=== rvm_mem_ctrl ===
Figure 1. Cell classes on the final placement (rvm_mem_ctrl).
Drawn at 1.5 px/um.
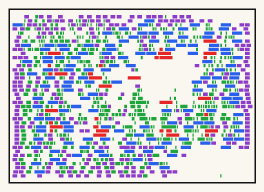
Figure 2. Metal 3 (rvm_mem_ctrl).
Drawn at 2 px/um.
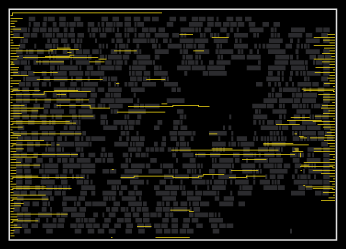
<file path="src/rtl/rvm_mem_ctrl_pkg.sv">
// Shared constants for the memory controller: access sizes, FSM states, alignment helpers.
// Latency: none (declarations only).
// Backpressure: n/a.
package rvm_mem_ctrl_pkg;

    localparam logic [1:0] RVM_SZ_B = 2'b00;
    localparam logic [1:0] RVM_SZ_H = 2'b01;
    localparam logic [1:0] RVM_SZ_W = 2'b10;

    typedef enum logic [1:0] {
        ST_IDLE   = 2'b00,
        ST_BUS_IF = 2'b01,
        ST_BUS_LS = 2'b10
    } rvm_mem_state_t;

    // The reserved size code 2'b11 behaves exactly like a word access.
    function automatic logic [1:0] rvm_norm_size(input logic [1:0] size);
        return (size == 2'b11) ? RVM_SZ_W : size;
    endfunction

    // True when the access does not sit on its natural boundary.
    function automatic logic rvm_is_misaligned(input logic [1:0] size, input logic [1:0] off);
        logic mis;
        mis = 1'b0;
        if (size == RVM_SZ_H) mis = off[0];
        if (size == RVM_SZ_W) mis = (off != 2'b00);
        return mis;
    endfunction

endpackage

</file>
<file path="src/rtl/rvm_mem_fmt.sv">
// Byte-lane formatter: store lane enables/replication and load byte/half extraction.
// Latency: purely combinational.
// Backpressure: none; outputs follow inputs.
module rvm_mem_fmt
    import rvm_mem_ctrl_pkg::*;
(
    input  logic [1:0]  size,
    input  logic        sgn,
    input  logic [1:0]  off,
    input  logic [31:0] wdata,
    input  logic [31:0] rdata,
    output logic [3:0]  b_en,
    output logic [31:0] wdata_rep,
    output logic [31:0] rdata_ext
);

    logic [7:0]  sel_byte;
    logic [15:0] sel_half;

    // Pick the addressed byte and half; halves ignore off[0] so misaligned halves align down.
    always_comb begin
        sel_byte = rdata[7:0];
        case (off)
            2'd0:    sel_byte = rdata[7:0];
            2'd1:    sel_byte = rdata[15:8];
            2'd2:    sel_byte = rdata[23:16];
            default: sel_byte = rdata[31:24];
        endcase
        sel_half = off[1] ? rdata[31:16] : rdata[15:0];
    end

    // Lane enables, replicated store data and extended load data per access size.
    always_comb begin
        b_en      = 4'b1111;
        wdata_rep = wdata;
        rdata_ext = rdata;
        case (rvm_norm_size(size))
            RVM_SZ_B: begin
                b_en      = 4'b0001 << off;
                wdata_rep = {4{wdata[7:0]}};
                rdata_ext = {{24{sgn & sel_byte[7]}}, sel_byte};
            end
            RVM_SZ_H: begin
                b_en      = 4'b0011 << {off[1], 1'b0};
                wdata_rep = {2{wdata[15:0]}};
                rdata_ext = {{16{sgn & sel_half[15]}}, sel_half};
            end
            default: begin
                b_en      = 4'b1111;
                wdata_rep = wdata;
                rdata_ext = rdata;
            end
        endcase
    end

endmodule

</file>
<file path="src/rtl/rvm_mem_ctrl.sv">
// Single-port memory controller arbitrating fetch and load/store onto one bus.
// Latency: grant in cycle 0, bus cycle from cycle 1, done pulse one cycle after the unstalled bus cycle.
// Backpressure: mem_stall holds the bus access; requesters hold req until done. Option: RVM_MEM_MISALIGN_TRAP_EN.
module rvm_mem_ctrl
    import rvm_mem_ctrl_pkg::*;
(
    input  logic        clk,
    input  logic        reset,
    input  logic        if_req,
    input  logic [31:0] if_addr,
    output logic [31:0] if_rdata,
    output logic        if_done,
    output logic        if_error,
    input  logic        ls_req,
    input  logic        ls_we,
    input  logic [1:0]  ls_size,
    input  logic        ls_signed,
    input  logic [31:0] ls_addr,
    input  logic [31:0] ls_wdata,
    output logic [31:0] ls_rdata,
    output logic        ls_done,
    output logic        ls_error,
    output logic [31:0] mem_addr,
    input  logic [31:0] mem_rdata,
    output logic [31:0] mem_wdata,
    output logic        mem_c_en,
    output logic        mem_w_en,
    output logic [3:0]  mem_b_en,
    input  logic        mem_error,
    input  logic        mem_stall
);

    rvm_mem_state_t state, state_nxt;

    logic [31:0] addr_q;
    logic [31:0] wdata_q;
    logic [1:0]  size_q;
    logic        we_q;
    logic        sgn_q;

    logic        ls_ok;
    logic        if_ok;
    logic        ls_trap;

    logic [3:0]  fmt_b_en;
    logic [31:0] fmt_wdata;
    logic [31:0] fmt_rdata;

    // A requester in its done cycle is still holding req; mask it so it is not re-issued.
    assign ls_ok = ls_req & ~ls_done;
    assign if_ok = if_req & ~if_done;

`ifdef RVM_MEM_MISALIGN_TRAP_EN
    assign ls_trap = rvm_is_misaligned(rvm_norm_size(ls_size), ls_addr[1:0]);
`else
    assign ls_trap = 1'b0;
`endif

    rvm_mem_fmt u_fmt (
        .size      (size_q),
        .sgn       (sgn_q),
        .off       (addr_q[1:0]),
        .wdata     (wdata_q),
        .rdata     (mem_rdata),
        .b_en      (fmt_b_en),
        .wdata_rep (fmt_wdata),
        .rdata_ext (fmt_rdata)
    );

    // State register.
    always_ff @(posedge clk) begin
        if (reset) state <= ST_IDLE;
        else       state <= state_nxt;
    end

    // Next state: LS wins in IDLE; bus states leave on the first unstalled cycle.
    always_comb begin
        state_nxt = state;
        case (state)
            ST_IDLE: begin
                if (ls_ok) state_nxt = ls_trap ? ST_IDLE : ST_BUS_LS;
                else if (if_ok) state_nxt = ST_BUS_IF;
            end
            ST_BUS_IF,
            ST_BUS_LS: begin
                if (!mem_stall) state_nxt = ST_IDLE;
            end
            default: state_nxt = ST_IDLE;
        endcase
    end

    // Bus pins: driven only during a bus state, from the latched request so they stay stable.
    always_comb begin
        mem_c_en  = 1'b0;
        mem_w_en  = 1'b0;
        mem_b_en  = 4'b0000;
        mem_addr  = 32'd0;
        mem_wdata = 32'd0;
        if (state != ST_IDLE) begin
            mem_c_en  = 1'b1;
            mem_w_en  = we_q;
            mem_b_en  = we_q ? fmt_b_en : 4'b1111;
            mem_addr  = {addr_q[31:2], 2'b00};
            mem_wdata = we_q ? fmt_wdata : 32'd0;
        end
    end

    // Request latch and completion capture; done pulses last exactly one cycle.
    always_ff @(posedge clk) begin
        if (reset) begin
            addr_q   <= 32'd0;
            wdata_q  <= 32'd0;
            size_q   <= RVM_SZ_W;
            we_q     <= 1'b0;
            sgn_q    <= 1'b0;
            if_done  <= 1'b0;
            if_error <= 1'b0;
            if_rdata <= 32'd0;
            ls_done  <= 1'b0;
            ls_error <= 1'b0;
            ls_rdata <= 32'd0;
        end else begin
            if_done <= 1'b0;
            ls_done <= 1'b0;
            case (state)
                ST_IDLE: begin
                    if (ls_ok) begin
                        addr_q  <= ls_addr;
                        wdata_q <= ls_wdata;
                        size_q  <= rvm_norm_size(ls_size);
                        we_q    <= ls_we;
                        sgn_q   <= ls_signed;
                        if (ls_trap) begin
                            ls_done  <= 1'b1;
                            ls_error <= 1'b1;
                            ls_rdata <= 32'd0;
                        end
                    end else if (if_ok) begin
                        addr_q  <= if_addr;
                        wdata_q <= 32'd0;
                        size_q  <= RVM_SZ_W;
                        we_q    <= 1'b0;
                        sgn_q   <= 1'b0;
                    end
                end
                ST_BUS_IF: begin
                    if (!mem_stall) begin
                        if_done  <= 1'b1;
                        if_error <= mem_error;
                        if_rdata <= mem_error ? 32'd0 : fmt_rdata;
                    end
                end
                ST_BUS_LS: begin
                    if (!mem_stall) begin
                        ls_done  <= 1'b1;
                        ls_error <= mem_error;
                        ls_rdata <= mem_error ? 32'd0 : fmt_rdata;
                    end
                end
                default: ;
            endcase
        end
    end

endmodule

</file>
<file path="config.mk">
export PLATFORM = sky130hd
export DESIGN_NAME = rvm_mem_ctrl
export DESIGN_NICKNAME = d
export VERILOG_FILES = /design/src/rtl/rvm_mem_ctrl_pkg.sv /design/src/rtl/rvm_mem_fmt.sv /design/src/rtl/rvm_mem_ctrl.sv
export SDC_FILE = /design/constraint.sdc
export NUM_CORES = 1
export LEC_CHECK = 0
export CAP_MARGIN = 20
export CORE_ASPECT_RATIO = 0.7
export CORE_UTILIZATION = 35
export DETAILED_ROUTE_END_ITERATION = 8
export PLACE_DENSITY = 0.71
export SYNTH_ARGS = -nofsm -noshare
export SYNTH_HDL_FRONTEND = slang
export SYNTH_SLANG_ARGS = --single-unit
</file>
<file path="constraint.sdc">
create_clock -name clk -period 5.2 [get_ports clk]
set_clock_uncertainty 0.05 [all_clocks]
set_input_delay 0.78 -clock clk [delete_from_list [all_inputs] [get_ports clk]]
set_output_delay 0.78 -clock clk [all_outputs]
set_load 0.02 [all_outputs]
</file>
==> CHANGELOG.md <==
## Flow update

- Most frequent cell after synthesis: dfxtp_1
- Total CTS buffers: 17
- Comb gate area: roughly 3300 um^2
- Init Core Util: between 30% and 40%
- First-pass GRT wire length: ~33000 um
- Number of top-level pins: between 200 and 300
- Layout clock area frac: around 5.7%
- Stages on the worst setup path: 8
- Die extent in y: about 110 um
- Worst path arrival time: 3.14 ns
- Status: finished, final reports clean
- Non-clock buffering overhead: 29.08%
- Post-synthesis cell area: 6345 um^2
- Post-CTS Setup Bufs: 0
- Xor/xnor share: 0%
- TritonCTS clock tree: built
- Dpl cell area: 9179 um^2
- Worst slew pin tran: about 1.0 ns
- Clkbuf count: 17
- Average size of a mapped cell: 8.337 um^2
- Worst Path Max Fanout: 38
- R2r worst-path depth: 4
- Core Box Area: 17470 um^2
- Dominant kind of cell by area: multi-input combinational cells
- Row cnt: 40
- RD Place Congestion: 0.8874
- Most frequent cells after synthesis: 138 x dfxtp_1, 117 x nand2_1, 103 x nor2_1, 50 x mux2i_1, 48 x o21ai_0
- Max-slew violation count: 0
- Crit path launch type: flop
- Clock buffer depth: 2
- Yosys top cell by area: dfxtp_1
- Biggest area cells: dfxtp_1 44%, mux2i_1 7.9%, nand2_1 6.9%
- WL final: about 22000 um
- Synth Instances: 761
- Setup TNS Final: 0 ns
- And-or/or-and share of the synthesized area: between 20% and 30%
- Hold path cells: 2
- Minimum clock period: around 4 ns
- CP endpoint kind: output pin
- Worst reg2reg path startpoint: size_q[0]$_SDFFE_PP0P_
- Final setup viols: 0
- Min-Delay Startpoint: if_rdata[1]$_SDFFE_PP0P_
- Drt wl/cell: 17.48 um
- Crit-path most repeated cell: inv_1
- # clock sinks: approximately 140
- Slowest CP cell: nand2_1
- Post-CTS sizing: 0
- Tap cells: 231
- Maximum resistive drop on vdd: 0.1674 mV
- Reg-to-reg slack, setup: approximately 2.6 ns
- N_diodes: 0
- Setup crit end: mem_wdata[3]
- Hold EP: if_rdata[1]$_SDFFE_PP0P_
- Final tally of hold violations: 0
- Cell Count, Final, Fillers Out: approximately 1200
- Via density per instance: ~5.1
- Placed wire-length estimate: about 16000 um
- Final setup margin: roughly 1.2 ns
- Final core utilization: a little under three fifths
- RSZ-0062 raised after global routing: no
- Seq/Total Area, Yosys: around 44%
- Placement Setup Slack: around 1.7 ns
- Share of layout cells above drive strength 1: under 10%
- Critical-path cell list: inv_1 > ha_1 > buf_4 > inv_1 > nand2_1 > inv_1 > and2_1 > clkdlybuf4s50_1
- Dominant flop cell: dfxtp_1
- Post-synth regs: ~140
- Mux area share: under 10%
- Most instantiated logic cell after routing: clkdlybuf4s50_1
About Figure 1:
blue -> registers  # cells 138, share of their area 29%
purple -> remaining buffers and delay cells  # cells 286, share of their area 30%
green -> remaining logic cells  # cells 559, share of their area 35%
red -> clock drivers and dummy loads  # cells 32, share of their area 5.9%

About Figure 2:
longest straight run = 74.8 um
share of all routed wire = 8.4%
nets with wire on the layer = 180
main direction = horizontal

## per-layer routing
layer	track usage [%]	routed length, um	vias to the layer above
met5	0	0	-
li1	-	-	3122
met3	8.367	1836	17
met4	5.421	222	0
met1	30.17	9488	2919
met2	37.22	10230	243
## report_power, final
part	total (uW)	internal [uW]	switching, uW	leakage, uW
registers	1190	1130	57.3	0.00113
logic	652	303	349	0.00213
clock network	1150	627	525	0.000263
total	3000	2060	932	0.00352
## worst register-to-register path: stages, from the launching register on
cell and delay, ns:
dfxtp_1 0.92, nor2_1 0.39, and2_1 0.39, a222oi_1 0.55, o21ai_0 0.15

=== mult_parity_dut_flat ===
Figure 3. Cell classes on the final placement (mult_parity_dut_flat).
Drawn at 1.5 px/um.
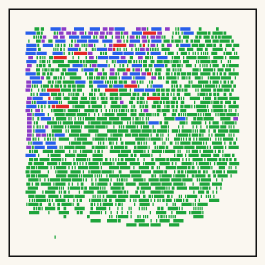
Figure 4. Clock wires, drivers and flops (mult_parity_dut_flat).
Drawn at 3 px/um.
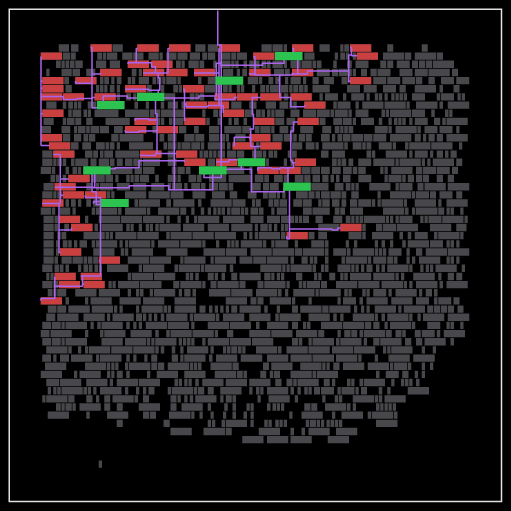
$ cat src/rtl/mult_parity_pkg.sv
// Shared types and helpers for the parity-protected signed multiplier.
// Parity helper is sized for the widest product so callers zero-extend narrower values.
package mult_parity_pkg;

    localparam int DATA_W_DEFAULT = 16;
    localparam int PARITY_MAX_W   = 64;

    typedef enum logic [1:0] {
        IDLE = 2'd0,
        CALC = 2'd1,
        DONE = 2'd2
    } state_e;

    function automatic logic parity(input logic [PARITY_MAX_W-1:0] v);
        return ^v;
    endfunction

endpackage

$ cat src/rtl/mult_parity_if.sv
// Request/acknowledge operand bus and result-strobe bus of the parity multiplier.
interface mult_parity_if
    import mult_parity_pkg::*;
#(
    parameter int DATA_W = DATA_W_DEFAULT
);
    logic [DATA_W-1:0]   arg_a;
    logic [DATA_W-1:0]   arg_b;
    logic                arg_a_parity;
    logic                arg_b_parity;
    logic                req;
    logic                ack;
    logic [2*DATA_W-1:0] result;
    logic                result_parity;
    logic                result_rdy;
    logic                arg_parity_error;

    modport master (
        output arg_a, arg_b, arg_a_parity, arg_b_parity, req,
        input  ack, result, result_parity, result_rdy, arg_parity_error
    );

    modport slave (
        input  arg_a, arg_b, arg_a_parity, arg_b_parity, req,
        output ack, result, result_parity, result_rdy, arg_parity_error
    );

endinterface

$ cat src/rtl/mult_parity_core.sv
// Combinational signed multiply, result parity and operand-error muxing.
// Operand parity ports exist only when MULT_PARITY_CHECK_EN is defined.
module mult_parity_core
    import mult_parity_pkg::*;
#(
    parameter int DATA_W = DATA_W_DEFAULT
) (
    input  logic [DATA_W-1:0]   a_i,
    input  logic [DATA_W-1:0]   b_i,
`ifdef MULT_PARITY_CHECK_EN
    input  logic                a_par_i,
    input  logic                b_par_i,
`endif
    output logic [2*DATA_W-1:0] result_o,
    output logic                parity_o,
    output logic                err_o
);
    localparam int PW = 2 * DATA_W;

    logic [PW-1:0] a_ext_s;
    logic [PW-1:0] b_ext_s;
    logic [PW-1:0] prod_s;
    logic          err_s;

    // Sign-extending both operands makes the truncated product the exact signed result.
    assign a_ext_s = {{DATA_W{a_i[DATA_W-1]}}, a_i};
    assign b_ext_s = {{DATA_W{b_i[DATA_W-1]}}, b_i};
    assign prod_s  = a_ext_s * b_ext_s;

    // Parity check on the operands and suppression of the product on error.
    always_comb begin
        err_s = 1'b0;
`ifdef MULT_PARITY_CHECK_EN
        err_s = (parity({{(PARITY_MAX_W-DATA_W){1'b0}}, a_i}) != a_par_i) |
                (parity({{(PARITY_MAX_W-DATA_W){1'b0}}, b_i}) != b_par_i);
`endif
        if (err_s) begin
            result_o = {PW{1'b0}};
            parity_o = 1'b0;
        end else begin
            result_o = prod_s;
            parity_o = parity({{(PARITY_MAX_W-PW){1'b0}}, prod_s});
        end
        err_o = err_s;
    end

endmodule

$ cat src/rtl/mult_parity_dut.sv
// Handshake FSM, operand capture and latency counter around mult_parity_core.
// Define MULT_PARITY_CHECK_EN to enable operand parity checking.
module mult_parity_dut
    import mult_parity_pkg::*;
#(
    parameter int DATA_W  = DATA_W_DEFAULT,
    parameter int LATENCY = 2
) (
    input  logic         clk,
    input  logic         rst_n,
    mult_parity_if.slave bus
);
    localparam int               CNT_W    = (LATENCY > 1) ? $clog2(LATENCY) : 1;
    localparam logic [CNT_W-1:0] CNT_LOAD = CNT_W'(LATENCY - 1);

    state_e              state_q;
    logic [CNT_W-1:0]    cnt_q;
    logic [DATA_W-1:0]   a_q;
    logic [DATA_W-1:0]   b_q;
    logic                ack_q;
    logic                rdy_q;
    logic [2*DATA_W-1:0] result_q;
    logic                rpar_q;
    logic                err_q;
    logic [2*DATA_W-1:0] result_d;
    logic                rpar_d;
    logic                err_d;
`ifdef MULT_PARITY_CHECK_EN
    logic                a_par_q;
    logic                b_par_q;
`endif

    mult_parity_core #(.DATA_W(DATA_W)) u_core (
        .a_i      (a_q),
        .b_i      (b_q),
`ifdef MULT_PARITY_CHECK_EN
        .a_par_i  (a_par_q),
        .b_par_i  (b_par_q),
`endif
        .result_o (result_d),
        .parity_o (rpar_d),
        .err_o    (err_d)
    );

    // Transaction FSM; rst_n is active high despite its name.
    always_ff @(posedge clk) begin
        if (rst_n) begin
            state_q  <= IDLE;
            cnt_q    <= {CNT_W{1'b0}};
            a_q      <= {DATA_W{1'b0}};
            b_q      <= {DATA_W{1'b0}};
            ack_q    <= 1'b0;
            rdy_q    <= 1'b0;
            result_q <= {(2*DATA_W){1'b0}};
            rpar_q   <= 1'b0;
            err_q    <= 1'b0;
`ifdef MULT_PARITY_CHECK_EN
            a_par_q  <= 1'b0;
            b_par_q  <= 1'b0;
`endif
        end else begin
            ack_q <= 1'b0;
            rdy_q <= 1'b0;
            case (state_q)
                IDLE: begin
                    if (bus.req) begin
                        a_q     <= bus.arg_a;
                        b_q     <= bus.arg_b;
`ifdef MULT_PARITY_CHECK_EN
                        a_par_q <= bus.arg_a_parity;
                        b_par_q <= bus.arg_b_parity;
`endif
                        ack_q   <= 1'b1;
                        cnt_q   <= CNT_LOAD;
                        state_q <= CALC;
                    end else begin
                        state_q <= IDLE;
                    end
                end
                CALC: begin
                    if (cnt_q == {CNT_W{1'b0}}) begin
                        result_q <= result_d;
                        rpar_q   <= rpar_d;
                        err_q    <= err_d;
                        rdy_q    <= 1'b1;
                        state_q  <= DONE;
                    end else begin
                        cnt_q <= cnt_q - {{(CNT_W-1){1'b0}}, 1'b1};
                    end
                end
                DONE: begin
                    state_q <= IDLE;
                end
                default: begin
                    state_q <= IDLE;
                end
            endcase
        end
    end

    assign bus.ack              = ack_q;
    assign bus.result_rdy       = rdy_q;
    assign bus.result           = result_q;
    assign bus.result_parity    = rpar_q;
    assign bus.arg_parity_error = err_q;

endmodule

$ cat src/flat_wrapper.sv
// flat-port wrapper written by rule: the top's interface ports become plain ports
module mult_parity_dut_flat import mult_parity_pkg::*;
#(
    parameter int DATA_W  = DATA_W_DEFAULT,
    parameter int LATENCY = 2
)
  (clk, rst_n, bus_arg_a, bus_arg_b, bus_arg_a_parity, bus_arg_b_parity, bus_req, bus_ack, bus_result, bus_result_parity, bus_result_rdy, bus_arg_parity_error);
  mult_parity_if #(.DATA_W(DATA_W)) bus_i ();
  input  logic clk;
  input  logic rst_n;
  input wire logic [$bits(bus_i.arg_a)-1:0] bus_arg_a;
  input wire logic [$bits(bus_i.arg_b)-1:0] bus_arg_b;
  input wire logic [$bits(bus_i.arg_a_parity)-1:0] bus_arg_a_parity;
  input wire logic [$bits(bus_i.arg_b_parity)-1:0] bus_arg_b_parity;
  input wire logic [$bits(bus_i.req)-1:0] bus_req;
  output wire logic [$bits(bus_i.ack)-1:0] bus_ack;
  output wire logic [$bits(bus_i.result)-1:0] bus_result;
  output wire logic [$bits(bus_i.result_parity)-1:0] bus_result_parity;
  output wire logic [$bits(bus_i.result_rdy)-1:0] bus_result_rdy;
  output wire logic [$bits(bus_i.arg_parity_error)-1:0] bus_arg_parity_error;
  assign bus_i.arg_a = bus_arg_a;
  assign bus_i.arg_b = bus_arg_b;
  assign bus_i.arg_a_parity = bus_arg_a_parity;
  assign bus_i.arg_b_parity = bus_arg_b_parity;
  assign bus_i.req = bus_req;
  assign bus_ack = bus_i.ack;
  assign bus_result = bus_i.result;
  assign bus_result_parity = bus_i.result_parity;
  assign bus_result_rdy = bus_i.result_rdy;
  assign bus_arg_parity_error = bus_i.arg_parity_error;
  mult_parity_dut #(.DATA_W(DATA_W), .LATENCY(LATENCY)) u_core (.clk(clk), .rst_n(rst_n), .bus(bus_i));
endmodule
$ cat config.mk
export PLATFORM = sky130hd
export DESIGN_NAME = mult_parity_dut_flat
export DESIGN_NICKNAME = d
export VERILOG_FILES = /design/src/rtl/mult_parity_pkg.sv /design/src/rtl/mult_parity_if.sv /design/src/rtl/mult_parity_core.sv /design/src/rtl/mult_parity_dut.sv /design/src/flat_wrapper.sv
export SDC_FILE = /design/constraint.sdc
export NUM_CORES = 1
export LEC_CHECK = 0
export CORE_MARGIN = 10
export CORE_UTILIZATION = 62
export DETAILED_ROUTE_END_ITERATION = 8
export PLACE_DENSITY = 0.79
export SETUP_SLACK_MARGIN = 0.4
export SLEW_MARGIN = 20
export SYNTH_ARGS = -nofsm -noshare
export SYNTH_HDL_FRONTEND = slang
export SYNTH_SLANG_ARGS = --single-unit
$ cat constraint.sdc
create_clock -name clk -period 17.6 [get_ports clk]
set_input_delay 1.76 -clock clk [delete_from_list [all_inputs] [get_ports clk]]
set_output_delay 1.76 -clock clk [all_outputs]
set_load 0.02 [all_outputs]
==> CHANGELOG.md <==
## Flow update

- Xor/xnor share: ~5.4%
- Total CTS buffers: 9
- Worst Path Max Fanout: 17
- Post-synth top area share: between 40 and 50%
- Number of top-level pins: 73
- Minimum clock period: between 7 and 8 ns
- Yosys top cell by area: fa_1
- # clock sinks: roughly 70
- Drt drc: 0
- Grt ovf: 0
- Insertion delay to the later sink of the worst-skew pair: between 0.3 and 0.4 ns
- Most instantiated logic cell after routing: inv_1
- Final setup margin: ~9.7 ns
- TritonCTS clock tree: built
- Mux area share: 0.07827%
- Core Box Area: roughly 20000 um^2
- First-pass GRT wire length: 51450 um
- Post-synthesis cell area: roughly 13000 um^2
- Number of enable flip-flop cells: 0
- Clk root buf: clkbuf_16
- Number of filler cells placed in the layout: 1652
- Status: finished, final reports clean
- Worst path arrival time: roughly 8 ns
- Slew HR: approximately a third
- Number of max-cap violations: 0
- Placed wire-length estimate: roughly 24000 um
- Sequential cell power: 197 uW
- Vias in the first global route: roughly 11000
- Fraction of registers with async set/reset: 0%
- R2r endpoint: u_core.bus.result_parity$_SDFFE_PP0P_
- Delay-heaviest family, CP: adder cells
- Cell Count, Final, Fillers Out: 1738
- Drt first pass iters: 5
- Leak Pwr: slightly below 0.007 uW
- Critical-path cell list: nand2_1 > fa_1 > inv_1 > fa_1 > fa_1 > fa_1 > fa_1 > inv_1 > fa_1 > inv_1 > ha_1 > a21o_1 > a211o_1 > o21ai_0 > o21ba_4 > and4_4 > or3_1 > a21oi_1 > xnor2_1 > xnor3_1 > xnor2_1 > nand2_1 > a21oi_2
- Most frequent cells after synthesis: 319 x inv_1, 262 x fa_1, 253 x nand2_1, 118 x and2_1, 82 x ha_1
- YS chip area: 12790 um^2
- Post-CTS sizing: 0
- Most frequent cells in the layout: 319 x inv_1, 262 x fa_1, 253 x nand2_1, 118 x and2_1, 82 x ha_1
- Largest logic family: adder cells
- Final nets: 1845
- Max Clock Skew: about 0.0063 ns
- RD Place Congestion: ~0.87
- Dpl cell area: between 10000 and 15000 um^2
- Synth unique cells: about 60
- DIE AREA: 26770 um^2
- N_diodes: 0
- Setup crit end: u_core.bus.result_parity$_SDFFE_PP0P_
- Maximum resistive drop on vdd: 0.1064 mV
- Number of port buffers: 69
- Clock-net power: between 150 and 200 uW
- Crit path launch type: flop
- Max-slew violation count: 0
- Worst slew pin tran: ~1 ns
- Init Core Util: around 63%
Notes on Figure 3 above:
green -> remaining logic cells  # cells 1306, share of their area 82%
red -> clock drivers and dummy loads  # cells 15, share of their area 2.0%
purple -> remaining buffers and delay cells  # cells 77, share of their area 5.5%
blue -> registers  # cells 70, share of their area 10%

Notes on Figure 4 above:
green -> clock-net drivers  # count 9
red -> flip-flops  # count 70
purple -> clock wires  # length 947 um
routed clock nets = 10

-- routing by layer --
layer  GRT usage [%]  vias to the layer above  wire, um
met2           43.99                      277     16200
met3           3.121                       99      1541
met5               0                        -         0
li1                -                     4310         -
met4           10.64                        0      1260
met1           27.82                     4792     11530
-- layout make-up --
cell class | count | area, um^2 | share of cell area (%)
timing repair buffer | 77 | 745.7 | 5.372
clock inverter | 6 | 40.04 | 0.2884
multi-input combinational | 987 | 9935 | 71.56
tap | 270 | 337.8 | 2.434
sequential | 70 | 1401 | 10.09
inverter | 319 | 1197 | 8.625
clock buffer | 9 | 225.2 | 1.622

=== alu_input_latch ===
==> config.mk <==
export PLATFORM = sky130hd
export DESIGN_NAME = alu_input_latch
export DESIGN_NICKNAME = d
export VERILOG_FILES = /design/src/rtl/alu_pkg.sv /design/src/rtl/btn_debounce.sv /design/src/rtl/alu_input_latch.sv
export SDC_FILE = /design/constraint.sdc
export NUM_CORES = 1
export LEC_CHECK = 0
export CAP_MARGIN = 20
export CORE_MARGIN = 2
export CORE_UTILIZATION = 40
export DETAILED_ROUTE_END_ITERATION = 10
export HOLD_SLACK_MARGIN = 0.06
export MAX_ROUTING_LAYER = met4
export PLACE_DENSITY = 0.75
export SLEW_MARGIN = 20
export SYNTH_ARGS = -nofsm -noshare
export SYNTH_HDL_FRONTEND = slang
export SYNTH_HIERARCHICAL = 1
export SYNTH_SLANG_ARGS = --single-unit
export TNS_END_PERCENT = 50
==> constraint.sdc <==
create_clock -name clk -period 1.1 [get_ports clk]
set_input_delay 0.22 -clock clk [delete_from_list [all_inputs] [get_ports clk]]
set_output_delay 0.22 -clock clk [all_outputs]
set_load 0.01 [all_outputs]
==> src/rtl/alu_pkg.sv <==
// Shared definitions for the ALU input capture stage: default widths, button
// indices and the debounce FSM state type.
package alu_pkg;

  localparam int unsigned NB_DATA_DFLT = 4;
  localparam int unsigned NB_OP_DFLT   = 6;
  localparam int unsigned NB_SW_DFLT   = 6;

  localparam int unsigned BTN_A  = 0;
  localparam int unsigned BTN_B  = 1;
  localparam int unsigned BTN_OP = 2;

  typedef enum logic {
    DB_STABLE,
    DB_COUNT
  } db_state_e;

endpackage

==> src/rtl/btn_debounce.sv <==
// One push-button front end: two-flop synchronizer, debounce FSM and a
// one-cycle press (rising edge) strobe.
// Configuration macro: ALU_IN_DEBOUNCE_EN. When undefined, the debounced level
// is a registered copy of the synchronizer output and DB_CYCLES is ignored.
module btn_debounce
  import alu_pkg::*;
#(
  parameter int unsigned DB_CYCLES = 1_000_000
) (
  input  logic clk,
  input  logic i_rst_n,
  input  logic i_btn,
  output logic o_press
);

  if (DB_CYCLES < 1) begin : g_bad_db_cycles
    $error("btn_debounce: DB_CYCLES must be >= 1");
  end

  logic sync1_q;
  logic sync2_q;
  logic stable_q;
  logic stable_dly_q;

  // Two-flop synchronizer for the asynchronous button input.
  always_ff @(posedge clk or negedge i_rst_n) begin
    if (!i_rst_n) begin
      sync1_q <= 1'b0;
      sync2_q <= 1'b0;
    end else begin
      sync1_q <= i_btn;
      sync2_q <= sync1_q;
    end
  end

`ifdef ALU_IN_DEBOUNCE_EN
  localparam int unsigned CW = $clog2(DB_CYCLES + 1);
  localparam logic [CW-1:0] CNT_MAX = CW'(DB_CYCLES);

  db_state_e     state_q, state_d;
  logic [CW-1:0] cnt_q, cnt_d;
  logic          stable_d;

  // Debounce next-state: a level change is accepted only after it has been
  // seen for DB_CYCLES consecutive cycles; any return to the old level aborts.
  always_comb begin
    state_d  = state_q;
    cnt_d    = cnt_q;
    stable_d = stable_q;
    unique case (state_q)
      DB_STABLE: begin
        if (sync2_q != stable_q) begin
          state_d = DB_COUNT;
          cnt_d   = CW'(1);
        end
      end
      DB_COUNT: begin
        if (sync2_q == stable_q) begin
          state_d = DB_STABLE;
          cnt_d   = '0;
        end else if (cnt_q == CNT_MAX) begin
          stable_d = ~stable_q;
          state_d  = DB_STABLE;
          cnt_d    = '0;
        end else begin
          cnt_d = cnt_q + CW'(1);
        end
      end
      default: begin
        state_d = DB_STABLE;
        cnt_d   = '0;
      end
    endcase
  end

  // Debounce state, counter and accepted level.
  always_ff @(posedge clk or negedge i_rst_n) begin
    if (!i_rst_n) begin
      state_q  <= DB_STABLE;
      cnt_q    <= '0;
      stable_q <= 1'b0;
    end else begin
      state_q  <= state_d;
      cnt_q    <= cnt_d;
      stable_q <= stable_d;
    end
  end
`else
  // Debounce bypassed: register sync2 so the pipeline depth matches the
  // debounced path with a zero-length count (press seen at edge k+3).
  always_ff @(posedge clk or negedge i_rst_n) begin
    if (!i_rst_n) begin
      stable_q <= 1'b0;
    end else begin
      stable_q <= sync2_q;
    end
  end
`endif

  // Delayed copy of the accepted level for edge detection.
  always_ff @(posedge clk or negedge i_rst_n) begin
    if (!i_rst_n) begin
      stable_dly_q <= 1'b0;
    end else begin
      stable_dly_q <= stable_q;
    end
  end

  // Only the press edge matters; release edges are ignored.
  assign o_press = stable_q & ~stable_dly_q;

endmodule

==> src/rtl/alu_input_latch.sv <==
// Operand/opcode capture stage in front of the ALU: each debounced button
// press latches the switch bus into Dato A, Dato B or the operation register.
// Configuration macro: ALU_IN_DEBOUNCE_EN (enables the per-button debounce FSM).
module alu_input_latch
  import alu_pkg::*;
#(
  parameter int unsigned NB_DATA   = NB_DATA_DFLT,
  parameter int unsigned NB_OP     = NB_OP_DFLT,
  parameter int unsigned NB_SW     = NB_SW_DFLT,
  parameter int unsigned DB_CYCLES = 1_000_000
) (
  input  logic               clk,
  input  logic               i_rst_n,
  input  logic [NB_SW-1:0]   i_sw,
  input  logic [2:0]         i_btn,
  output logic [NB_DATA-1:0] o_datoA,
  output logic [NB_DATA-1:0] o_datoB,
  output logic [NB_OP-1:0]   o_operation,
  output logic               o_valid,
  output logic [2:0]         o_loaded
);

  if (NB_SW < NB_DATA || NB_SW < NB_OP) begin : g_bad_sw_width
    $error("alu_input_latch: NB_SW must be >= max(NB_DATA, NB_OP)");
  end

  logic [2:0]         press;
  logic [NB_DATA-1:0] dato_a_q;
  logic [NB_DATA-1:0] dato_b_q;
  logic [NB_OP-1:0]   op_q;
  logic               valid_q;
  logic [2:0]         loaded_q;

  for (genvar i = 0; i < 3; i++) begin : g_btn
    btn_debounce #(
      .DB_CYCLES(DB_CYCLES)
    ) u_btn_debounce (
      .clk     (clk),
      .i_rst_n (i_rst_n),
      .i_btn   (i_btn[i]),
      .o_press (press[i])
    );
  end

  // Capture registers; simultaneous presses all load from the same i_sw sample.
  always_ff @(posedge clk or negedge i_rst_n) begin
    if (!i_rst_n) begin
      dato_a_q <= '0;
      dato_b_q <= '0;
      op_q     <= '0;
      valid_q  <= 1'b0;
      loaded_q <= '0;
    end else begin
      if (press[BTN_A])  dato_a_q <= i_sw[NB_DATA-1:0];
      if (press[BTN_B])  dato_b_q <= i_sw[NB_DATA-1:0];
      if (press[BTN_OP]) op_q     <= i_sw[NB_OP-1:0];
      valid_q  <= |press;
      loaded_q <= loaded_q | press;
    end
  end

  assign o_datoA     = dato_a_q;
  assign o_datoB     = dato_b_q;
  assign o_operation = op_q;
  assign o_valid     = valid_q;
  assign o_loaded    = loaded_q;

endmodule

==> CHANGELOG.md <==
## Flow update

- Post-CTS sizing: 73
- Number of port buffers: 28
- Vias in the first global route: slightly above 600
- Failing checks: setup timing
- Initial antenna violation count: 0
- Dpl cell area: approximately 1300 um^2
- Clock buffer depth: 2
- Crit path launch type: flop
- Final nets: approximately 100
- Die extent in y: 53.65 um
- R2r worst-path depth: 2
- Worst slew pin tran: between 0.2 and 0.3 ns
- RD Place Congestion: between 0.6 and 0.7
- Final Cell Area: between 1000 and 1500 um^2
- Routed Antenna Nets: 0
- Slowest CP cell: dfrtp_1
- Switching Power: about 560 uW
- Reg-to-reg slack, setup: -0.06 ns
- Met2 usage in global routing: 22.84%
- Clk root buf: clkbuf_4
- DIE AREA: between 2000 and 3000 um^2
- Init Core Util: 43.32%
- Cell Count, Final, Fillers Out: between 100 and 150
- Number of top-level pins: 29
- Final setup margin: -0.05622 ns
- Worst path arrival time: about 1.4 ns
- Stages on the worst setup path: 2
- Gr usage total: roughly 16%
- RSZ-0062 raised after global routing: yes
- Comb power frac: between 10 and 15%
- Post-CTS Setup Bufs: 5
- Hold Buf Count CTS: 0
- Top sig layer: met4
- Post-synthesis cell area: 985.9 um^2
- Area Overhead vs Synth: 36.93%
- Core Box Area: between 2000 and 2500 um^2
- Most frequent cells in the layout: 30 x dfrtp_1, 18 x buf_2, 10 x mux2_2, 10 x clkdlybuf4s50_1
- Internal: approximately 1900 uW
- WL met2: 896 um
- Most instantiated logic cell after routing: dfrtp_1
- GR met3 Demand/Resource: 5.000%
- N_diodes: 0
- Max Clock Skew: approximately 0.0026 ns
- Status: complete, but fails checks
- Global route hottest layer: met2
- Grt ovf: 0
- Period utilization: 105.1%
- Minimum clock period: 1.156 ns
- Met3 WL: around 110 um
- Largest logic family: multiplexers
- Yosys simple share: around 6.7%
- YS warnings: 6
- HP Class: input pin to async pin
- Setup TNS Final: -0.2982 ns
- Final setup viols: 6
- Placement Setup Slack: -0.05119 ns
- WL final: ~1800 um
- Clock-net power: between 800 and 900 uW
- Number of max-cap violations: 0
- Critical-path cell list: nor2b_4 > mux2_2
- Final tally of hold violations: 0
- Average size of a mapped cell: around 19 um^2
- Worst Path Max Fanout: 8
- Max-slew violation count: 0
- Die Wd: ~54 um
- Slew HR: between 80% and 90%
- TritonCTS clock tree: built
[cell usage after synthesis]
library cell  number  area [um^2]
dfrtp_1           30        750.7
mux2_2            14        157.7
nor2b_4            3        41.29
or2_2              3        18.77
buf_6              1        11.26
or3_1              1        6.260
[layout make-up]
| cell class | count | area (um^2) | area share (%) |
|---|---|---|---|
| tap | 28 | 35.03 | 2.595 |
| multi-input combinational | 21 | 239.0 | 17.70 |
| sequential | 30 | 750.7 | 55.61 |
| timing repair buffer | 34 | 247.7 | 18.35 |
| clock buffer | 5 | 37.54 | 2.780 |
| clock inverter | 3 | 40.04 | 2.966 |
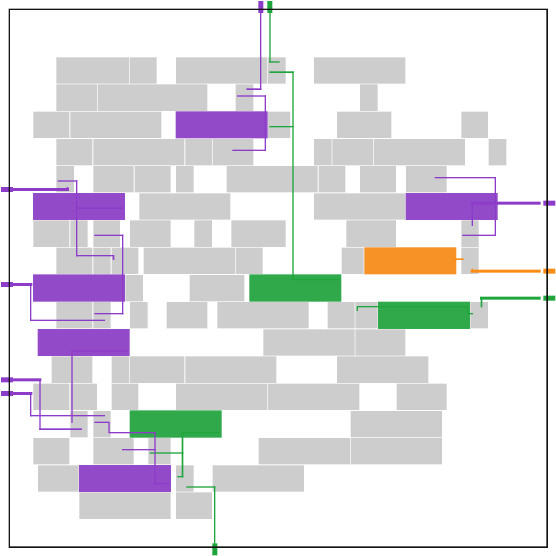
Figure 5: alu_input_latch, wires at chosen ports, followed through buffers.
Drawn at 10 px/um.
purple -> o_operation  # bits 6, direction output, end cells 6, buffers 6, wire 146 um
green -> o_loaded  # bits 3, direction output, end cells 3, buffers 3, wire 75.1 um
orange -> o_valid  # bits 1, direction output, end cells 1, buffers 1, wire 8.10 um


=== mc_mips_core ===
Figure 6. Metal 3 (mc_mips_core).
Drawn at 1 px/um.
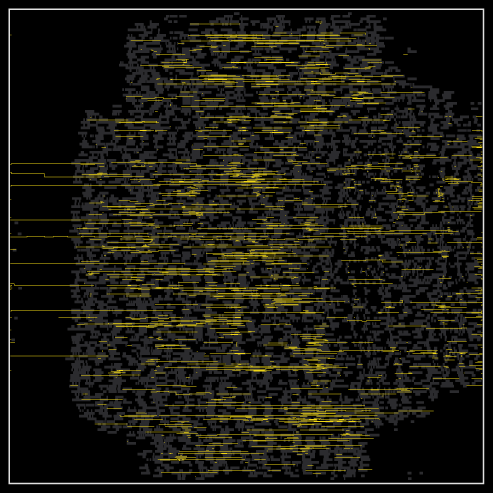
Figure 7. Clock wires, drivers and flops (mc_mips_core).
Drawn at 1 px/um.
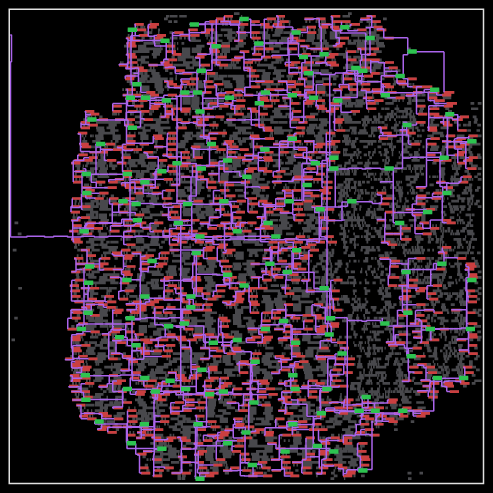
## src/rtl/mc_mips_core.sv

```systemverilog
// mc_mips_core: multi-cycle MIPS integer core sharing one ready-handshaked memory port.
// Optional feature: define MC_MIPS_BNE_EN to decode bne (opcode 0x05); otherwise it halts.
module mc_mips_core #(
  parameter logic [31:0] RESET_PC = 32'h0000_0000,
  parameter int unsigned ADDR_W   = 32
) (
  input  logic              clock,
  input  logic              reset,
  output logic              mem_req,
  output logic              mem_we,
  output logic [ADDR_W-1:0] mem_addr,
  output logic [31:0]       mem_wdata,
  input  logic              mem_ready,
  input  logic [31:0]       mem_rdata,
  input  logic [4:0]        dbg_sel,
  output logic [31:0]       dbg_data,
  output logic              instr_retired,
  output logic              halted
);

  localparam logic [5:0] OP_RTYPE = 6'h00;
  localparam logic [5:0] OP_LW    = 6'h23;
  localparam logic [5:0] OP_SW    = 6'h2B;
  localparam logic [5:0] OP_BEQ   = 6'h04;
  localparam logic [5:0] OP_ADDI  = 6'h08;
  localparam logic [5:0] OP_J     = 6'h02;
`ifdef MC_MIPS_BNE_EN
  localparam logic [5:0] OP_BNE   = 6'h05;
`endif
  localparam logic [5:0] FN_ADD   = 6'h20;
  localparam logic [5:0] FN_SUB   = 6'h22;
  localparam logic [5:0] FN_AND   = 6'h24;
  localparam logic [5:0] FN_OR    = 6'h25;
  localparam logic [5:0] FN_SLT   = 6'h2A;

  typedef enum logic [3:0] {
    S_FETCH, S_DECODE, S_EXEC, S_ALUWB, S_MEMADR, S_MEMRD, S_MEMWB,
    S_MEMWR, S_BRANCH, S_ADDIEX, S_ADDIWB, S_JUMP, S_HALT
  } state_t;

  state_t      state, state_n;
  logic [31:0] pc, pc_n, ir, ir_n, a, a_n, b, b_n, alu_out, alu_n, mdr, mdr_n;
  logic [31:0] regs [32];
  logic        rf_we;
  logic [4:0]  rf_waddr;
  logic [31:0] rf_wdata;
  logic        retire, take, req_n;
  logic [31:0] addr_n;

  logic [5:0]  opcode, funct;
  logic [4:0]  rs, rt, rd;
  logic [31:0] imm_sx, br_off;
  logic        funct_ok, xfer;

  assign opcode   = ir[31:26];
  assign rs       = ir[25:21];
  assign rt       = ir[20:16];
  assign rd       = ir[15:11];
  assign funct    = ir[5:0];
  assign imm_sx   = {{16{ir[15]}}, ir[15:0]};
  assign br_off   = {{14{ir[15]}}, ir[15:0], 2'b00};
  assign funct_ok = (funct == FN_ADD) || (funct == FN_SUB) || (funct == FN_AND) ||
                    (funct == FN_OR)  || (funct == FN_SLT);
  // mem_ready is meaningless unless a request is actually outstanding
  assign xfer     = mem_req && mem_ready;

  assign dbg_data      = (dbg_sel == 5'd0) ? 32'd0 : regs[dbg_sel];
  assign instr_retired = retire;

  // Next-state and datapath updates, one architectural step per state
  always_comb begin
    state_n  = state;
    pc_n     = pc;
    ir_n     = ir;
    a_n      = a;
    b_n      = b;
    alu_n    = alu_out;
    mdr_n    = mdr;
    rf_we    = 1'b0;
    rf_waddr = rd;
    rf_wdata = alu_out;
    retire   = 1'b0;
    take     = 1'b0;
    case (state)
      S_FETCH: begin
        if (xfer) begin
          ir_n    = mem_rdata;
          pc_n    = pc + 32'd4;
          state_n = S_DECODE;
        end
      end
      S_DECODE: begin
        a_n = regs[rs];
        b_n = regs[rt];
        case (opcode)
          OP_RTYPE:     state_n = funct_ok ? S_EXEC : S_HALT;
          OP_LW, OP_SW: state_n = S_MEMADR;
          OP_BEQ:       state_n = S_BRANCH;
`ifdef MC_MIPS_BNE_EN
          OP_BNE:       state_n = S_BRANCH;
`endif
          OP_ADDI:      state_n = S_ADDIEX;
          OP_J:         state_n = S_JUMP;
          default:      state_n = S_HALT;
        endcase
      end
      S_EXEC: begin
        case (funct)
          FN_ADD:  alu_n = a + b;
          FN_SUB:  alu_n = a - b;
          FN_AND:  alu_n = a & b;
          FN_OR:   alu_n = a | b;
          FN_SLT:  alu_n = {31'd0, ($signed(a) < $signed(b))};
          default: alu_n = alu_out;
        endcase
        state_n = S_ALUWB;
      end
      S_ALUWB: begin
        rf_we    = 1'b1;
        rf_waddr = rd;
        rf_wdata = alu_out;
        retire   = 1'b1;
        state_n  = S_FETCH;
      end
      S_MEMADR: begin
        alu_n   = a + imm_sx;
        state_n = (opcode == OP_LW) ? S_MEMRD : S_MEMWR;
      end
      S_MEMRD: begin
        if (xfer) begin
          mdr_n   = mem_rdata;
          state_n = S_MEMWB;
        end
      end
      S_MEMWB: begin
        rf_we    = 1'b1;
        rf_waddr = rt;
        rf_wdata = mdr;
        retire   = 1'b1;
        state_n  = S_FETCH;
      end
      S_MEMWR: begin
        if (xfer) begin
          retire  = 1'b1;
          state_n = S_FETCH;
        end
      end
      S_BRANCH: begin
`ifdef MC_MIPS_BNE_EN
        take = (opcode == OP_BNE) ? (a != b) : (a == b);
`else
        take = (a == b);
`endif
        if (take) pc_n = pc + br_off;
        retire  = 1'b1;
        state_n = S_FETCH;
      end
      S_ADDIEX: begin
        alu_n   = a + imm_sx;
        state_n = S_ADDIWB;
      end
      S_ADDIWB: begin
        rf_we    = 1'b1;
        rf_waddr = rt;
        rf_wdata = alu_out;
        retire   = 1'b1;
        state_n  = S_FETCH;
      end
      S_JUMP: begin
        pc_n    = {pc[31:28], ir[25:0], 2'b00};
        retire  = 1'b1;
        state_n = S_FETCH;
      end
      S_HALT:  state_n = S_HALT;
      default: state_n = S_HALT;
    endcase
    // Port outputs are registered from the state being entered
    req_n  = (state_n == S_FETCH) || (state_n == S_MEMRD) || (state_n == S_MEMWR);
    addr_n = (state_n == S_FETCH) ? pc_n : alu_n;
  end

  always_ff @(posedge clock or posedge reset) begin
    if (reset) begin
      state     <= S_FETCH;
      pc        <= RESET_PC;
      ir        <= '0;
      a         <= '0;
      b         <= '0;
      alu_out   <= '0;
      mdr       <= '0;
      mem_req   <= 1'b0;
      mem_we    <= 1'b0;
      mem_addr  <= '0;
      mem_wdata <= '0;
      halted    <= 1'b0;
    end else begin
      state     <= state_n;
      pc        <= pc_n;
      ir        <= ir_n;
      a         <= a_n;
      b         <= b_n;
      alu_out   <= alu_n;
      mdr       <= mdr_n;
      mem_req   <= req_n;
      mem_we    <= (state_n == S_MEMWR);
      mem_addr  <= ADDR_W'(addr_n);
      mem_wdata <= b_n;
      halted    <= (state_n == S_HALT);
    end
  end

  // Register file; $0 is never written
  always_ff @(posedge clock or posedge reset) begin
    if (reset) begin
      for (int i = 0; i < 32; i++) regs[i] <= '0;
    end else if (rf_we && (rf_waddr != 5'd0)) begin
      regs[rf_waddr] <= rf_wdata;
    end
  end

endmodule

```

## config.mk

```make
export PLATFORM = sky130hd
export DESIGN_NAME = mc_mips_core
export DESIGN_NICKNAME = d
export VERILOG_FILES = /design/src/rtl/mc_mips_core.sv
export SDC_FILE = /design/constraint.sdc
export NUM_CORES = 2
export LEC_CHECK = 0
export CORE_UTILIZATION = 35
export DETAILED_ROUTE_END_ITERATION = 8
export PLACE_DENSITY = 0.49
export SKIP_CTS_REPAIR_TIMING = 1
export SLEW_MARGIN = 20
export SYNTH_ARGS = -nofsm -noshare
export SYNTH_HDL_FRONTEND = slang
export SYNTH_SLANG_ARGS = --single-unit
export TNS_END_PERCENT = 20
```

## constraint.sdc

```tcl
create_clock -name clock -period 45.6 [get_ports clock]
set_clock_uncertainty 0.1 [all_clocks]
set_input_delay 4.56 -clock clock [delete_from_list [all_inputs] [get_ports clock]]
set_output_delay 4.56 -clock clock [all_outputs]
set_load 0.01 [all_outputs]
```

==> CHANGELOG.md <==
## Flow update

- Status: finished, final reports clean
- Xor/xnor share: under 10%
- PwrDens: about 28 nW/um^2
- Delay-heaviest family, CP: buffers and inverters
- Tap cells: around 3000
- Minimum clock period: ~14 ns
- Setup CP Type: input pin to output pin
- Seq/Total Area, Yosys: roughly two fifths
- Clock buffer depth: 3
- Number of port buffers: around 140
- # Cells Yosys: about 7000
- Vias in the first global route: about 58000
- Top sig layer: met5
- GR met3 Demand/Resource: about 5.5%
- WL final: about 280000 um
- Yosys simple share: under 10%
- Initial antenna violation count: 7
- Post-synth top area share: 40.49%
- WL met2: 129900 um
- #MultiIn Comb: 4807
- Most frequent cells after synthesis: 1255 x dfrtp_1, 960 x mux4_2, 864 x nor2_1, 836 x a21oi_1, 553 x nand2_1
- Pwr Total: 2447 uW
- Net count after synthesis: 7037
- Period utilization: a little under a third
- Grt ovf: 0
- Maximum resistive drop on vdd: between 0.03 and 0.04 mV
- Worst Path Required: about 41 ns
Notes on Figure 6 above:
share of all routed wire = 8.2%
main direction = horizontal
wire length on this layer = 23.2 mm
longest straight run = 218 um
nets with wire on the layer = 688

Notes on Figure 7 above:
purple -> clock wires  # length 18800 um
green -> clock-net drivers  # count 146
red -> flip-flops  # count 1255
routed clock nets = 147
flops lie = widely spread

[worst reg2reg max path, stage by stage (launching register included)]
cell,delay (ns)
dfrtp_4,0.95
buf_4,0.73
buf_4,0.77
buf_12,0.64
buf_4,0.80
mux4_2,0.62
mux4_2,0.49
mux2i_1,0.27
a21oi_1,0.11
[report_power, final]
part           switching, uW  leakage [uW]  internal [uW]  total (uW)
Combinational           44.1        0.0151           16.5        60.6
Clock                    517       0.00251            756        1270
Sequential                 0        0.0174           1110        1110

=== dct2d_ctrl_flat ===
Figure 8. Metal 3 (dct2d_ctrl_flat).
Drawn at 1.5 px/um.
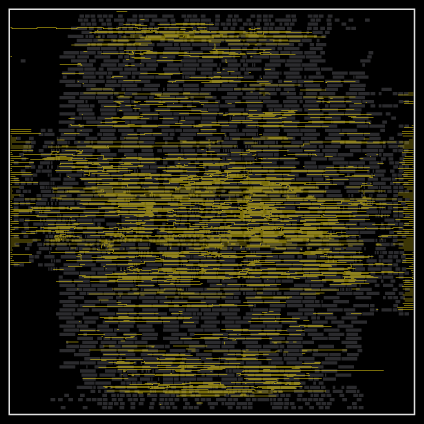
Figure 9. Clock wires, drivers and flops (dct2d_ctrl_flat).
Drawn at 2 px/um.
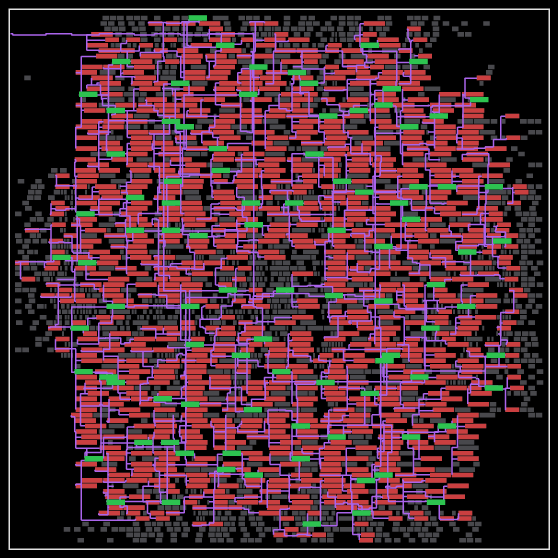
==> src/rtl/dct_pkg.sv <==
// Shared definitions for the 8x8 2D DCT controller: FSM states, lane count
// and lane packing helper.
package dct_pkg;

    localparam int unsigned LANES = 8;

    typedef enum logic [2:0] {
        ST_IDLE,
        ST_ROW,
        ST_RDRAIN,
        ST_CISSUE,
        ST_CWAIT,
        ST_COUT
    } state_e;

    // LSB position of lane k in a packed row/column of w-bit samples.
    function automatic int unsigned lane_lsb(input int unsigned k, input int unsigned w);
        return k * w;
    endfunction

endpackage

==> src/rtl/dct2d_ctrl_if.sv <==
// Row-in / column-out handshake bundle of the 2D DCT controller.
interface dct2d_ctrl_if #(
    parameter int unsigned DATA_W = 12
) ();

    logic                  in_valid;
    logic                  in_ready;
    logic [8*DATA_W-1:0]   in_row;
    logic                  out_valid;
    logic                  out_ready;
    logic [8*DATA_W-1:0]   out_col;
    logic                  out_last;

    modport master (
        output in_valid, in_row, out_ready,
        input  in_ready, out_valid, out_col, out_last
    );

    modport slave (
        input  in_valid, in_row, out_ready,
        output in_ready, out_valid, out_col, out_last
    );

endinterface

==> src/rtl/dct_tbuf.sv <==
// 8x8 transpose buffer: whole-row write, whole-column combinational read.
module dct_tbuf
    import dct_pkg::*;
#(
    parameter int unsigned DATA_W = 12
) (
    input  logic                      clk,
    input  logic                      wr_en_i,
    input  logic [2:0]                wr_row_i,
    input  logic [LANES*DATA_W-1:0]   wr_data_i,
    input  logic [2:0]                rd_col_i,
    output logic [LANES*DATA_W-1:0]   rd_data_o
);

    logic [DATA_W-1:0] mem_q [LANES][LANES];

    always_ff @(posedge clk) begin
        if (wr_en_i) begin
            for (int unsigned k = 0; k < LANES; k++) begin
                mem_q[wr_row_i][3'(k)] <= wr_data_i[lane_lsb(k, DATA_W) +: DATA_W];
            end
        end
    end

    always_comb begin
        rd_data_o = '0;
        for (int unsigned k = 0; k < LANES; k++) begin
            rd_data_o[lane_lsb(k, DATA_W) +: DATA_W] = mem_q[3'(k)][rd_col_i];
        end
    end

endmodule

==> src/rtl/dct2d_ctrl.sv <==
// 2D 8x8 DCT controller time-sharing one 1D core over a row pass and a column pass.
// Optional block counter output enabled by defining DCT2D_CTRL_BLKCNT_EN.
module dct2d_ctrl
    import dct_pkg::*;
#(
    parameter int unsigned DATA_W  = 12,
    parameter int unsigned DCT_LAT = 1
) (
    input  logic                      clk,
    input  logic                      rst,
    dct2d_ctrl_if.slave               bus,
    output logic [LANES*DATA_W-1:0]   dct_a,
    input  logic [LANES*DATA_W-1:0]   dct_b,
    output logic                      busy
`ifdef DCT2D_CTRL_BLKCNT_EN
    ,
    output logic [15:0]               blk_count
`endif
);

    localparam int unsigned DEPTH  = DCT_LAT + 1;
    localparam int unsigned WCNT_W = $clog2(DEPTH + 1);
    localparam int unsigned ROW_W  = LANES * DATA_W;

    state_e              state_q, state_d;
    logic [2:0]          r_q, r_d;
    logic [2:0]          c_q, c_d;
    logic [WCNT_W-1:0]   wcnt_q, wcnt_d;
    logic [ROW_W-1:0]    dct_a_q, dct_a_d;
    logic [ROW_W-1:0]    out_col_q, out_col_d;
    logic [DEPTH-1:0]    cap_v_q;
    logic [2:0]          cap_idx_q [DEPTH];

    logic                in_hs;
    logic                out_hs;
    logic                cap_we;
    logic [2:0]          cap_row;
    logic [ROW_W-1:0]    col_rd;

    assign in_hs   = bus.in_valid && (state_q == ST_ROW);
    assign out_hs  = bus.out_ready && (state_q == ST_COUT);
    assign cap_we  = cap_v_q[DEPTH-1];
    assign cap_row = cap_idx_q[DEPTH-1];

    dct_tbuf #(
        .DATA_W (DATA_W)
    ) u_tbuf (
        .clk       (clk),
        .wr_en_i   (cap_we),
        .wr_row_i  (cap_row),
        .wr_data_i (dct_b),
        .rd_col_i  (c_q),
        .rd_data_o (col_rd)
    );

    // Row index rides alongside the core latency so the result lands in its own tbuf row.
    always_ff @(posedge clk) begin
        if (rst) begin
            cap_v_q <= '0;
            for (int unsigned i = 0; i < DEPTH; i++) begin
                cap_idx_q[i] <= '0;
            end
        end else begin
            cap_v_q[0]   <= in_hs;
            cap_idx_q[0] <= r_q;
            for (int unsigned i = 1; i < DEPTH; i++) begin
                cap_v_q[i]   <= cap_v_q[i-1];
                cap_idx_q[i] <= cap_idx_q[i-1];
            end
        end
    end

    always_ff @(posedge clk) begin
        if (rst) begin
            state_q   <= ST_IDLE;
            r_q       <= '0;
            c_q       <= '0;
            wcnt_q    <= '0;
            dct_a_q   <= '0;
            out_col_q <= '0;
        end else begin
            state_q   <= state_d;
            r_q       <= r_d;
            c_q       <= c_d;
            wcnt_q    <= wcnt_d;
            dct_a_q   <= dct_a_d;
            out_col_q <= out_col_d;
        end
    end

    always_comb begin
        state_d   = state_q;
        r_d       = r_q;
        c_d       = c_q;
        wcnt_d    = wcnt_q;
        dct_a_d   = dct_a_q;
        out_col_d = out_col_q;
        case (state_q)
            ST_IDLE: state_d = ST_ROW;
            ST_ROW: begin
                if (in_hs) begin
                    dct_a_d = bus.in_row;
                    r_d     = r_q + 3'd1;
                    if (r_q == 3'd7) state_d = ST_RDRAIN;
                end
            end
            ST_RDRAIN: begin
                if (cap_we && (cap_row == 3'd7)) state_d = ST_CISSUE;
            end
            ST_CISSUE: begin
                dct_a_d = col_rd;
                wcnt_d  = '0;
                state_d = ST_CWAIT;
            end
            ST_CWAIT: begin
                if (wcnt_q == WCNT_W'(DCT_LAT)) begin
                    out_col_d = dct_b;
                    state_d   = ST_COUT;
                end else begin
                    wcnt_d = wcnt_q + 1'b1;
                end
            end
            ST_COUT: begin
                if (out_hs) begin
                    c_d     = c_q + 3'd1;
                    state_d = (c_q == 3'd7) ? ST_ROW : ST_CISSUE;
                end
            end
            default: state_d = ST_IDLE;
        endcase
    end

    assign bus.in_ready  = (state_q == ST_ROW);
    assign bus.out_valid = (state_q == ST_COUT);
    assign bus.out_last  = (state_q == ST_COUT) && (c_q == 3'd7);
    assign bus.out_col   = out_col_q;
    assign dct_a         = dct_a_q;
    assign busy          = (state_q != ST_IDLE);

`ifdef DCT2D_CTRL_BLKCNT_EN
    logic [15:0] blk_count_q;

    always_ff @(posedge clk) begin
        if (rst) begin
            blk_count_q <= '0;
        end else if (out_hs && (c_q == 3'd7)) begin
            blk_count_q <= blk_count_q + 16'd1;
        end
    end

    assign blk_count = blk_count_q;
`endif

endmodule

==> src/flat_wrapper.sv <==
// flat-port wrapper written by rule: the top's interface ports become plain ports
module dct2d_ctrl_flat import dct_pkg::*;
#(
    parameter int unsigned DATA_W  = 12,
    parameter int unsigned DCT_LAT = 1
)
  (clk, rst, dct_a, dct_b, busy, bus_in_valid, bus_in_row, bus_out_ready, bus_in_ready, bus_out_valid, bus_out_col, bus_out_last);
  dct2d_ctrl_if #(.DATA_W(DATA_W)) bus_i ();
  input  logic clk;
  input  logic rst;
  output logic [LANES*DATA_W-1:0] dct_a;
  input  logic [LANES*DATA_W-1:0] dct_b;
  output logic busy;
  input wire logic [$bits(bus_i.in_valid)-1:0] bus_in_valid;
  input wire logic [$bits(bus_i.in_row)-1:0] bus_in_row;
  input wire logic [$bits(bus_i.out_ready)-1:0] bus_out_ready;
  output wire logic [$bits(bus_i.in_ready)-1:0] bus_in_ready;
  output wire logic [$bits(bus_i.out_valid)-1:0] bus_out_valid;
  output wire logic [$bits(bus_i.out_col)-1:0] bus_out_col;
  output wire logic [$bits(bus_i.out_last)-1:0] bus_out_last;
  assign bus_i.in_valid = bus_in_valid;
  assign bus_i.in_row = bus_in_row;
  assign bus_i.out_ready = bus_out_ready;
  assign bus_in_ready = bus_i.in_ready;
  assign bus_out_valid = bus_i.out_valid;
  assign bus_out_col = bus_i.out_col;
  assign bus_out_last = bus_i.out_last;
  dct2d_ctrl #(.DATA_W(DATA_W), .DCT_LAT(DCT_LAT)) u_core (.clk(clk), .rst(rst), .bus(bus_i), .dct_a(dct_a), .dct_b(dct_b), .busy(busy));
endmodule
==> config.mk <==
export PLATFORM = sky130hd
export DESIGN_NAME = dct2d_ctrl_flat
export DESIGN_NICKNAME = d
export VERILOG_FILES = /design/src/rtl/dct_pkg.sv /design/src/rtl/dct2d_ctrl_if.sv /design/src/rtl/dct_tbuf.sv /design/src/rtl/dct2d_ctrl.sv /design/src/flat_wrapper.sv
export SDC_FILE = /design/constraint.sdc
export NUM_CORES = 1
export LEC_CHECK = 0
export CAP_MARGIN = 20
export CORE_MARGIN = 2
export CORE_UTILIZATION = 52
export CTS_CLUSTER_SIZE = 16
export DETAILED_ROUTE_END_ITERATION = 10
export GPL_TIMING_DRIVEN = 0
export PLACE_DENSITY_LB_ADDON = 0.3
export SKIP_LAST_GASP = 1
export SLEW_MARGIN = 30
export SYNTH_ARGS = -nofsm -noshare
export SYNTH_HDL_FRONTEND = slang
export SYNTH_SLANG_ARGS = --single-unit
==> constraint.sdc <==
create_clock -name clk -period 11.25 [get_ports clk]
set_input_delay 2.25 -clock clk [delete_from_list [all_inputs] [get_ports clk]]
set_output_delay 2.25 -clock clk [all_outputs]
set_load 0.05 [all_outputs]
==> CHANGELOG.md <==
## Flow update

- Mux area share: 17.19%
- R2r endpoint: u_core.bus.out_col[8]$_SDFFE_PP0P_
- Crit path from: u_core.state_q[0]$_SDFFE_PP0P_
- RD Place Congestion: around 0.9
- Seq pwr share: between 50% and 60%
- Row cnt: 97
- Insertion delay to the later sink of the worst-skew pair: 0.67 ns
- Switching Power: around 1600 uW
- WL final: 128500 um
- Worst slew pin tran: around 1.1 ns
- Hold path cells: 1
- Post-CTS Setup Bufs: 0
- Met1 WL: about 43000 um
- CTS clk-pin slew, worst paths: ~0.070 ns
- Hold Buf Count CTS: 0
- Drt wl/cell: around 37 um
- Final tally of hold violations: 0
- Internal: approximately 6000 uW
- Setup CP Type: flop to output pin
- GR Util met1: between 40% and 50%
- Post-synth top area share: around 63%
- Period utilization: around 44%
- Average size of a mapped cell: between 15 and 20 um^2
- Status: finished, final reports clean
- Crit path launch type: flop
- WL met2: 57210 um
- Init Core Util: between 50% and 60%
- Most instantiated logic cell after routing: edfxtp_1
- HP Class: flop to flop
- Drt first pass iters: 6
- Worst Path Max Fanout: 10
- Max-slew violation count: 0
- Placement Setup Slack: 7.010 ns
- Die extent in y: about 270 um
- Share of layout cells above drive strength 1: between 15 and 20%
- Switching power share of the total: a little over a fifth
- Gr usage total: a little over a third
- Placed wire-length estimate: 83220 um
- Htree depth: 3
- Top reg by flops: u_core.u_tbuf.mem_q
- Largest logic family: multiplexers
- Yosys adder share: 0.1710%
- Most frequent cells after synthesis: 768 x edfxtp_1, 211 x dfxtp_1, 196 x mux2i_1, 196 x nand2_1, 192 x mux4_2
- Clock buffer depth: 3
- Cell Count, Final, Fillers Out: between 3000 and 4000
- Routed vias: approximately 23000
- Final nets: around 2700
- # clock sinks: ~1000
- Number of enable flip-flop cells: ~770
- Number of max-cap violations: 0
- Hold slack final: roughly 0.45 ns
- Initial DRC Count: about 3400
- Max reg flops: ~770
- Cell count after placement: around 3300
- Top achievable clock speed: 202.0 MHz
- Final Cell Area: around 46000 um^2
- Final core utilization: between 60 and 70%
- Hold EP: u_core.cap_v_q[1]$_SDFF_PP0_
- Worst reg2reg path startpoint: u_core.wcnt_q[0]$_SDFFE_PP0P_
Notes on Figure 8 above:
nets with wire on the layer = 598
main direction = horizontal
share of all routed wire = 15%

Notes on Figure 9 above:
red -> flip-flops  # count 979
purple -> clock wires  # length 10400 um
green -> clock-net drivers  # count 94
flops lie = widely spread

[worst max-delay path, stage by stage, from the launching register on]
cell	delay, ns
dfxtp_1	0.46
clkbuf_1	0.36
inv_1	0.12
nor3_1	0.22
clkdlybuf4s50_1	0.86
[layout make-up]
type	instances	area, um^2	area share (%)
inverters	3	11.26	0.02457
diodes	1	2.502	0.005461
clock inverters	46	518.0	1.130
plain buffers	125	780.7	1.704
clock buffers	130	2715	5.925
multi-input cells	840	8583	18.73
well taps	940	1176	2.567
repair buffers	439	4752	10.37
flip-flops and latches	979	27290	59.54

=== uart_tx_arbiter_flat ===
File: config.mk
export PLATFORM = sky130hd
export DESIGN_NAME = uart_tx_arbiter_flat
export DESIGN_NICKNAME = d
export VERILOG_FILES = /design/src/rtl/uart_tx_arbiter_if.sv /design/src/rtl/uart_tx_arbiter.sv /design/src/flat_wrapper.sv
export SDC_FILE = /design/constraint.sdc
export NUM_CORES = 1
export LEC_CHECK = 0
export CELL_PAD_IN_SITES_DETAIL_PLACEMENT = 0
export CELL_PAD_IN_SITES_GLOBAL_PLACEMENT = 2
export CORE_ASPECT_RATIO = 0.6
export CORE_MARGIN = 3
export CORE_UTILIZATION = 23
export CTS_CLUSTER_DIAMETER = 50
export DETAILED_ROUTE_END_ITERATION = 16
export GPL_TIMING_DRIVEN = 0
export PLACE_DENSITY = 0.68
export SETUP_SLACK_MARGIN = 0.05
export SLEW_MARGIN = 20
export SYNTH_ARGS = -nofsm -noshare
export SYNTH_HDL_FRONTEND = slang
export SYNTH_SLANG_ARGS = --single-unit
File: constraint.sdc
create_clock -name clk -period 2.25 [get_ports clk]
set_input_delay 0.45 -clock clk [delete_from_list [all_inputs] [get_ports clk]]
set_output_delay 0.45 -clock clk [all_outputs]
set_load 0.05 [all_outputs]
File: src/rtl/uart_tx_arbiter_if.sv
// Bundle between the message requesters, the arbiter and the single uart_tx.
// master = arbiter side, slave = requesters plus transmitter side.
interface uart_tx_arbiter_if #(
    parameter int NUM_REQ   = 4,
    parameter int DATA_BITS = 8
);
    logic [NUM_REQ-1:0]           req;
    logic [NUM_REQ*DATA_BITS-1:0] req_data;
    logic [NUM_REQ-1:0]           ack;
    logic [NUM_REQ-1:0]           grant;
    logic                         tx_start;
    logic [DATA_BITS-1:0]         tx_data;
    logic                         tx_busy;
    logic                         tx_done;
    logic                         timeout;

    modport master (
        input  req, req_data, tx_busy, tx_done,
        output ack, grant, tx_start, tx_data, timeout
    );

    modport slave (
        output req, req_data, tx_busy, tx_done,
        input  ack, grant, tx_start, tx_data, timeout
    );
endinterface

File: src/rtl/uart_tx_arbiter.sv
// Round-robin arbiter sharing one uart_tx among NUM_REQ requesters.
// One byte per grant; ack on tx_done, timeout pulse if the transmitter stalls.
module uart_tx_arbiter #(
    parameter int NUM_REQ        = 4,
    parameter int DATA_BITS      = 8,
    parameter int TIMEOUT_CYCLES = 65535
) (
    input  logic                  clk,
    input  logic                  rst,
    uart_tx_arbiter_if.master     bus
);
    localparam int LW = (NUM_REQ > 1) ? $clog2(NUM_REQ) : 1;
    localparam int TW = (TIMEOUT_CYCLES > 0) ? $clog2(TIMEOUT_CYCLES + 1) : 1;
    localparam logic [TW-1:0] TIMER_LAST = (TIMEOUT_CYCLES > 0) ? TW'(TIMEOUT_CYCLES - 1) : '0;
    localparam logic [TW-1:0] TIMER_MAX  = '1;
    localparam logic [LW-1:0] LAST_RST   = LW'(NUM_REQ - 1);
    localparam bit            TIMEOUT_EN = (TIMEOUT_CYCLES != 0);

    typedef enum logic [2:0] {
        S_IDLE,
        S_START,
        S_WAIT_BUSY,
        S_WAIT_DONE,
        S_RELEASE
    } state_t;

    state_t               state_q, state_d;
    logic [NUM_REQ-1:0]   grant_q, grant_d;
    logic [NUM_REQ-1:0]   ack_q, ack_d;
    logic                 tx_start_q, tx_start_d;
    logic [DATA_BITS-1:0] tx_data_q, tx_data_d;
    logic                 timeout_q, timeout_d;
    logic [TW-1:0]        timer_q, timer_d;
    logic [LW-1:0]        last_q, last_d;
    logic [LW-1:0]        owner_q, owner_d;

    logic [DATA_BITS-1:0] req_bytes [NUM_REQ];
    logic                 found;
    logic [LW-1:0]        winner;
    logic [LW-1:0]        cand;
    logic [TW-1:0]        timer_inc;
    logic                 expired;

    for (genvar gi = 0; gi < NUM_REQ; gi++) begin : g_slice
        assign req_bytes[gi] = bus.req_data[gi*DATA_BITS +: DATA_BITS];
    end

    // Search starts just after the last owner so every requester gets a turn.
    always_comb begin
        found  = 1'b0;
        winner = '0;
        cand   = '0;
        for (int k = 0; k < NUM_REQ; k++) begin
            cand = LW'((int'(last_q) + 1 + k) % NUM_REQ);
            if (!found && bus.req[cand]) begin
                found  = 1'b1;
                winner = cand;
            end
        end
    end

    assign timer_inc = (timer_q == TIMER_MAX) ? timer_q : timer_q + 1'b1;
    assign expired   = TIMEOUT_EN && (timer_q == TIMER_LAST);

    always_comb begin
        state_d    = state_q;
        grant_d    = grant_q;
        ack_d      = '0;
        tx_start_d = 1'b0;
        tx_data_d  = tx_data_q;
        timeout_d  = 1'b0;
        timer_d    = timer_q;
        last_d     = last_q;
        owner_d    = owner_q;

        case (state_q)
            S_IDLE: begin
                if (found) begin
                    grant_d    = NUM_REQ'(1) << winner;
                    tx_data_d  = req_bytes[winner];
                    tx_start_d = 1'b1;
                    owner_d    = winner;
                    state_d    = S_START;
                end
            end
            S_START: begin
                timer_d = '0;
                state_d = S_WAIT_BUSY;
            end
            S_WAIT_BUSY: begin
                timer_d = timer_inc;
                // tx_done wins over an expiring timer in the same cycle.
                if (bus.tx_done) begin
                    ack_d   = grant_q;
                    state_d = S_RELEASE;
                end else if (expired) begin
                    timeout_d = 1'b1;
                    state_d   = S_RELEASE;
                end else if (bus.tx_busy) begin
                    state_d = S_WAIT_DONE;
                end
            end
            S_WAIT_DONE: begin
                timer_d = timer_inc;
                if (bus.tx_done) begin
                    ack_d   = grant_q;
                    state_d = S_RELEASE;
                end else if (expired) begin
                    timeout_d = 1'b1;
                    state_d   = S_RELEASE;
                end
            end
            S_RELEASE: begin
                grant_d = '0;
                last_d  = owner_q;
                state_d = S_IDLE;
            end
            default: begin
                grant_d = '0;
                state_d = S_IDLE;
            end
        endcase
    end

    always_ff @(posedge clk or posedge rst) begin
        if (rst) begin
            state_q    <= S_IDLE;
            grant_q    <= '0;
            ack_q      <= '0;
            tx_start_q <= 1'b0;
            tx_data_q  <= '0;
            timeout_q  <= 1'b0;
            timer_q    <= '0;
            last_q     <= LAST_RST;
            owner_q    <= '0;
        end else begin
            state_q    <= state_d;
            grant_q    <= grant_d;
            ack_q      <= ack_d;
            tx_start_q <= tx_start_d;
            tx_data_q  <= tx_data_d;
            timeout_q  <= timeout_d;
            timer_q    <= timer_d;
            last_q     <= last_d;
            owner_q    <= owner_d;
        end
    end

    assign bus.grant    = grant_q;
    assign bus.ack      = ack_q;
    assign bus.tx_start = tx_start_q;
    assign bus.tx_data  = tx_data_q;
    assign bus.timeout  = timeout_q;
endmodule

File: src/flat_wrapper.sv
// flat-port wrapper written by rule: the top's interface ports become plain ports
module uart_tx_arbiter_flat 
#(
    parameter int NUM_REQ        = 4,
    parameter int DATA_BITS      = 8,
    parameter int TIMEOUT_CYCLES = 65535
)
  (clk, rst, bus_req, bus_req_data, bus_tx_busy, bus_tx_done, bus_ack, bus_grant, bus_tx_start, bus_tx_data, bus_timeout);
  uart_tx_arbiter_if #(.NUM_REQ(NUM_REQ), .DATA_BITS(DATA_BITS)) bus_i ();
  input  logic clk;
  input  logic rst;
  input wire logic [$bits(bus_i.req)-1:0] bus_req;
  input wire logic [$bits(bus_i.req_data)-1:0] bus_req_data;
  input wire logic [$bits(bus_i.tx_busy)-1:0] bus_tx_busy;
  input wire logic [$bits(bus_i.tx_done)-1:0] bus_tx_done;
  output wire logic [$bits(bus_i.ack)-1:0] bus_ack;
  output wire logic [$bits(bus_i.grant)-1:0] bus_grant;
  output wire logic [$bits(bus_i.tx_start)-1:0] bus_tx_start;
  output wire logic [$bits(bus_i.tx_data)-1:0] bus_tx_data;
  output wire logic [$bits(bus_i.timeout)-1:0] bus_timeout;
  assign bus_i.req = bus_req;
  assign bus_i.req_data = bus_req_data;
  assign bus_i.tx_busy = bus_tx_busy;
  assign bus_i.tx_done = bus_tx_done;
  assign bus_ack = bus_i.ack;
  assign bus_grant = bus_i.grant;
  assign bus_tx_start = bus_i.tx_start;
  assign bus_tx_data = bus_i.tx_data;
  assign bus_timeout = bus_i.timeout;
  uart_tx_arbiter #(.NUM_REQ(NUM_REQ), .DATA_BITS(DATA_BITS), .TIMEOUT_CYCLES(TIMEOUT_CYCLES)) u_core (.clk(clk), .rst(rst), .bus(bus_i));
endmodule
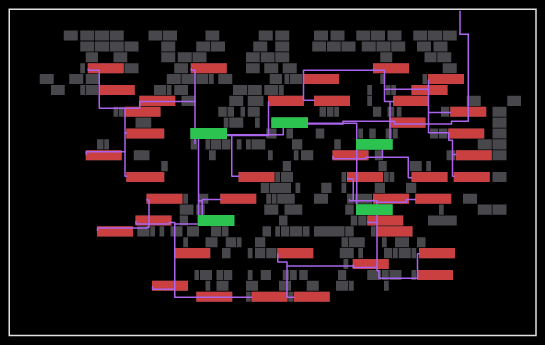
Figure 10: uart_tx_arbiter_flat, clock wires, drivers and flops.
Drawn at 4 px/um.
purple -> clock wires  # length 621 um
green -> clock-net drivers  # count 5
red -> flip-flops  # count 41
routed clock nets = 6

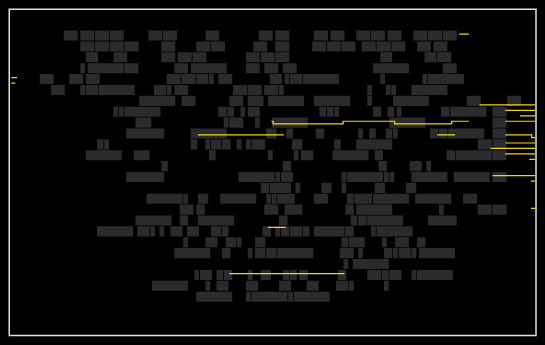
Figure 11: uart_tx_arbiter_flat, metal 3.
Drawn at 4 px/um.
nets with wire on the layer = 19
main direction = horizontal
wire length on this layer = 191 um
longest straight run = 28.5 um

==> CHANGELOG.md <==
## Flow update

- Clkbuf count: 5
- Most frequent cells after synthesis: 39 x dfrtp_1, 29 x nand2_1, 20 x mux2i_1, 20 x nor2_1, 10 x xnor2_1
- TritonCTS clock tree: built
- Flop share of the area: about 34%
- Xor/xnor share: 4.042%
- Combinational share of cell area: between 30 and 40%
- Buffers, non-clock: between 60 and 70
- Reg area: a little over 1000 um^2
- Max-slew violation count: 0
- Post-synth regs: ~41
- Dominant flop cell: dfrtp_1
- N_diodes: 0
- Vias in the first global route: 1748
- Status: finished, final reports clean
- Area Overhead vs Synth: 41.34%
- Fraction of registers with async set/reset: 100.0%
- Most frequent cells in the layout: 57 x clkdlybuf4s50_1, 39 x dfrtp_1, 29 x nand2_1, 20 x mux2i_1, 19 x nor2_1
- Pwr Total: approximately 3400 uW
- R2r endpoint: u_core.timer_q[7]$_DFFE_PP0P_
- Largest net degree at the start of global routing: 30
- Placed wire-length estimate: 4669 um
- Setup crit end: u_core.bus.grant[3]$_DFFE_PP0P_
- Hold slack final: 0.4590 ns
- Clk root buf: clkbuf_16
- WL final: around 6000 um
- Slowest CP cell: clkdlybuf4s50_1
- Htree depth: 2
- CTS clk-pin slew, worst paths: 0.06 ns
- Clock buffer depth: 2
- Post-synthesis cell area: between 2000 and 2500 um^2
- Buf/Inv on CP: 2
- Drt wl/cell: around 15 um
- Row cnt: 26
- Die Wd: 131.3 um
- PwrDens: 1109 nW/um^2
## metal layers
layer / wire (um) / vias up
li1: - / 908
met3: 190 / 2
met2: 2244 / 24
met1: 3562 / 881
met5: 0 / -
met4: 21 / 0
## flip-flops by register name, summed over array words and instances (netlist names)
name and count:
u_core.timer_q 16, u_core.bus.tx_data 8, u_core.bus.ack 4, u_core.bus.grant 4, u_core.state_q 3, u_core.last_q 2
u_core.owner_q 2, u_core.bus.timeout 1, u_core.bus.tx_start 1
## report_power, final
part,switching [uW],internal (uW)
clock network,297,407
logic,987,607
registers,154,944

=== instr_fetch_unit ===
Figure 12. Metal 3 (instr_fetch_unit).
Drawn at 3 px/um.
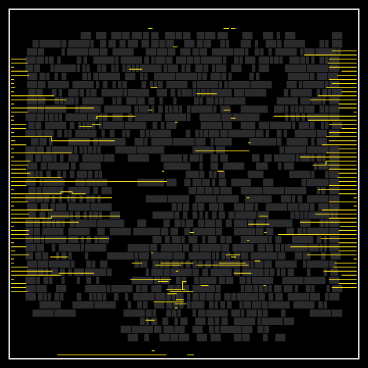
Figure 13. Clock wires, drivers and flops (instr_fetch_unit).
Drawn at 4 px/um.
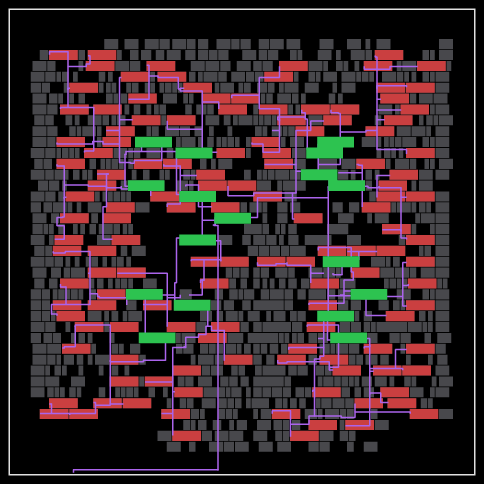
$ cat config.mk
export PLATFORM = sky130hd
export DESIGN_NAME = instr_fetch_unit
export DESIGN_NICKNAME = d
export VERILOG_FILES = /design/src/rtl/instr_fetch_unit.sv
export SDC_FILE = /design/constraint.sdc
export NUM_CORES = 1
export LEC_CHECK = 0
export CORE_MARGIN = 5
export CORE_UTILIZATION = 48
export DETAILED_ROUTE_END_ITERATION = 10
export PLACE_DENSITY = 0.95
export SLEW_MARGIN = 10
export SYNTH_ARGS = -nofsm -noshare
export SYNTH_HDL_FRONTEND = slang
export SYNTH_SLANG_ARGS = --single-unit
$ cat constraint.sdc
create_clock -name clk -period 3.3 [get_ports clk]
set_input_delay 0.495 -clock clk [delete_from_list [all_inputs] [get_ports clk]]
set_output_delay 0.495 -clock clk [all_outputs]
set_load 0.1 [all_outputs]
$ cat src/rtl/instr_fetch_unit.sv
// instr_fetch_unit: fetch controller between the PC register and a variable-latency
// instruction memory. Issues one request per PC value, holds the returned instruction
// until the core consumes it, and stalls the PC meanwhile. Flush discards any held or
// in-flight instruction. A saturating counter tracks stalled cycles.
//
// Ports:
//   clk, reset       rising-edge clock, synchronous active-high reset
//   current_pc       PC register output
//   fetch_stall      1 = PC register must hold
//   imem_req_*       request channel (valid/ready/addr)
//   imem_resp_*      response channel (single-cycle valid pulse, data)
//   flush            discard current fetch and restart from current_pc
//   inst_valid/ready held instruction handshake towards the core
//   inst, inst_pc    held instruction and the address it came from
//   stall_count      saturating count of cycles with fetch_stall = 1
module instr_fetch_unit #(
  parameter int unsigned ADDR_W = 32,
  parameter int unsigned DATA_W = 32,
  parameter int unsigned CNT_W  = 32
) (
  input  logic              clk,
  input  logic              reset,
  input  logic [ADDR_W-1:0] current_pc,
  output logic              fetch_stall,
  output logic              imem_req_valid,
  input  logic              imem_req_ready,
  output logic [ADDR_W-1:0] imem_req_addr,
  input  logic              imem_resp_valid,
  input  logic [DATA_W-1:0] imem_resp_data,
  input  logic              flush,
  output logic              inst_valid,
  input  logic              inst_ready,
  output logic [DATA_W-1:0] inst,
  output logic [ADDR_W-1:0] inst_pc,
  output logic [CNT_W-1:0]  stall_count
);

  typedef enum logic [2:0] {
    StIdle,
    StReq,
    StWait,
    StDrain,
    StHold
  } state_e;

  state_e state_q, state_d;

  logic [ADDR_W-1:0] req_pc_q;
  logic [DATA_W-1:0] inst_q;
  logic [ADDR_W-1:0] inst_pc_q;
  logic [CNT_W-1:0]  stall_count_q;

  logic req_fire;
  logic resp_keep;

  assign req_fire  = (state_q == StReq) && imem_req_ready;
  // A response is only kept when it lands in WAIT and no flush is pending.
  assign resp_keep = (state_q == StWait) && imem_resp_valid && !flush;

  // State register
  always_ff @(posedge clk) begin
    if (reset) begin
      state_q <= StIdle;
    end else begin
      state_q <= state_d;
    end
  end

  // Next-state logic
  always_comb begin
    state_d = state_q;
    unique case (state_q)
      StIdle: state_d = StReq;
      StReq: begin
        if (req_fire) begin
          state_d = flush ? StDrain : StWait;
        end
      end
      StWait: begin
        if (imem_resp_valid) begin
          state_d = flush ? StReq : StHold;
        end else if (flush) begin
          // Response still owed by memory; it must be absorbed before re-requesting.
          state_d = StDrain;
        end
      end
      StDrain: begin
        if (imem_resp_valid) begin
          state_d = StReq;
        end
      end
      StHold: begin
        if (flush || inst_ready) begin
          state_d = StReq;
        end
      end
      default: state_d = StIdle;
    endcase
  end

  // Outputs
  always_comb begin
    imem_req_valid = (state_q == StReq);
    imem_req_addr  = (state_q == StReq) ? current_pc : '0;
    inst_valid     = (state_q == StHold);
    // Flush beats a simultaneous consume so the PC does not advance past a dropped word.
    fetch_stall    = !((state_q == StHold) && inst_ready && !flush);
    inst           = inst_q;
    inst_pc        = inst_pc_q;
    stall_count    = stall_count_q;
  end

  // Datapath registers
  always_ff @(posedge clk) begin
    if (reset) begin
      req_pc_q      <= '0;
      inst_q        <= '0;
      inst_pc_q     <= '0;
      stall_count_q <= '0;
    end else begin
      if (req_fire) begin
        req_pc_q <= current_pc;
      end
      if (resp_keep) begin
        inst_q    <= imem_resp_data;
        inst_pc_q <= req_pc_q;
      end
      if (fetch_stall && (stall_count_q != {CNT_W{1'b1}})) begin
        stall_count_q <= stall_count_q + 1'b1;
      end
    end
  end

endmodule

==> CHANGELOG.md <==
## Flow update

- Status: finished, final reports clean
- WL met2: around 7400 um
- GR met3 Demand/Resource: around 6.1%
- Worst path arrival time: about 2.0 ns
- CTS clk-pin slew, worst paths: 0.06 ns
- Worst reg2reg path startpoint: stall_count[27]$_SDFFE_PP0P_
- Leak Pwr: 0.002793 uW
- Net count after synthesis: between 700 and 800
- Most frequent cells after synthesis: 211 x nand2_1, 131 x dfxtp_1, 117 x a21oi_1, 39 x clkbuf_1, 34 x and2_1
- Cell Count, Final, Fillers Out: approximately 1000
- Drt first pass iters: 7
- Average size of a mapped cell: around 7.9 um^2
- Dpl cell area: 7345 um^2
- Min-Delay Startpoint: req_pc_q[24]$_SDFFE_PP0P_
- Via density per instance: roughly 5.3
- Post-CTS sizing: 0
- Mux area share: between 1.5 and 2%
- Top achievable clock speed: approximately 400 MHz
- Die extent in y: roughly 120 um
- Comb power frac: 14.2%
- Number of filler cells placed in the layout: between 800 and 900
- Die Wd: approximately 120 um
- Setup crit end: stall_count[15]
- Max-slew violation count: 0
- # clock sinks: 131
- Internal: 2759 uW
- Final Cell Area: between 7000 and 8000 um^2
- Final setup margin: 0.8013 ns
- Fraction of registers with async set/reset: 0%
- Minimum clock period: 2.499 ns
- Cell count after placement: between 900 and 1000
- Post-synth top area share: 48.64%
- Yosys top cell by area: dfxtp_1
- Hold slack final: roughly 0.45 ns
- Hold Buf Count CTS: 0
- Global route hottest layer: met2
- Met2 usage in global routing: about 36%
- CP peak stage delay: between 1 and 1.5 ns
- Drt drc: 0
- Switching Power: about 1100 uW
- Number of port buffers: about 200
- Synth unique cells: 48
- Final tally of hold violations: 0
- TritonCTS clock tree: built
- Yosys adder share: less than 1%
- Row cnt: 38
- Most instantiated logic cell after routing: nand2_1
- Routed vias: 5348
- Biggest area cells: dfxtp_1 49%, nand2_1 15%, a21oi_1 11%
- Number of enable flip-flop cells: 0
- Number of max-cap violations: 0
- Share of layout cells above drive strength 1: about an eighth
- Log Warnings: 28
- N_diodes: 0
- Clock share of power: between 40% and 50%
- Worst Path Required: 2.80 ns
- Placement Setup Slack: 0.6656 ns
About Figure 12:
wire length on this layer = 1320 um
longest straight run = 51.8 um

About Figure 13:
purple -> clock wires  # length 1470 um
red -> flip-flops  # count 131
green -> clock-net drivers  # count 17
routed clock nets = 18

==> area by class of cell <==
type                    instances  area [um^2]  area share (%)
multi-input cells             506         2629           33.30
flip-flops and latches        131         2623           33.22
clock buffers                  18        439.2           5.563
inverters                       1        3.754         0.04754
well taps                     140        175.2           2.219
repair buffers                207         1922           24.34
clock inverters                14        103.9           1.315
==> kinds of logic (layout without fill, tap and decap cells) <==
kind of cell | Yosys count | count (layout)
compound gates | 148 | 148
xor+xnor | 3 | 3
mux | 8 | 8
fa+ha+maj | 1 | 1
simple gates | 346 | 346
buf+inv | 42 | 240
flops | 131 | 131

=== control_unit ===
Figure 14. Cell classes on the final placement (control_unit).
Drawn at 4 px/um.
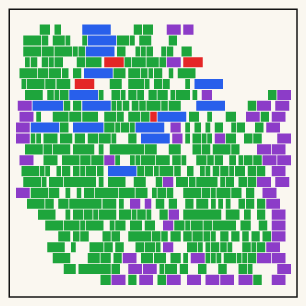
Figure 15. Clock wires, drivers and flops (control_unit).
Drawn at 6 px/um.
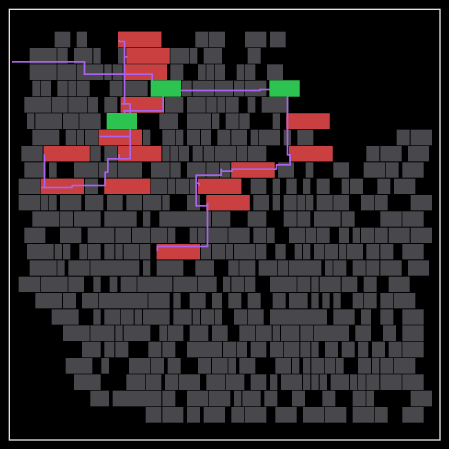
`config.mk`:
```
export PLATFORM = sky130hd
export DESIGN_NAME = control_unit
export DESIGN_NICKNAME = d
export VERILOG_FILES = /design/src/rtl/cpu_defs_pkg.sv /design/src/rtl/ctrl_decode.sv /design/src/rtl/control_unit.sv
export SDC_FILE = /design/constraint.sdc
export NUM_CORES = 1
export LEC_CHECK = 0
export CAP_MARGIN = 40
export CORE_UTILIZATION = 54
export CTS_CLUSTER_DIAMETER = 40
export CTS_CLUSTER_SIZE = 14
export DETAILED_ROUTE_END_ITERATION = 6
export PLACE_DENSITY = 0.95
export SETUP_SLACK_MARGIN = 0.15
export SLEW_MARGIN = 10
export SYNTH_ARGS = -nofsm -noshare
export SYNTH_HDL_FRONTEND = slang
export SYNTH_HIERARCHICAL = 1
export SYNTH_SLANG_ARGS = --single-unit
```
`constraint.sdc`:
```
create_clock -name clk -period 4.17 [get_ports clk]
set_input_delay 0.6255 -clock clk [delete_from_list [all_inputs] [get_ports clk]]
set_output_delay 0.6255 -clock clk [all_outputs]
set_load 0.02 [all_outputs]
```
`src/rtl/cpu_defs_pkg.sv`:
```
// Shared CPU definitions: opcode constants, control-unit state encoding,
// opcode classes and the packed control vector used by the control unit,
// datapath and ALU.
package cpu_defs;

  localparam logic [4:0] OP_LD   = 5'b00000;
  localparam logic [4:0] OP_LDI  = 5'b00001;
  localparam logic [4:0] OP_ST   = 5'b00010;
  localparam logic [4:0] OP_ADD  = 5'b00011;
  localparam logic [4:0] OP_SUB  = 5'b00100;
  localparam logic [4:0] OP_AND  = 5'b00101;
  localparam logic [4:0] OP_OR   = 5'b00110;
  localparam logic [4:0] OP_SHR  = 5'b00111;
  localparam logic [4:0] OP_SHL  = 5'b01000;
  localparam logic [4:0] OP_ROR  = 5'b01001;
  localparam logic [4:0] OP_ROL  = 5'b01010;
  localparam logic [4:0] OP_ADDI = 5'b01011;
  localparam logic [4:0] OP_ANDI = 5'b01100;
  localparam logic [4:0] OP_ORI  = 5'b01101;
  localparam logic [4:0] OP_MUL  = 5'b01110;
  localparam logic [4:0] OP_DIV  = 5'b01111;
  localparam logic [4:0] OP_NEG  = 5'b10000;
  localparam logic [4:0] OP_NOT  = 5'b10001;
  localparam logic [4:0] OP_BR   = 5'b10010;
  localparam logic [4:0] OP_JR   = 5'b10011;
  localparam logic [4:0] OP_JAL  = 5'b10100;
  localparam logic [4:0] OP_IN   = 5'b10101;
  localparam logic [4:0] OP_OUT  = 5'b10110;
  localparam logic [4:0] OP_MFHI = 5'b10111;
  localparam logic [4:0] OP_MFLO = 5'b11000;
  localparam logic [4:0] OP_NOP  = 5'b11001;
  localparam logic [4:0] OP_HALT = 5'b11010;

  // ALU code used for address and branch-offset arithmetic
  localparam logic [4:0] ALU_ADD = 5'b00011;

  typedef enum logic [3:0] {
    ST_T0, ST_T1, ST_T2, ST_T3, ST_T4, ST_T5, ST_T6, ST_T7, ST_T8,
    ST_MDW, ST_HALT
  } state_e;

  typedef enum logic [3:0] {
    CL_NOP, CL_RTYPE, CL_MD, CL_IMM, CL_UNARY, CL_LD, CL_LDI, CL_ST,
    CL_BR, CL_JR, CL_JAL, CL_IN, CL_OUT, CL_MFHI, CL_MFLO, CL_HALT
  } op_class_e;

  typedef struct packed {
    logic pc_out, pc_in, inc_pc, mar_in, mdr_in, mdr_out, mdr_read, ir_in, wren;
    logic y_in, z_in, zhi_in, zlo_in, zhi_out, zlo_out, c_out;
    logic hi_in, hi_out, lo_in, lo_out;
    logic gra, grb, grc, r_in, r_out, ba_out, con_ff_in, inport_out, op_in;
    logic [4:0] alu_sel;
  } ctrl_t;

  // Undefined opcodes fall into CL_NOP
  function automatic op_class_e op_class(input logic [4:0] op);
    op_class_e cl;
    cl = CL_NOP;
    case (op)
      OP_LD:   cl = CL_LD;
      OP_LDI:  cl = CL_LDI;
      OP_ST:   cl = CL_ST;
      OP_ADD, OP_SUB, OP_AND, OP_OR,
      OP_SHR, OP_SHL, OP_ROR, OP_ROL: cl = CL_RTYPE;
      OP_ADDI, OP_ANDI, OP_ORI:       cl = CL_IMM;
      OP_MUL, OP_DIV:                 cl = CL_MD;
      OP_NEG, OP_NOT:                 cl = CL_UNARY;
      OP_BR:   cl = CL_BR;
      OP_JR:   cl = CL_JR;
      OP_JAL:  cl = CL_JAL;
      OP_IN:   cl = CL_IN;
      OP_OUT:  cl = CL_OUT;
      OP_MFHI: cl = CL_MFHI;
      OP_MFLO: cl = CL_MFLO;
      OP_HALT: cl = CL_HALT;
      default: cl = CL_NOP;
    endcase
    return cl;
  endfunction

endpackage

```
`src/rtl/ctrl_decode.sv`:
```
// Combinational map from (state, latched opcode) to the control vector.
// Ports: state - current FSM state; opcode - latched opcode;
//        ctrl - control vector; br_cond - this step's branch controls
//        are conditional on the CON flip-flop.
module ctrl_decode
  import cpu_defs::*;
(
  input  state_e     state,
  input  logic [4:0] opcode,
  output ctrl_t      ctrl,
  output logic       br_cond
);

  op_class_e cl;
  assign cl = op_class(opcode);

  always_comb begin
    ctrl    = '0;
    br_cond = 1'b0;
    case (state)
      ST_T0: begin ctrl.pc_out = 1'b1; ctrl.mar_in = 1'b1; ctrl.inc_pc = 1'b1; end
      ST_T1: begin ctrl.mdr_read = 1'b1; ctrl.mdr_in = 1'b1; end
      ST_T2: begin ctrl.mdr_out = 1'b1; ctrl.ir_in = 1'b1; end
      ST_T3: begin
        case (cl)
          CL_RTYPE, CL_IMM: begin ctrl.grb = 1'b1; ctrl.r_out = 1'b1; ctrl.y_in = 1'b1; end
          CL_MD:    begin ctrl.gra = 1'b1; ctrl.r_out = 1'b1; ctrl.y_in = 1'b1; end
          CL_UNARY: begin
            ctrl.grb = 1'b1; ctrl.r_out = 1'b1; ctrl.z_in = 1'b1; ctrl.alu_sel = opcode;
          end
          CL_LD, CL_LDI, CL_ST: begin ctrl.grb = 1'b1; ctrl.ba_out = 1'b1; ctrl.y_in = 1'b1; end
          CL_BR:   begin ctrl.gra = 1'b1; ctrl.r_out = 1'b1; ctrl.con_ff_in = 1'b1; end
          CL_JR:   begin ctrl.gra = 1'b1; ctrl.r_out = 1'b1; ctrl.pc_in = 1'b1; end
          CL_JAL:  begin ctrl.pc_out = 1'b1; ctrl.grb = 1'b1; ctrl.r_in = 1'b1; end
          CL_IN:   begin ctrl.inport_out = 1'b1; ctrl.gra = 1'b1; ctrl.r_in = 1'b1; end
          CL_OUT:  begin ctrl.gra = 1'b1; ctrl.r_out = 1'b1; ctrl.op_in = 1'b1; end
          CL_MFHI: begin ctrl.hi_out = 1'b1; ctrl.gra = 1'b1; ctrl.r_in = 1'b1; end
          CL_MFLO: begin ctrl.lo_out = 1'b1; ctrl.gra = 1'b1; ctrl.r_in = 1'b1; end
          default: ;
        endcase
      end
      // Multi-cycle mul/div keeps the second operand and op code presented
      ST_MDW: begin ctrl.grb = 1'b1; ctrl.r_out = 1'b1; ctrl.alu_sel = opcode; end
      ST_T4: begin
        case (cl)
          CL_RTYPE: begin
            ctrl.grc = 1'b1; ctrl.r_out = 1'b1; ctrl.z_in = 1'b1; ctrl.alu_sel = opcode;
          end
          CL_MD: begin
            ctrl.grb = 1'b1; ctrl.r_out = 1'b1; ctrl.z_in = 1'b1; ctrl.alu_sel = opcode;
          end
          CL_IMM:   begin ctrl.c_out = 1'b1; ctrl.z_in = 1'b1; ctrl.alu_sel = opcode; end
          CL_UNARY: ctrl.zlo_in = 1'b1;
          CL_LD, CL_LDI, CL_ST: begin ctrl.c_out = 1'b1; ctrl.z_in = 1'b1; ctrl.alu_sel = ALU_ADD; end
          CL_BR:  begin ctrl.pc_out = 1'b1; ctrl.y_in = 1'b1; end
          CL_JAL: begin ctrl.gra = 1'b1; ctrl.r_out = 1'b1; ctrl.pc_in = 1'b1; end
          default: ;
        endcase
      end
      ST_T5: begin
        case (cl)
          CL_RTYPE, CL_MD: begin ctrl.zlo_in = 1'b1; ctrl.zhi_in = 1'b1; end
          CL_IMM, CL_LD, CL_LDI, CL_ST: ctrl.zlo_in = 1'b1;
          CL_UNARY: begin ctrl.zlo_out = 1'b1; ctrl.gra = 1'b1; ctrl.r_in = 1'b1; end
          CL_BR: begin ctrl.c_out = 1'b1; ctrl.z_in = 1'b1; ctrl.alu_sel = ALU_ADD; end
          default: ;
        endcase
      end
      ST_T6: begin
        case (cl)
          CL_RTYPE, CL_IMM, CL_LDI: begin ctrl.zlo_out = 1'b1; ctrl.gra = 1'b1; ctrl.r_in = 1'b1; end
          CL_MD:        begin ctrl.zlo_out = 1'b1; ctrl.lo_in = 1'b1; end
          CL_LD, CL_ST: begin ctrl.zlo_out = 1'b1; ctrl.mar_in = 1'b1; end
          CL_BR:        ctrl.zlo_in = 1'b1;
          default: ;
        endcase
      end
      ST_T7: begin
        case (cl)
          CL_MD: begin ctrl.zhi_out = 1'b1; ctrl.hi_in = 1'b1; end
          CL_LD: begin ctrl.mdr_read = 1'b1; ctrl.mdr_in = 1'b1; end
          CL_ST: begin ctrl.gra = 1'b1; ctrl.r_out = 1'b1; ctrl.wren = 1'b1; end
          CL_BR: begin ctrl.zlo_out = 1'b1; ctrl.pc_in = 1'b1; br_cond = 1'b1; end
          default: ;
        endcase
      end
      ST_T8: if (cl == CL_LD) begin ctrl.mdr_out = 1'b1; ctrl.gra = 1'b1; ctrl.r_in = 1'b1; end
      default: ;
    endcase
  end

endmodule

```
`src/rtl/control_unit.sv`:
```
// Moore control unit: sequences fetch and per-opcode execute steps and
// drives the datapath control lines.
// Ports: clk, clr (sync, active-high), IR (opcode IR[31:27]), con (CON FF),
//        stop (pause, sampled in T0); run plus all control strobes and
//        ALUSelection as outputs.
module control_unit
  import cpu_defs::*;
#(
  parameter int unsigned MD_WAIT = 2
) (
  input  logic        clk,
  input  logic        clr,
  input  logic [31:0] IR,
  input  logic        con,
  input  logic        stop,
  output logic        run,
  output logic        PCout, PCin, IncPC, MARin, MDRin, MDRout, MDRread, IRin, wren,
  output logic        Yin, Zin, ZHIin, ZLOin, ZHIout, ZLOout, Cout,
  output logic        HIin, HIout, Loin, Loout,
  output logic        Gra, Grb, Grc, Rin, Rout, BAout, CON_FF_In, InPortout, OPin,
  output logic [4:0]  ALUSelection
);

  localparam int unsigned WCW = (MD_WAIT > 1) ? $clog2(MD_WAIT) : 1;

  state_e         state, state_nxt;
  logic [4:0]     opq;
  logic [WCW-1:0] wait_cnt;
  ctrl_t          dec_ctrl, ctrl;
  logic           br_cond;
  op_class_e      cl_q, cl_ir;
  logic           unused_ir_bits;

  assign cl_q  = op_class(opq);
  assign cl_ir = op_class(IR[31:27]);
  // Operand fields are consumed by the datapath, not here
  assign unused_ir_bits = ^IR[26:0];

  always_ff @(posedge clk) begin
    if (clr) begin
      state    <= ST_T0;
      opq      <= OP_NOP;
      run      <= 1'b1;
      wait_cnt <= '0;
    end else begin
      state    <= state_nxt;
      if (state == ST_T2) opq <= IR[31:27];
      if (state_nxt == ST_HALT) run <= 1'b0;
      wait_cnt <= (state == ST_MDW) ? wait_cnt + 1'b1 : '0;
    end
  end

  always_comb begin
    state_nxt = state;
    case (state)
      ST_T0: state_nxt = stop ? ST_T0 : ST_T1;
      ST_T1: state_nxt = ST_T2;
      // The opcode is not latched yet, so branch on IR directly
      ST_T2: begin
        if (cl_ir == CL_NOP)       state_nxt = ST_T0;
        else if (cl_ir == CL_HALT) state_nxt = ST_HALT;
        else                       state_nxt = ST_T3;
      end
      ST_T3: begin
        case (cl_q)
          CL_JR, CL_IN, CL_OUT, CL_MFHI, CL_MFLO: state_nxt = ST_T0;
          CL_MD:   state_nxt = (MD_WAIT > 0) ? ST_MDW : ST_T4;
          default: state_nxt = ST_T4;
        endcase
      end
      ST_MDW: state_nxt = (wait_cnt == WCW'(MD_WAIT - 1)) ? ST_T4 : ST_MDW;
      ST_T4: state_nxt = (cl_q == CL_JAL) ? ST_T0 : ST_T5;
      ST_T5: state_nxt = (cl_q == CL_UNARY) ? ST_T0 : ST_T6;
      ST_T6: begin
        case (cl_q)
          CL_RTYPE, CL_IMM, CL_LDI: state_nxt = ST_T0;
          default:                  state_nxt = ST_T7;
        endcase
      end
      ST_T7:   state_nxt = (cl_q == CL_LD) ? ST_T8 : ST_T0;
      ST_T8:   state_nxt = ST_T0;
      ST_HALT: state_nxt = ST_HALT;
      default: state_nxt = ST_T0;
    endcase
  end

  ctrl_decode u_decode (
    .state   (state),
    .opcode  (opq),
    .ctrl    (dec_ctrl),
    .br_cond (br_cond)
  );

  // con is the registered CON flip-flop, so gating the branch step with it
  // keeps the outputs glitch-free; stop in T0 and clr blank everything.
  always_comb begin
    ctrl = dec_ctrl;
    if (br_cond && !con) begin
      ctrl.zlo_out = 1'b0;
      ctrl.pc_in   = 1'b0;
    end
    if (clr || (state == ST_T0 && stop)) ctrl = '0;
  end

  assign PCout        = ctrl.pc_out;
  assign PCin         = ctrl.pc_in;
  assign IncPC        = ctrl.inc_pc;
  assign MARin        = ctrl.mar_in;
  assign MDRin        = ctrl.mdr_in;
  assign MDRout       = ctrl.mdr_out;
  assign MDRread      = ctrl.mdr_read;
  assign IRin         = ctrl.ir_in;
  assign wren         = ctrl.wren;
  assign Yin          = ctrl.y_in;
  assign Zin          = ctrl.z_in;
  assign ZHIin        = ctrl.zhi_in;
  assign ZLOin        = ctrl.zlo_in;
  assign ZHIout       = ctrl.zhi_out;
  assign ZLOout       = ctrl.zlo_out;
  assign Cout         = ctrl.c_out;
  assign HIin         = ctrl.hi_in;
  assign HIout        = ctrl.hi_out;
  assign Loin         = ctrl.lo_in;
  assign Loout        = ctrl.lo_out;
  assign Gra          = ctrl.gra;
  assign Grb          = ctrl.grb;
  assign Grc          = ctrl.grc;
  assign Rin          = ctrl.r_in;
  assign Rout         = ctrl.r_out;
  assign BAout        = ctrl.ba_out;
  assign CON_FF_In    = ctrl.con_ff_in;
  assign InPortout    = ctrl.inport_out;
  assign OPin         = ctrl.op_in;
  assign ALUSelection = ctrl.alu_sel;

endmodule
```
==> CHANGELOG.md <==
## Flow update

- Status: finished, final reports clean
- Flops: 15
- Drt drc: 0
- Grt ovf: 0
- Met1 WL: a little under 3000 um
- Post-synthesis cell area: around 2600 um^2
- Most frequent cell after synthesis: and2_1
- Yosys adder share: around 9.1%
- Final nets: ~450
- Number of enable flip-flop cells: 0
- Slowest CP cell: mux4_2
- Gr usage total: 25.69%
- Buffers, non-clock: around 55
- YS chip area: approximately 2600 um^2
- Largest logic family: simple AND/OR/NAND/NOR gates
- Number of port buffers: between 40 and 50
## Picture notes: Figure 14
purple -> remaining buffers and delay cells  # cells 55, share of their area 17%
blue -> registers  # cells 15, share of their area 9.8%
green -> remaining logic cells  # cells 319, share of their area 72%
red -> clock drivers and dummy loads  # cells 4, share of their area 1.5%

## Picture notes: Figure 15
red -> flip-flops  # count 15
purple -> clock wires  # length 171 um
green -> clock-net drivers  # count 3
routed clock nets = 4

==> per-stage QoR <==
step / cell area [um^2] / setup slack (ns)
5_1_grt: 3157 / 0.1435
2_1_floorplan: 2613 / 1.136
3_5_place_dp: 3027 / 0.3661
3_3_place_gp: 3022 / 0.3837
4_1_cts: 3082 / 0.1871
6_report: 3157 / 0.2093
==> power breakdown <==
part	internal (uW)	total (uW)	switching, uW
Clock	66.1	116	50.2
Combinational	167	388	221
Sequential	160	198	38.1
Total	393	702	310
==> per-layer routing <==
layer	up-vias	GRT usage [%]
met4	0	7.407
met5	-	0
li1	1372	-
met3	23	3.516
met2	176	45.19
met1	1307	32.87

=== fir_avg_out_buffer_flat ===
[config.mk]
export PLATFORM = sky130hd
export DESIGN_NAME = fir_avg_out_buffer_flat
export DESIGN_NICKNAME = d
export VERILOG_FILES = /design/src/rtl/fir_avg_out_buffer_if.sv /design/src/rtl/fir_avg_out_buffer.sv /design/src/flat_wrapper.sv
export SDC_FILE = /design/constraint.sdc
export NUM_CORES = 1
export LEC_CHECK = 0
export CORE_MARGIN = 1.5
export CORE_UTILIZATION = 40
export DETAILED_ROUTE_END_ITERATION = 8
export DONT_BUFFER_PORTS = 1
export PLACE_DENSITY = 0.65
export SLEW_MARGIN = 10
export SYNTH_ARGS = -nofsm -noshare
export SYNTH_HDL_FRONTEND = slang
export SYNTH_SLANG_ARGS = --single-unit
export TNS_END_PERCENT = 5
[constraint.sdc]
create_clock -name clk -period 4.1 [get_ports clk]
set_input_delay 1.025 -clock clk [delete_from_list [all_inputs] [get_ports clk]]
set_output_delay 1.025 -clock clk [all_outputs]
set_load 0.03 [all_outputs]
[src/rtl/fir_avg_out_buffer_if.sv]
// Stream bundle between the moving-sum adder, the averaging buffer and its consumer.
// master drives samples and out_ready; slave is the buffer itself.
interface fir_avg_out_buffer_if #(
   parameter int unsigned SIZE = 16
);
   logic [SIZE+1:0] sum_in;
   logic            in_valid;
   logic [SIZE-1:0] out_data;
   logic            out_valid;
   logic            out_ready;

   modport master (
      output sum_in,
      output in_valid,
      output out_ready,
      input  out_data,
      input  out_valid
   );

   modport slave (
      input  sum_in,
      input  in_valid,
      input  out_ready,
      output out_data,
      output out_valid
   );
endinterface

[src/rtl/fir_avg_out_buffer.sv]
// Averaging output stage: drops pipeline warm-up samples, scales the 4-tap sum by 1/4 and
// buffers results in a FWFT FIFO. Define FIR_AVG_ROUND_EN to round half up instead of truncating.
module fir_avg_out_buffer #(
   parameter int unsigned SIZE   = 16,
   parameter int unsigned DEPTH  = 8,
   parameter int unsigned WARMUP = 5,
   parameter int unsigned CNT_W  = 8
) (
   input  logic                     clk,
   input  logic                     reset,
   fir_avg_out_buffer_if.slave      bus,
   output logic [$clog2(DEPTH):0]   level,
   output logic                     ovf,
   input  logic                     ovf_clr,
   output logic [CNT_W-1:0]         drop_cnt
);

   localparam int unsigned AW = $clog2(DEPTH);
   localparam int unsigned WW = (WARMUP > 1) ? $clog2(WARMUP) : 1;
   localparam logic [WW-1:0] WarmLast = WW'(WARMUP - 1);

   typedef enum logic [0:0] {StPrime, StRun} state_e;

   state_e          state_q, state_d;
   logic [WW-1:0]   warm_cnt_q, warm_cnt_d;

   logic [AW:0]     wr_ptr_q, rd_ptr_q;
   logic [SIZE-1:0] mem_q [DEPTH];
   logic [SIZE-1:0] hold_q;
   logic            ovf_q;
   logic [CNT_W-1:0] drop_cnt_q;

   logic [SIZE+2:0] sum_ext;
   logic [SIZE:0]   shifted;
   logic [SIZE-1:0] avg;
   logic            unused_lsb;

   logic empty, full, pop, push_req, push, drop;

   // ---------------- Scaling ----------------
`ifdef FIR_AVG_ROUND_EN
   assign sum_ext = {1'b0, bus.sum_in} + (SIZE+3)'(2);
`else
   assign sum_ext = {1'b0, bus.sum_in};
`endif
   assign shifted    = sum_ext[SIZE+2:2];
   assign unused_lsb = ^sum_ext[1:0];
   assign avg        = shifted[SIZE] ? '1 : shifted[SIZE-1:0];

   // ---------------- Warm-up FSM ----------------
   always_comb begin
      state_d    = state_q;
      warm_cnt_d = warm_cnt_q;
      unique case (state_q)
         StPrime: begin
            if (bus.in_valid) begin
               if (warm_cnt_q == WarmLast) begin
                  state_d = StRun;
               end else begin
                  warm_cnt_d = warm_cnt_q + WW'(1);
               end
            end
         end
         StRun:   state_d = StRun;
         default: state_d = StPrime;
      endcase
   end

   always_ff @(posedge clk) begin
      if (reset) begin
         state_q    <= StPrime;
         warm_cnt_q <= '0;
      end else begin
         state_q    <= state_d;
         warm_cnt_q <= warm_cnt_d;
      end
   end

   // ---------------- FIFO control ----------------
   assign empty    = (wr_ptr_q == rd_ptr_q);
   assign full     = (wr_ptr_q[AW] != rd_ptr_q[AW]) && (wr_ptr_q[AW-1:0] == rd_ptr_q[AW-1:0]);
   assign pop      = !empty && bus.out_ready;
   assign push_req = (state_q == StRun) && bus.in_valid;
   // A pop on the same edge frees the slot, so a full FIFO still accepts.
   assign push     = push_req && (!full || pop);
   assign drop     = push_req && full && !pop;

   always_ff @(posedge clk) begin
      if (push) begin
         mem_q[wr_ptr_q[AW-1:0]] <= avg;
      end
   end

   always_ff @(posedge clk) begin
      if (reset) begin
         wr_ptr_q <= '0;
         rd_ptr_q <= '0;
         hold_q   <= '0;
      end else begin
         if (push) begin
            wr_ptr_q <= wr_ptr_q + (AW+1)'(1);
         end
         if (pop) begin
            rd_ptr_q <= rd_ptr_q + (AW+1)'(1);
            hold_q   <= mem_q[rd_ptr_q[AW-1:0]];
         end
      end
   end

   // ---------------- Overflow reporting ----------------
   always_ff @(posedge clk) begin
      if (reset) begin
         ovf_q      <= 1'b0;
         drop_cnt_q <= '0;
      end else if (drop) begin
         ovf_q <= 1'b1;
         if (ovf_clr) begin
            drop_cnt_q <= CNT_W'(1);
         end else if (drop_cnt_q != '1) begin
            drop_cnt_q <= drop_cnt_q + CNT_W'(1);
         end
      end else if (ovf_clr) begin
         ovf_q      <= 1'b0;
         drop_cnt_q <= '0;
      end
   end

   // ---------------- Outputs ----------------
   assign bus.out_valid = !empty;
   assign bus.out_data  = empty ? hold_q : mem_q[rd_ptr_q[AW-1:0]];
   assign level         = wr_ptr_q - rd_ptr_q;
   assign ovf           = ovf_q;
   assign drop_cnt      = drop_cnt_q;

endmodule

[src/flat_wrapper.sv]
// flat-port wrapper written by rule: the top's interface ports become plain ports
module fir_avg_out_buffer_flat 
#(
   parameter int unsigned SIZE   = 16,
   parameter int unsigned DEPTH  = 8,
   parameter int unsigned WARMUP = 5,
   parameter int unsigned CNT_W  = 8
)
  (clk, reset, level, ovf, ovf_clr, drop_cnt, bus_sum_in, bus_in_valid, bus_out_ready, bus_out_data, bus_out_valid);
  fir_avg_out_buffer_if #(.SIZE(SIZE)) bus_i ();
  input  logic clk;
  input  logic reset;
  output logic [$clog2(DEPTH):0] level;
  output logic ovf;
  input  logic ovf_clr;
  output logic [CNT_W-1:0] drop_cnt;
  input wire logic [$bits(bus_i.sum_in)-1:0] bus_sum_in;
  input wire logic [$bits(bus_i.in_valid)-1:0] bus_in_valid;
  input wire logic [$bits(bus_i.out_ready)-1:0] bus_out_ready;
  output wire logic [$bits(bus_i.out_data)-1:0] bus_out_data;
  output wire logic [$bits(bus_i.out_valid)-1:0] bus_out_valid;
  assign bus_i.sum_in = bus_sum_in;
  assign bus_i.in_valid = bus_in_valid;
  assign bus_i.out_ready = bus_out_ready;
  assign bus_out_data = bus_i.out_data;
  assign bus_out_valid = bus_i.out_valid;
  fir_avg_out_buffer #(.SIZE(SIZE), .DEPTH(DEPTH), .WARMUP(WARMUP), .CNT_W(CNT_W)) u_core (.clk(clk), .reset(reset), .bus(bus_i), .level(level), .ovf(ovf), .ovf_clr(ovf_clr), .drop_cnt(drop_cnt));
endmodule
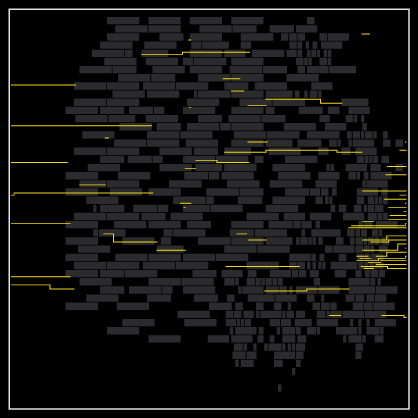
Figure 16: fir_avg_out_buffer_flat, metal 3.
Drawn at 3 px/um.
wire length on this layer = 692 um
main direction = horizontal

==> CHANGELOG.md <==
## Flow update

- Gr usage total: ~16%
- Reg-to-reg slack, setup: between 1 and 1.5 ns
- PwrDens: between 400 and 500 nW/um^2
- Final tally of hold violations: 0
- Via density per instance: around 5.4
- Net count after synthesis: approximately 460
- Synth unique cells: a little over 40
- Comb power frac: approximately 1%
- Largest net degree at the start of global routing: 38
- Setup CP Type: flop to output pin
- Max-slew violation count: 0
- Buffers, non-clock: 27
- First-pass GRT wire length: ~21000 um
- CTS clk-pin slew, worst paths: approximately 0.060 ns
- Hold Buf Count CTS: 0
- HP Class: flop to flop
- Area Overhead vs Synth: 15.75%
- Clock share of power: a little under half
- Row cnt: 47
- Core Box Area: ~17000 um^2
- Routed Antenna Nets: 0
- Layout clock area frac: under 10%
- Non-clock buffering overhead: under 10%
- Hold path cells: 2
- Period utilization: 91.24%
- Biggest area cells: edfxtp_1 57%, dfxtp_1 12%, mux4_2 11%
- Most instantiated logic cell after routing: edfxtp_1
- Combinational share of cell area: about a quarter
- Switching Power: around 700 uW
- R2r worst-path depth: 7
- YS warnings: 0
- DIE AREA: 17630 um^2
- Grt ovf: 0
- Cell count after placement: around 650
- Die Wd: about 130 um
- Most frequent cells in the layout: 128 x edfxtp_1, 46 x nor2_1, 39 x dfxtp_1, 32 x mux4_2, 26 x a21oi_1
- Most frequent cell after synthesis: edfxtp_1
- Log Warnings: 29
- Met3 WL: slightly below 700 um
- Die extent in y: about 130 um
- Cell Count, Final, Fillers Out: 682
- Slowest CP cell: or2_2
- Routed vias: 3656
- Status: finished, final reports clean
- Insertion delay to the later sink of the worst-skew pair: ~0.43 ns
- Post-synthesis cell area: slightly below 7000 um^2
- Max reg flops: roughly 130
- Number of max-cap violations: 0
- Flop share of the area: 59.59%
- Setup TNS Final: 0 ns
- Synth Instances: approximately 430
- Number of port buffers: 0
- Drt wl/cell: 19.37 um
- Average size of a mapped cell: between 15 and 20 um^2
- Leak Pwr: between 0.002 and 0.0025 uW
- Minimum clock period: between 3 and 4 ns
- Post-synth regs: 168
- Post-synth top area share: 57.07%
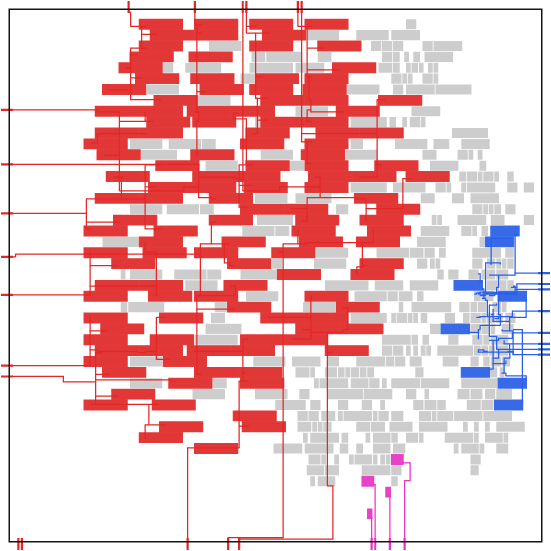
Figure 17: fir_avg_out_buffer_flat, wires at chosen ports, followed through buffers.
Drawn at 4 px/um.
blue -> drop_cnt  # bits 8, direction output, end cells 8, buffers 0, wire 296 um
red -> bus_sum_in  # bits 18, direction input, end cells 128, buffers 0, wire 1400 um
magenta -> level  # bits 4, direction output, end cells 4, buffers 0, wire 53.8 um

[per-layer routing]
metal / GRT usage, % / vias to the layer above
met3: 5.134 / 13
li1: - / 1699
met2: 25.95 / 86
met5: 0 / -
met1: 20.39 / 1858
met4: 5.983 / 0
[cell families after synthesis]
group,count (synthesis),synth area share (%)
compound gates,60,5.908
xor+xnor,10,1.300
fa+ha+maj,9,1.783
buf+inv,37,2.136
flops,168,68.96
mux,51,13.52
simple gates,90,6.391

=== fan_mode_controller ===
Figure 18. Metal 3 (fan_mode_controller).
Drawn at 4 px/um.
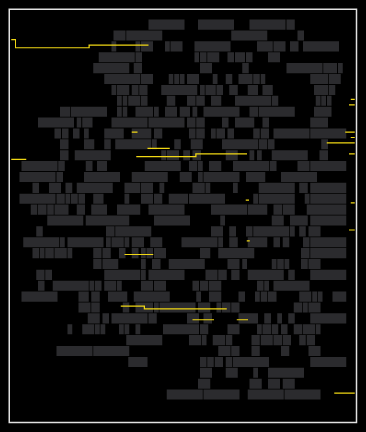
Figure 19. Cell classes on the final placement (fan_mode_controller).
Drawn at 3 px/um.
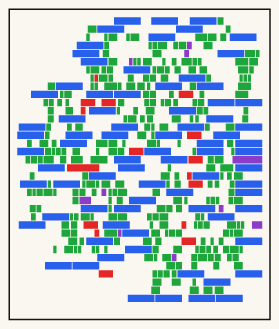
Figure 20. Wires at chosen ports, followed through buffers (fan_mode_controller).
Drawn at 4 px/um.
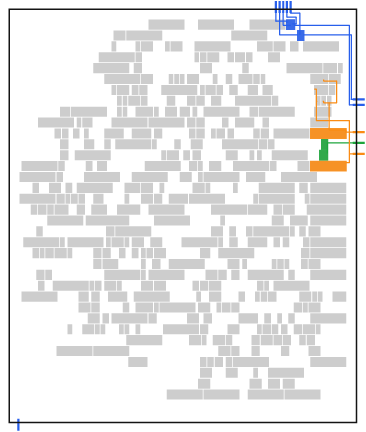
## src/rtl/fan_pkg.sv

```systemverilog
// Shared fan definitions: speed state encoding and default battery threshold.
package fan_pkg;

    localparam int unsigned STATE_W        = 2;
    localparam int unsigned LOW_THRESH_DEF = 10;

    typedef enum logic [STATE_W-1:0] {
        ST_IDLE = 2'b00,
        ST_LOW  = 2'b01,
        ST_MID  = 2'b10,
        ST_HIGH = 2'b11
    } fan_state_t;

    // Normal mode-button rotation idle->low->mid->high->idle.
    function automatic fan_state_t next_speed(input fan_state_t s);
        fan_state_t n;
        n = ST_IDLE;
        case (s)
            ST_IDLE: n = ST_LOW;
            ST_LOW:  n = ST_MID;
            ST_MID:  n = ST_HIGH;
            ST_HIGH: n = ST_IDLE;
            default: n = ST_IDLE;
        endcase
        return n;
    endfunction

endpackage

```

## src/rtl/btn_debounce.sv

```systemverilog
// Raw button conditioning: 2-flop synchroniser, level debouncer, rising-edge press pulse.
module btn_debounce #(
    parameter int unsigned DEB_CYCLES = 1_000_000
) (
    input  logic clk,
    input  logic rst_n,
    input  logic i_btn,
    output logic o_press
);

    localparam int unsigned CNT_W = (DEB_CYCLES > 1) ? $clog2(DEB_CYCLES) : 1;

    logic             r_sync1;
    logic             r_sync2;
    logic [CNT_W-1:0] r_cnt;
    logic             r_level;
    logic             r_press;
    logic             w_diff;
    logic             w_done;

    assign w_diff  = (r_sync2 != r_level);
    assign w_done  = (r_cnt == CNT_W'(DEB_CYCLES - 1));
    assign o_press = r_press;

    // Bring the asynchronous button into the clock domain.
    always_ff @(posedge clk or negedge rst_n) begin
        if (!rst_n) begin
            r_sync1 <= 1'b0;
            r_sync2 <= 1'b0;
        end else begin
            r_sync1 <= i_btn;
            r_sync2 <= r_sync1;
        end
    end

    // Count consecutive samples that disagree with the accepted level; flip on the last one.
    always_ff @(posedge clk or negedge rst_n) begin
        if (!rst_n) begin
            r_cnt   <= '0;
            r_level <= 1'b0;
            r_press <= 1'b0;
        end else begin
            r_press <= 1'b0;
            if (!w_diff) begin
                r_cnt <= '0;
            end else if (w_done) begin
                r_cnt   <= '0;
                r_level <= r_sync2;
                r_press <= r_sync2;
            end else begin
                r_cnt <= r_cnt + CNT_W'(1);
            end
        end
    end

endmodule

```

## src/rtl/fan_mode_controller.sv

```systemverilog
// Fan speed controller: button-driven speed FSM with battery throttling and 100/200 ms ticks.
module fan_mode_controller
    import fan_pkg::*;
#(
    parameter int unsigned TICKS_100MS = 5_000_000,
    parameter int unsigned DEB_CYCLES  = 1_000_000,
    parameter int unsigned LOW_THRESH  = LOW_THRESH_DEF
) (
    input  logic       clk,
    input  logic       rst_n,
    input  logic       btn_mode,
    input  logic       btn_off,
    input  logic [7:0] battery,
    input  logic       battery_empty,
    output logic [1:0] state,
    output logic       timer_100ms,
    output logic       timer_200ms,
    output logic       low_batt
);

    localparam int unsigned PRE_W = (TICKS_100MS > 1) ? $clog2(TICKS_100MS) : 1;

    logic [PRE_W-1:0] r_pre;
    logic             r_tog;
    logic             r_t100;
    logic             r_t200;
    logic             r_low_batt;
    fan_state_t       r_state;
    logic             w_wrap;
    logic             w_mode_press;
    logic             w_off_press;

    assign w_wrap      = (r_pre == PRE_W'(TICKS_100MS - 1));
    assign state       = r_state;
    assign timer_100ms = r_t100;
    assign timer_200ms = r_t200;
    assign low_batt    = r_low_batt;

    btn_debounce #(.DEB_CYCLES(DEB_CYCLES)) u_deb_mode (
        .clk     (clk),
        .rst_n   (rst_n),
        .i_btn   (btn_mode),
        .o_press (w_mode_press)
    );

    btn_debounce #(.DEB_CYCLES(DEB_CYCLES)) u_deb_off (
        .clk     (clk),
        .rst_n   (rst_n),
        .i_btn   (btn_off),
        .o_press (w_off_press)
    );

    // Free-running prescaler; the toggle selects every second 100 ms tick for the 200 ms pulse.
    always_ff @(posedge clk or negedge rst_n) begin
        if (!rst_n) begin
            r_pre  <= '0;
            r_tog  <= 1'b0;
            r_t100 <= 1'b0;
            r_t200 <= 1'b0;
        end else begin
            r_t100 <= w_wrap;
            r_t200 <= w_wrap & r_tog;
            if (w_wrap) begin
                r_pre <= '0;
                r_tog <= ~r_tog;
            end else begin
                r_pre <= r_pre + PRE_W'(1);
            end
        end
    end

    // Low-battery flag; values above 99 simply compare as not-low.
    always_ff @(posedge clk or negedge rst_n) begin
        if (!rst_n) begin
            r_low_batt <= 1'b0;
        end else begin
            r_low_batt <= (battery < 8'(LOW_THRESH));
        end
    end

    // Speed FSM: empty battery beats off, off beats mode, low battery caps speed at low.
    always_ff @(posedge clk or negedge rst_n) begin
        if (!rst_n) begin
            r_state <= ST_IDLE;
        end else if (battery_empty) begin
            r_state <= ST_IDLE;
        end else if (w_off_press) begin
            r_state <= ST_IDLE;
        end else if (w_mode_press) begin
            if (r_low_batt) begin
                r_state <= (r_state == ST_LOW) ? ST_IDLE : ST_LOW;
            end else begin
                r_state <= next_speed(r_state);
            end
        end else if (r_low_batt && ((r_state == ST_MID) || (r_state == ST_HIGH))) begin
            r_state <= ST_LOW;
        end
    end

endmodule

```

## config.mk

```make
export PLATFORM = sky130hd
export DESIGN_NAME = fan_mode_controller
export DESIGN_NICKNAME = d
export VERILOG_FILES = /design/src/rtl/fan_pkg.sv /design/src/rtl/btn_debounce.sv /design/src/rtl/fan_mode_controller.sv
export SDC_FILE = /design/constraint.sdc
export NUM_CORES = 1
export LEC_CHECK = 0
export CAP_MARGIN = 25
export CORE_ASPECT_RATIO = 1.2
export CORE_MARGIN = 2
export CORE_UTILIZATION = 45
export CTS_CLUSTER_SIZE = 28
export DETAILED_ROUTE_END_ITERATION = 16
export DONT_BUFFER_PORTS = 1
export GPL_TIMING_DRIVEN = 0
export HOLD_SLACK_MARGIN = 0.05
export SYNTH_ARGS = -nofsm -noshare
export SYNTH_HDL_FRONTEND = slang
export SYNTH_SLANG_ARGS = --single-unit
export TNS_END_PERCENT = 10
```

## constraint.sdc

```tcl
create_clock -name clk -period 2.47 [get_ports clk]
set_input_delay 0.494 -clock clk [delete_from_list [all_inputs] [get_ports clk]]
set_output_delay 0.494 -clock clk [all_outputs]
set_load 0.05 [all_outputs]
```

==> CHANGELOG.md <==
## Flow update

- Status: finished, final reports clean
- Most frequent cells after synthesis: 77 x dfrtp_1, 41 x nor2_1, 25 x nand3_1, 22 x xor2_1
- Hold Buf Count CTS: 2
- Clock share of power: roughly 41%
- Final setup margin: 0.2604 ns
- Most frequent cell after synthesis: dfrtp_1
- Yosys adder share: a little over 2%
- Die Wd: a little under 90 um
- Initial antenna violation count: 0
- Clock-net power: about 930 uW
- Dominant flop cell: dfrtp_1
- Yosys top cell by area: dfrtp_1
- Drt drc: 0
- Post-synthesis cell area: about 3700 um^2
- Flops: about 77
- Worst Path Required: 2.70 ns
- Yosys simple share: 25.49%
- CP endpoint kind: flop
- Slowest CP cell: or4_1
- Largest logic family: simple AND/OR/NAND/NOR gates
- PwrDens: approximately 570 nW/um^2
- Comb gate area: 1657 um^2
- Max-slew violation count: 0
- N_diodes: 0
- Buffers, non-clock: 10
- Number of filler cells placed in the layout: around 750
- Drt wl/cell: between 10 and 15 um
- Final setup viols: 0
- Grt ovf: 0
- Sequential cell power: roughly 1300 uW
- Average size of a mapped cell: 10.28 um^2
- Logic power comb: roughly 65 uW
- And-or/or-and share of the synthesized area: under 10%
- Max reg flops: 23
- Minimum clock period: approximately 2.2 ns
- Tap cells: approximately 95
- # Cells Yosys: 357
- Number of top-level pins: 18
- Htree depth: 3
- Cell count after placement: 453
- Reg-to-reg slack, setup: ~0.26 ns
- RSZ-0062 raised after global routing: no
- Worst reg2reg path startpoint: u_deb_off.r_cnt[6]$_DFF_PN0_
- Number of enable flip-flop cells: 0
- R2r endpoint: u_deb_off.r_cnt[11]$_DFF_PN0_
About Figure 18:
wire length on this layer = 136 um
main direction = horizontal

About Figure 19:
red -> clock drivers and dummy loads  # cells 16, share of their area 4.9%
green -> remaining logic cells  # cells 273, share of their area 44%
blue -> registers  # cells 77, share of their area 49%
purple -> remaining buffers and delay cells  # cells 10, share of their area 2.1%

About Figure 20:
green -> battery_empty  # bits 1, direction input, end cells 2, buffers 0, wire 9.20 um
blue -> battery  # bits 8, direction input, end cells 2, buffers 0, wire 100 um
orange -> state  # bits 2, direction output, end cells 2, buffers 0, wire 55.5 um

-- worst max-delay path: cells and delay by family, from the launching register on --
family / cells / cell delay, ns
AND-OR/OR-AND: 1 / 0.32
buffers and inverters: 1 / 0.20
AND/OR/NAND/NOR: 3 / 1.16
flip-flops: 1 / 0.43
-- routing by layer --
metal	vias up	share of wire, %	track usage (%)
li1	1309	-	-
met1	1306	48	21.53
met2	24	49	28.64
met3	7	2.0	2.642
met4	0	0.90	7.332
met5	-	0	0


==> screenshots <==
Metal 3.
picture 1
Drawn at 6 px/um.
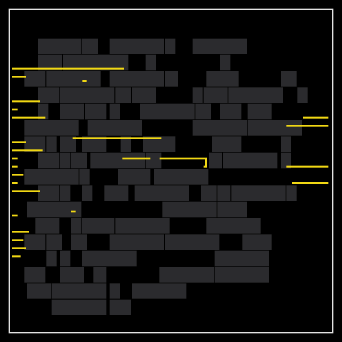
picture 2
Drawn at 4 px/um.
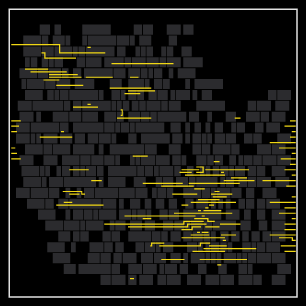
picture 3
Drawn at 2 px/um.
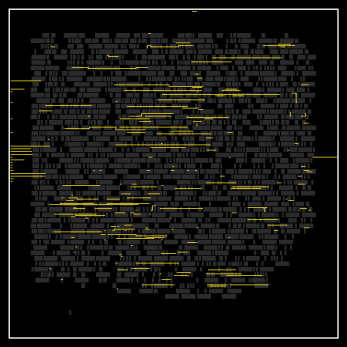
Picture 3 is mult_parity_dut_flat.
Picture 2 is control_unit.
Picture 1 is alu_input_latch.
The one with the smallest die is picture 1.
The one with the largest die is picture 3.

Key to picture 3:
wire length on this layer = 1540 um
longest straight run = 58.9 um
share of all routed wire = 5.1%
main direction = horizontal


==> gallery <==
Wires at chosen ports, followed through buffers.
(a)
Drawn at 1 px/um.
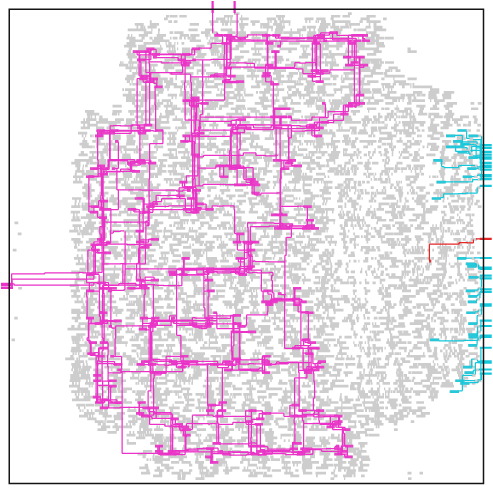
(b)
Drawn at 3 px/um.
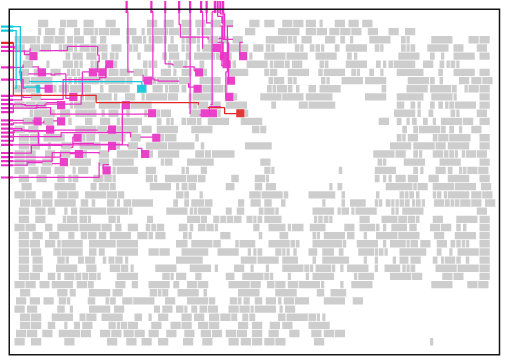
(c)
Drawn at 2 px/um.
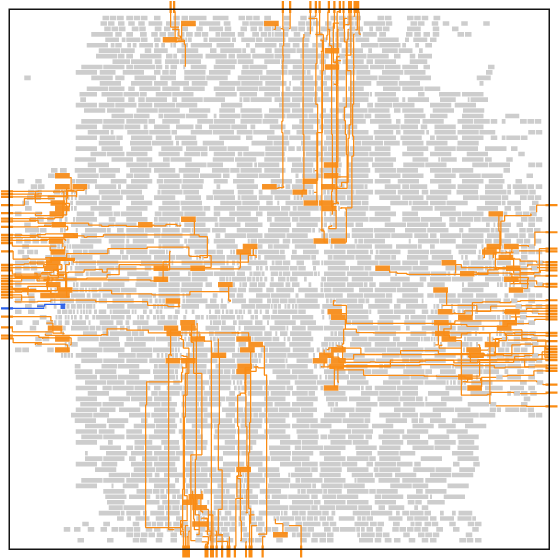
(d)
Drawn at 4 px/um.
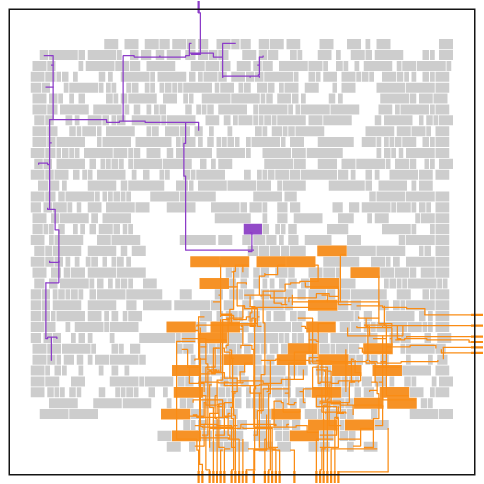
(e)
Drawn at 6 px/um.
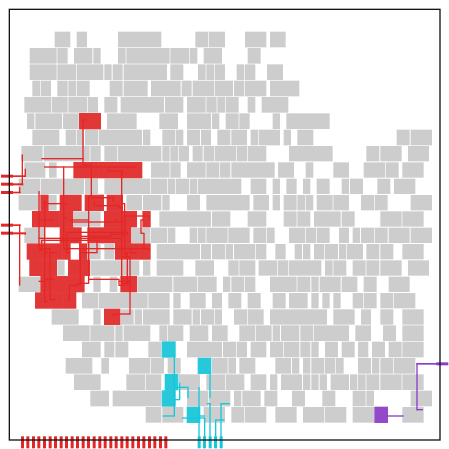
(f)
Drawn at 3 px/um.
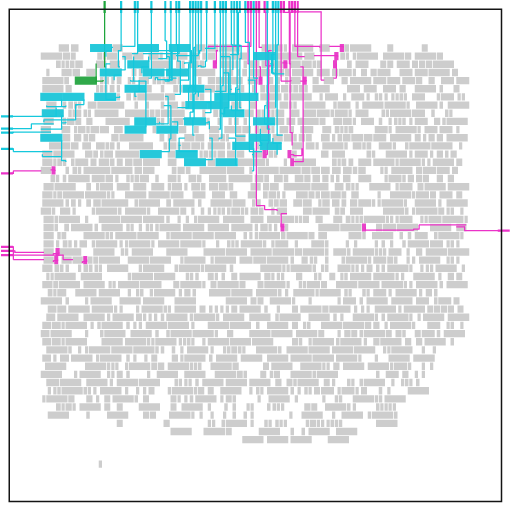
rvm_mem_ctrl: (b)
dct2d_ctrl_flat: (c)
mult_parity_dut_flat: (f)
control_unit: (e)
mc_mips_core: (a)
instr_fetch_unit: (d)

Key to (e):
cyan -> ALUSelection  # bits 5, direction output, end cells 5, buffers 5, wire 57.1 um
purple -> HIout  # bits 1, direction output, end cells 1, buffers 1, wire 14.8 um
red -> IR  # bits 32, direction input, end cells 30, buffers 5, wire 316 um

Power and IR drop assume default switching activity.
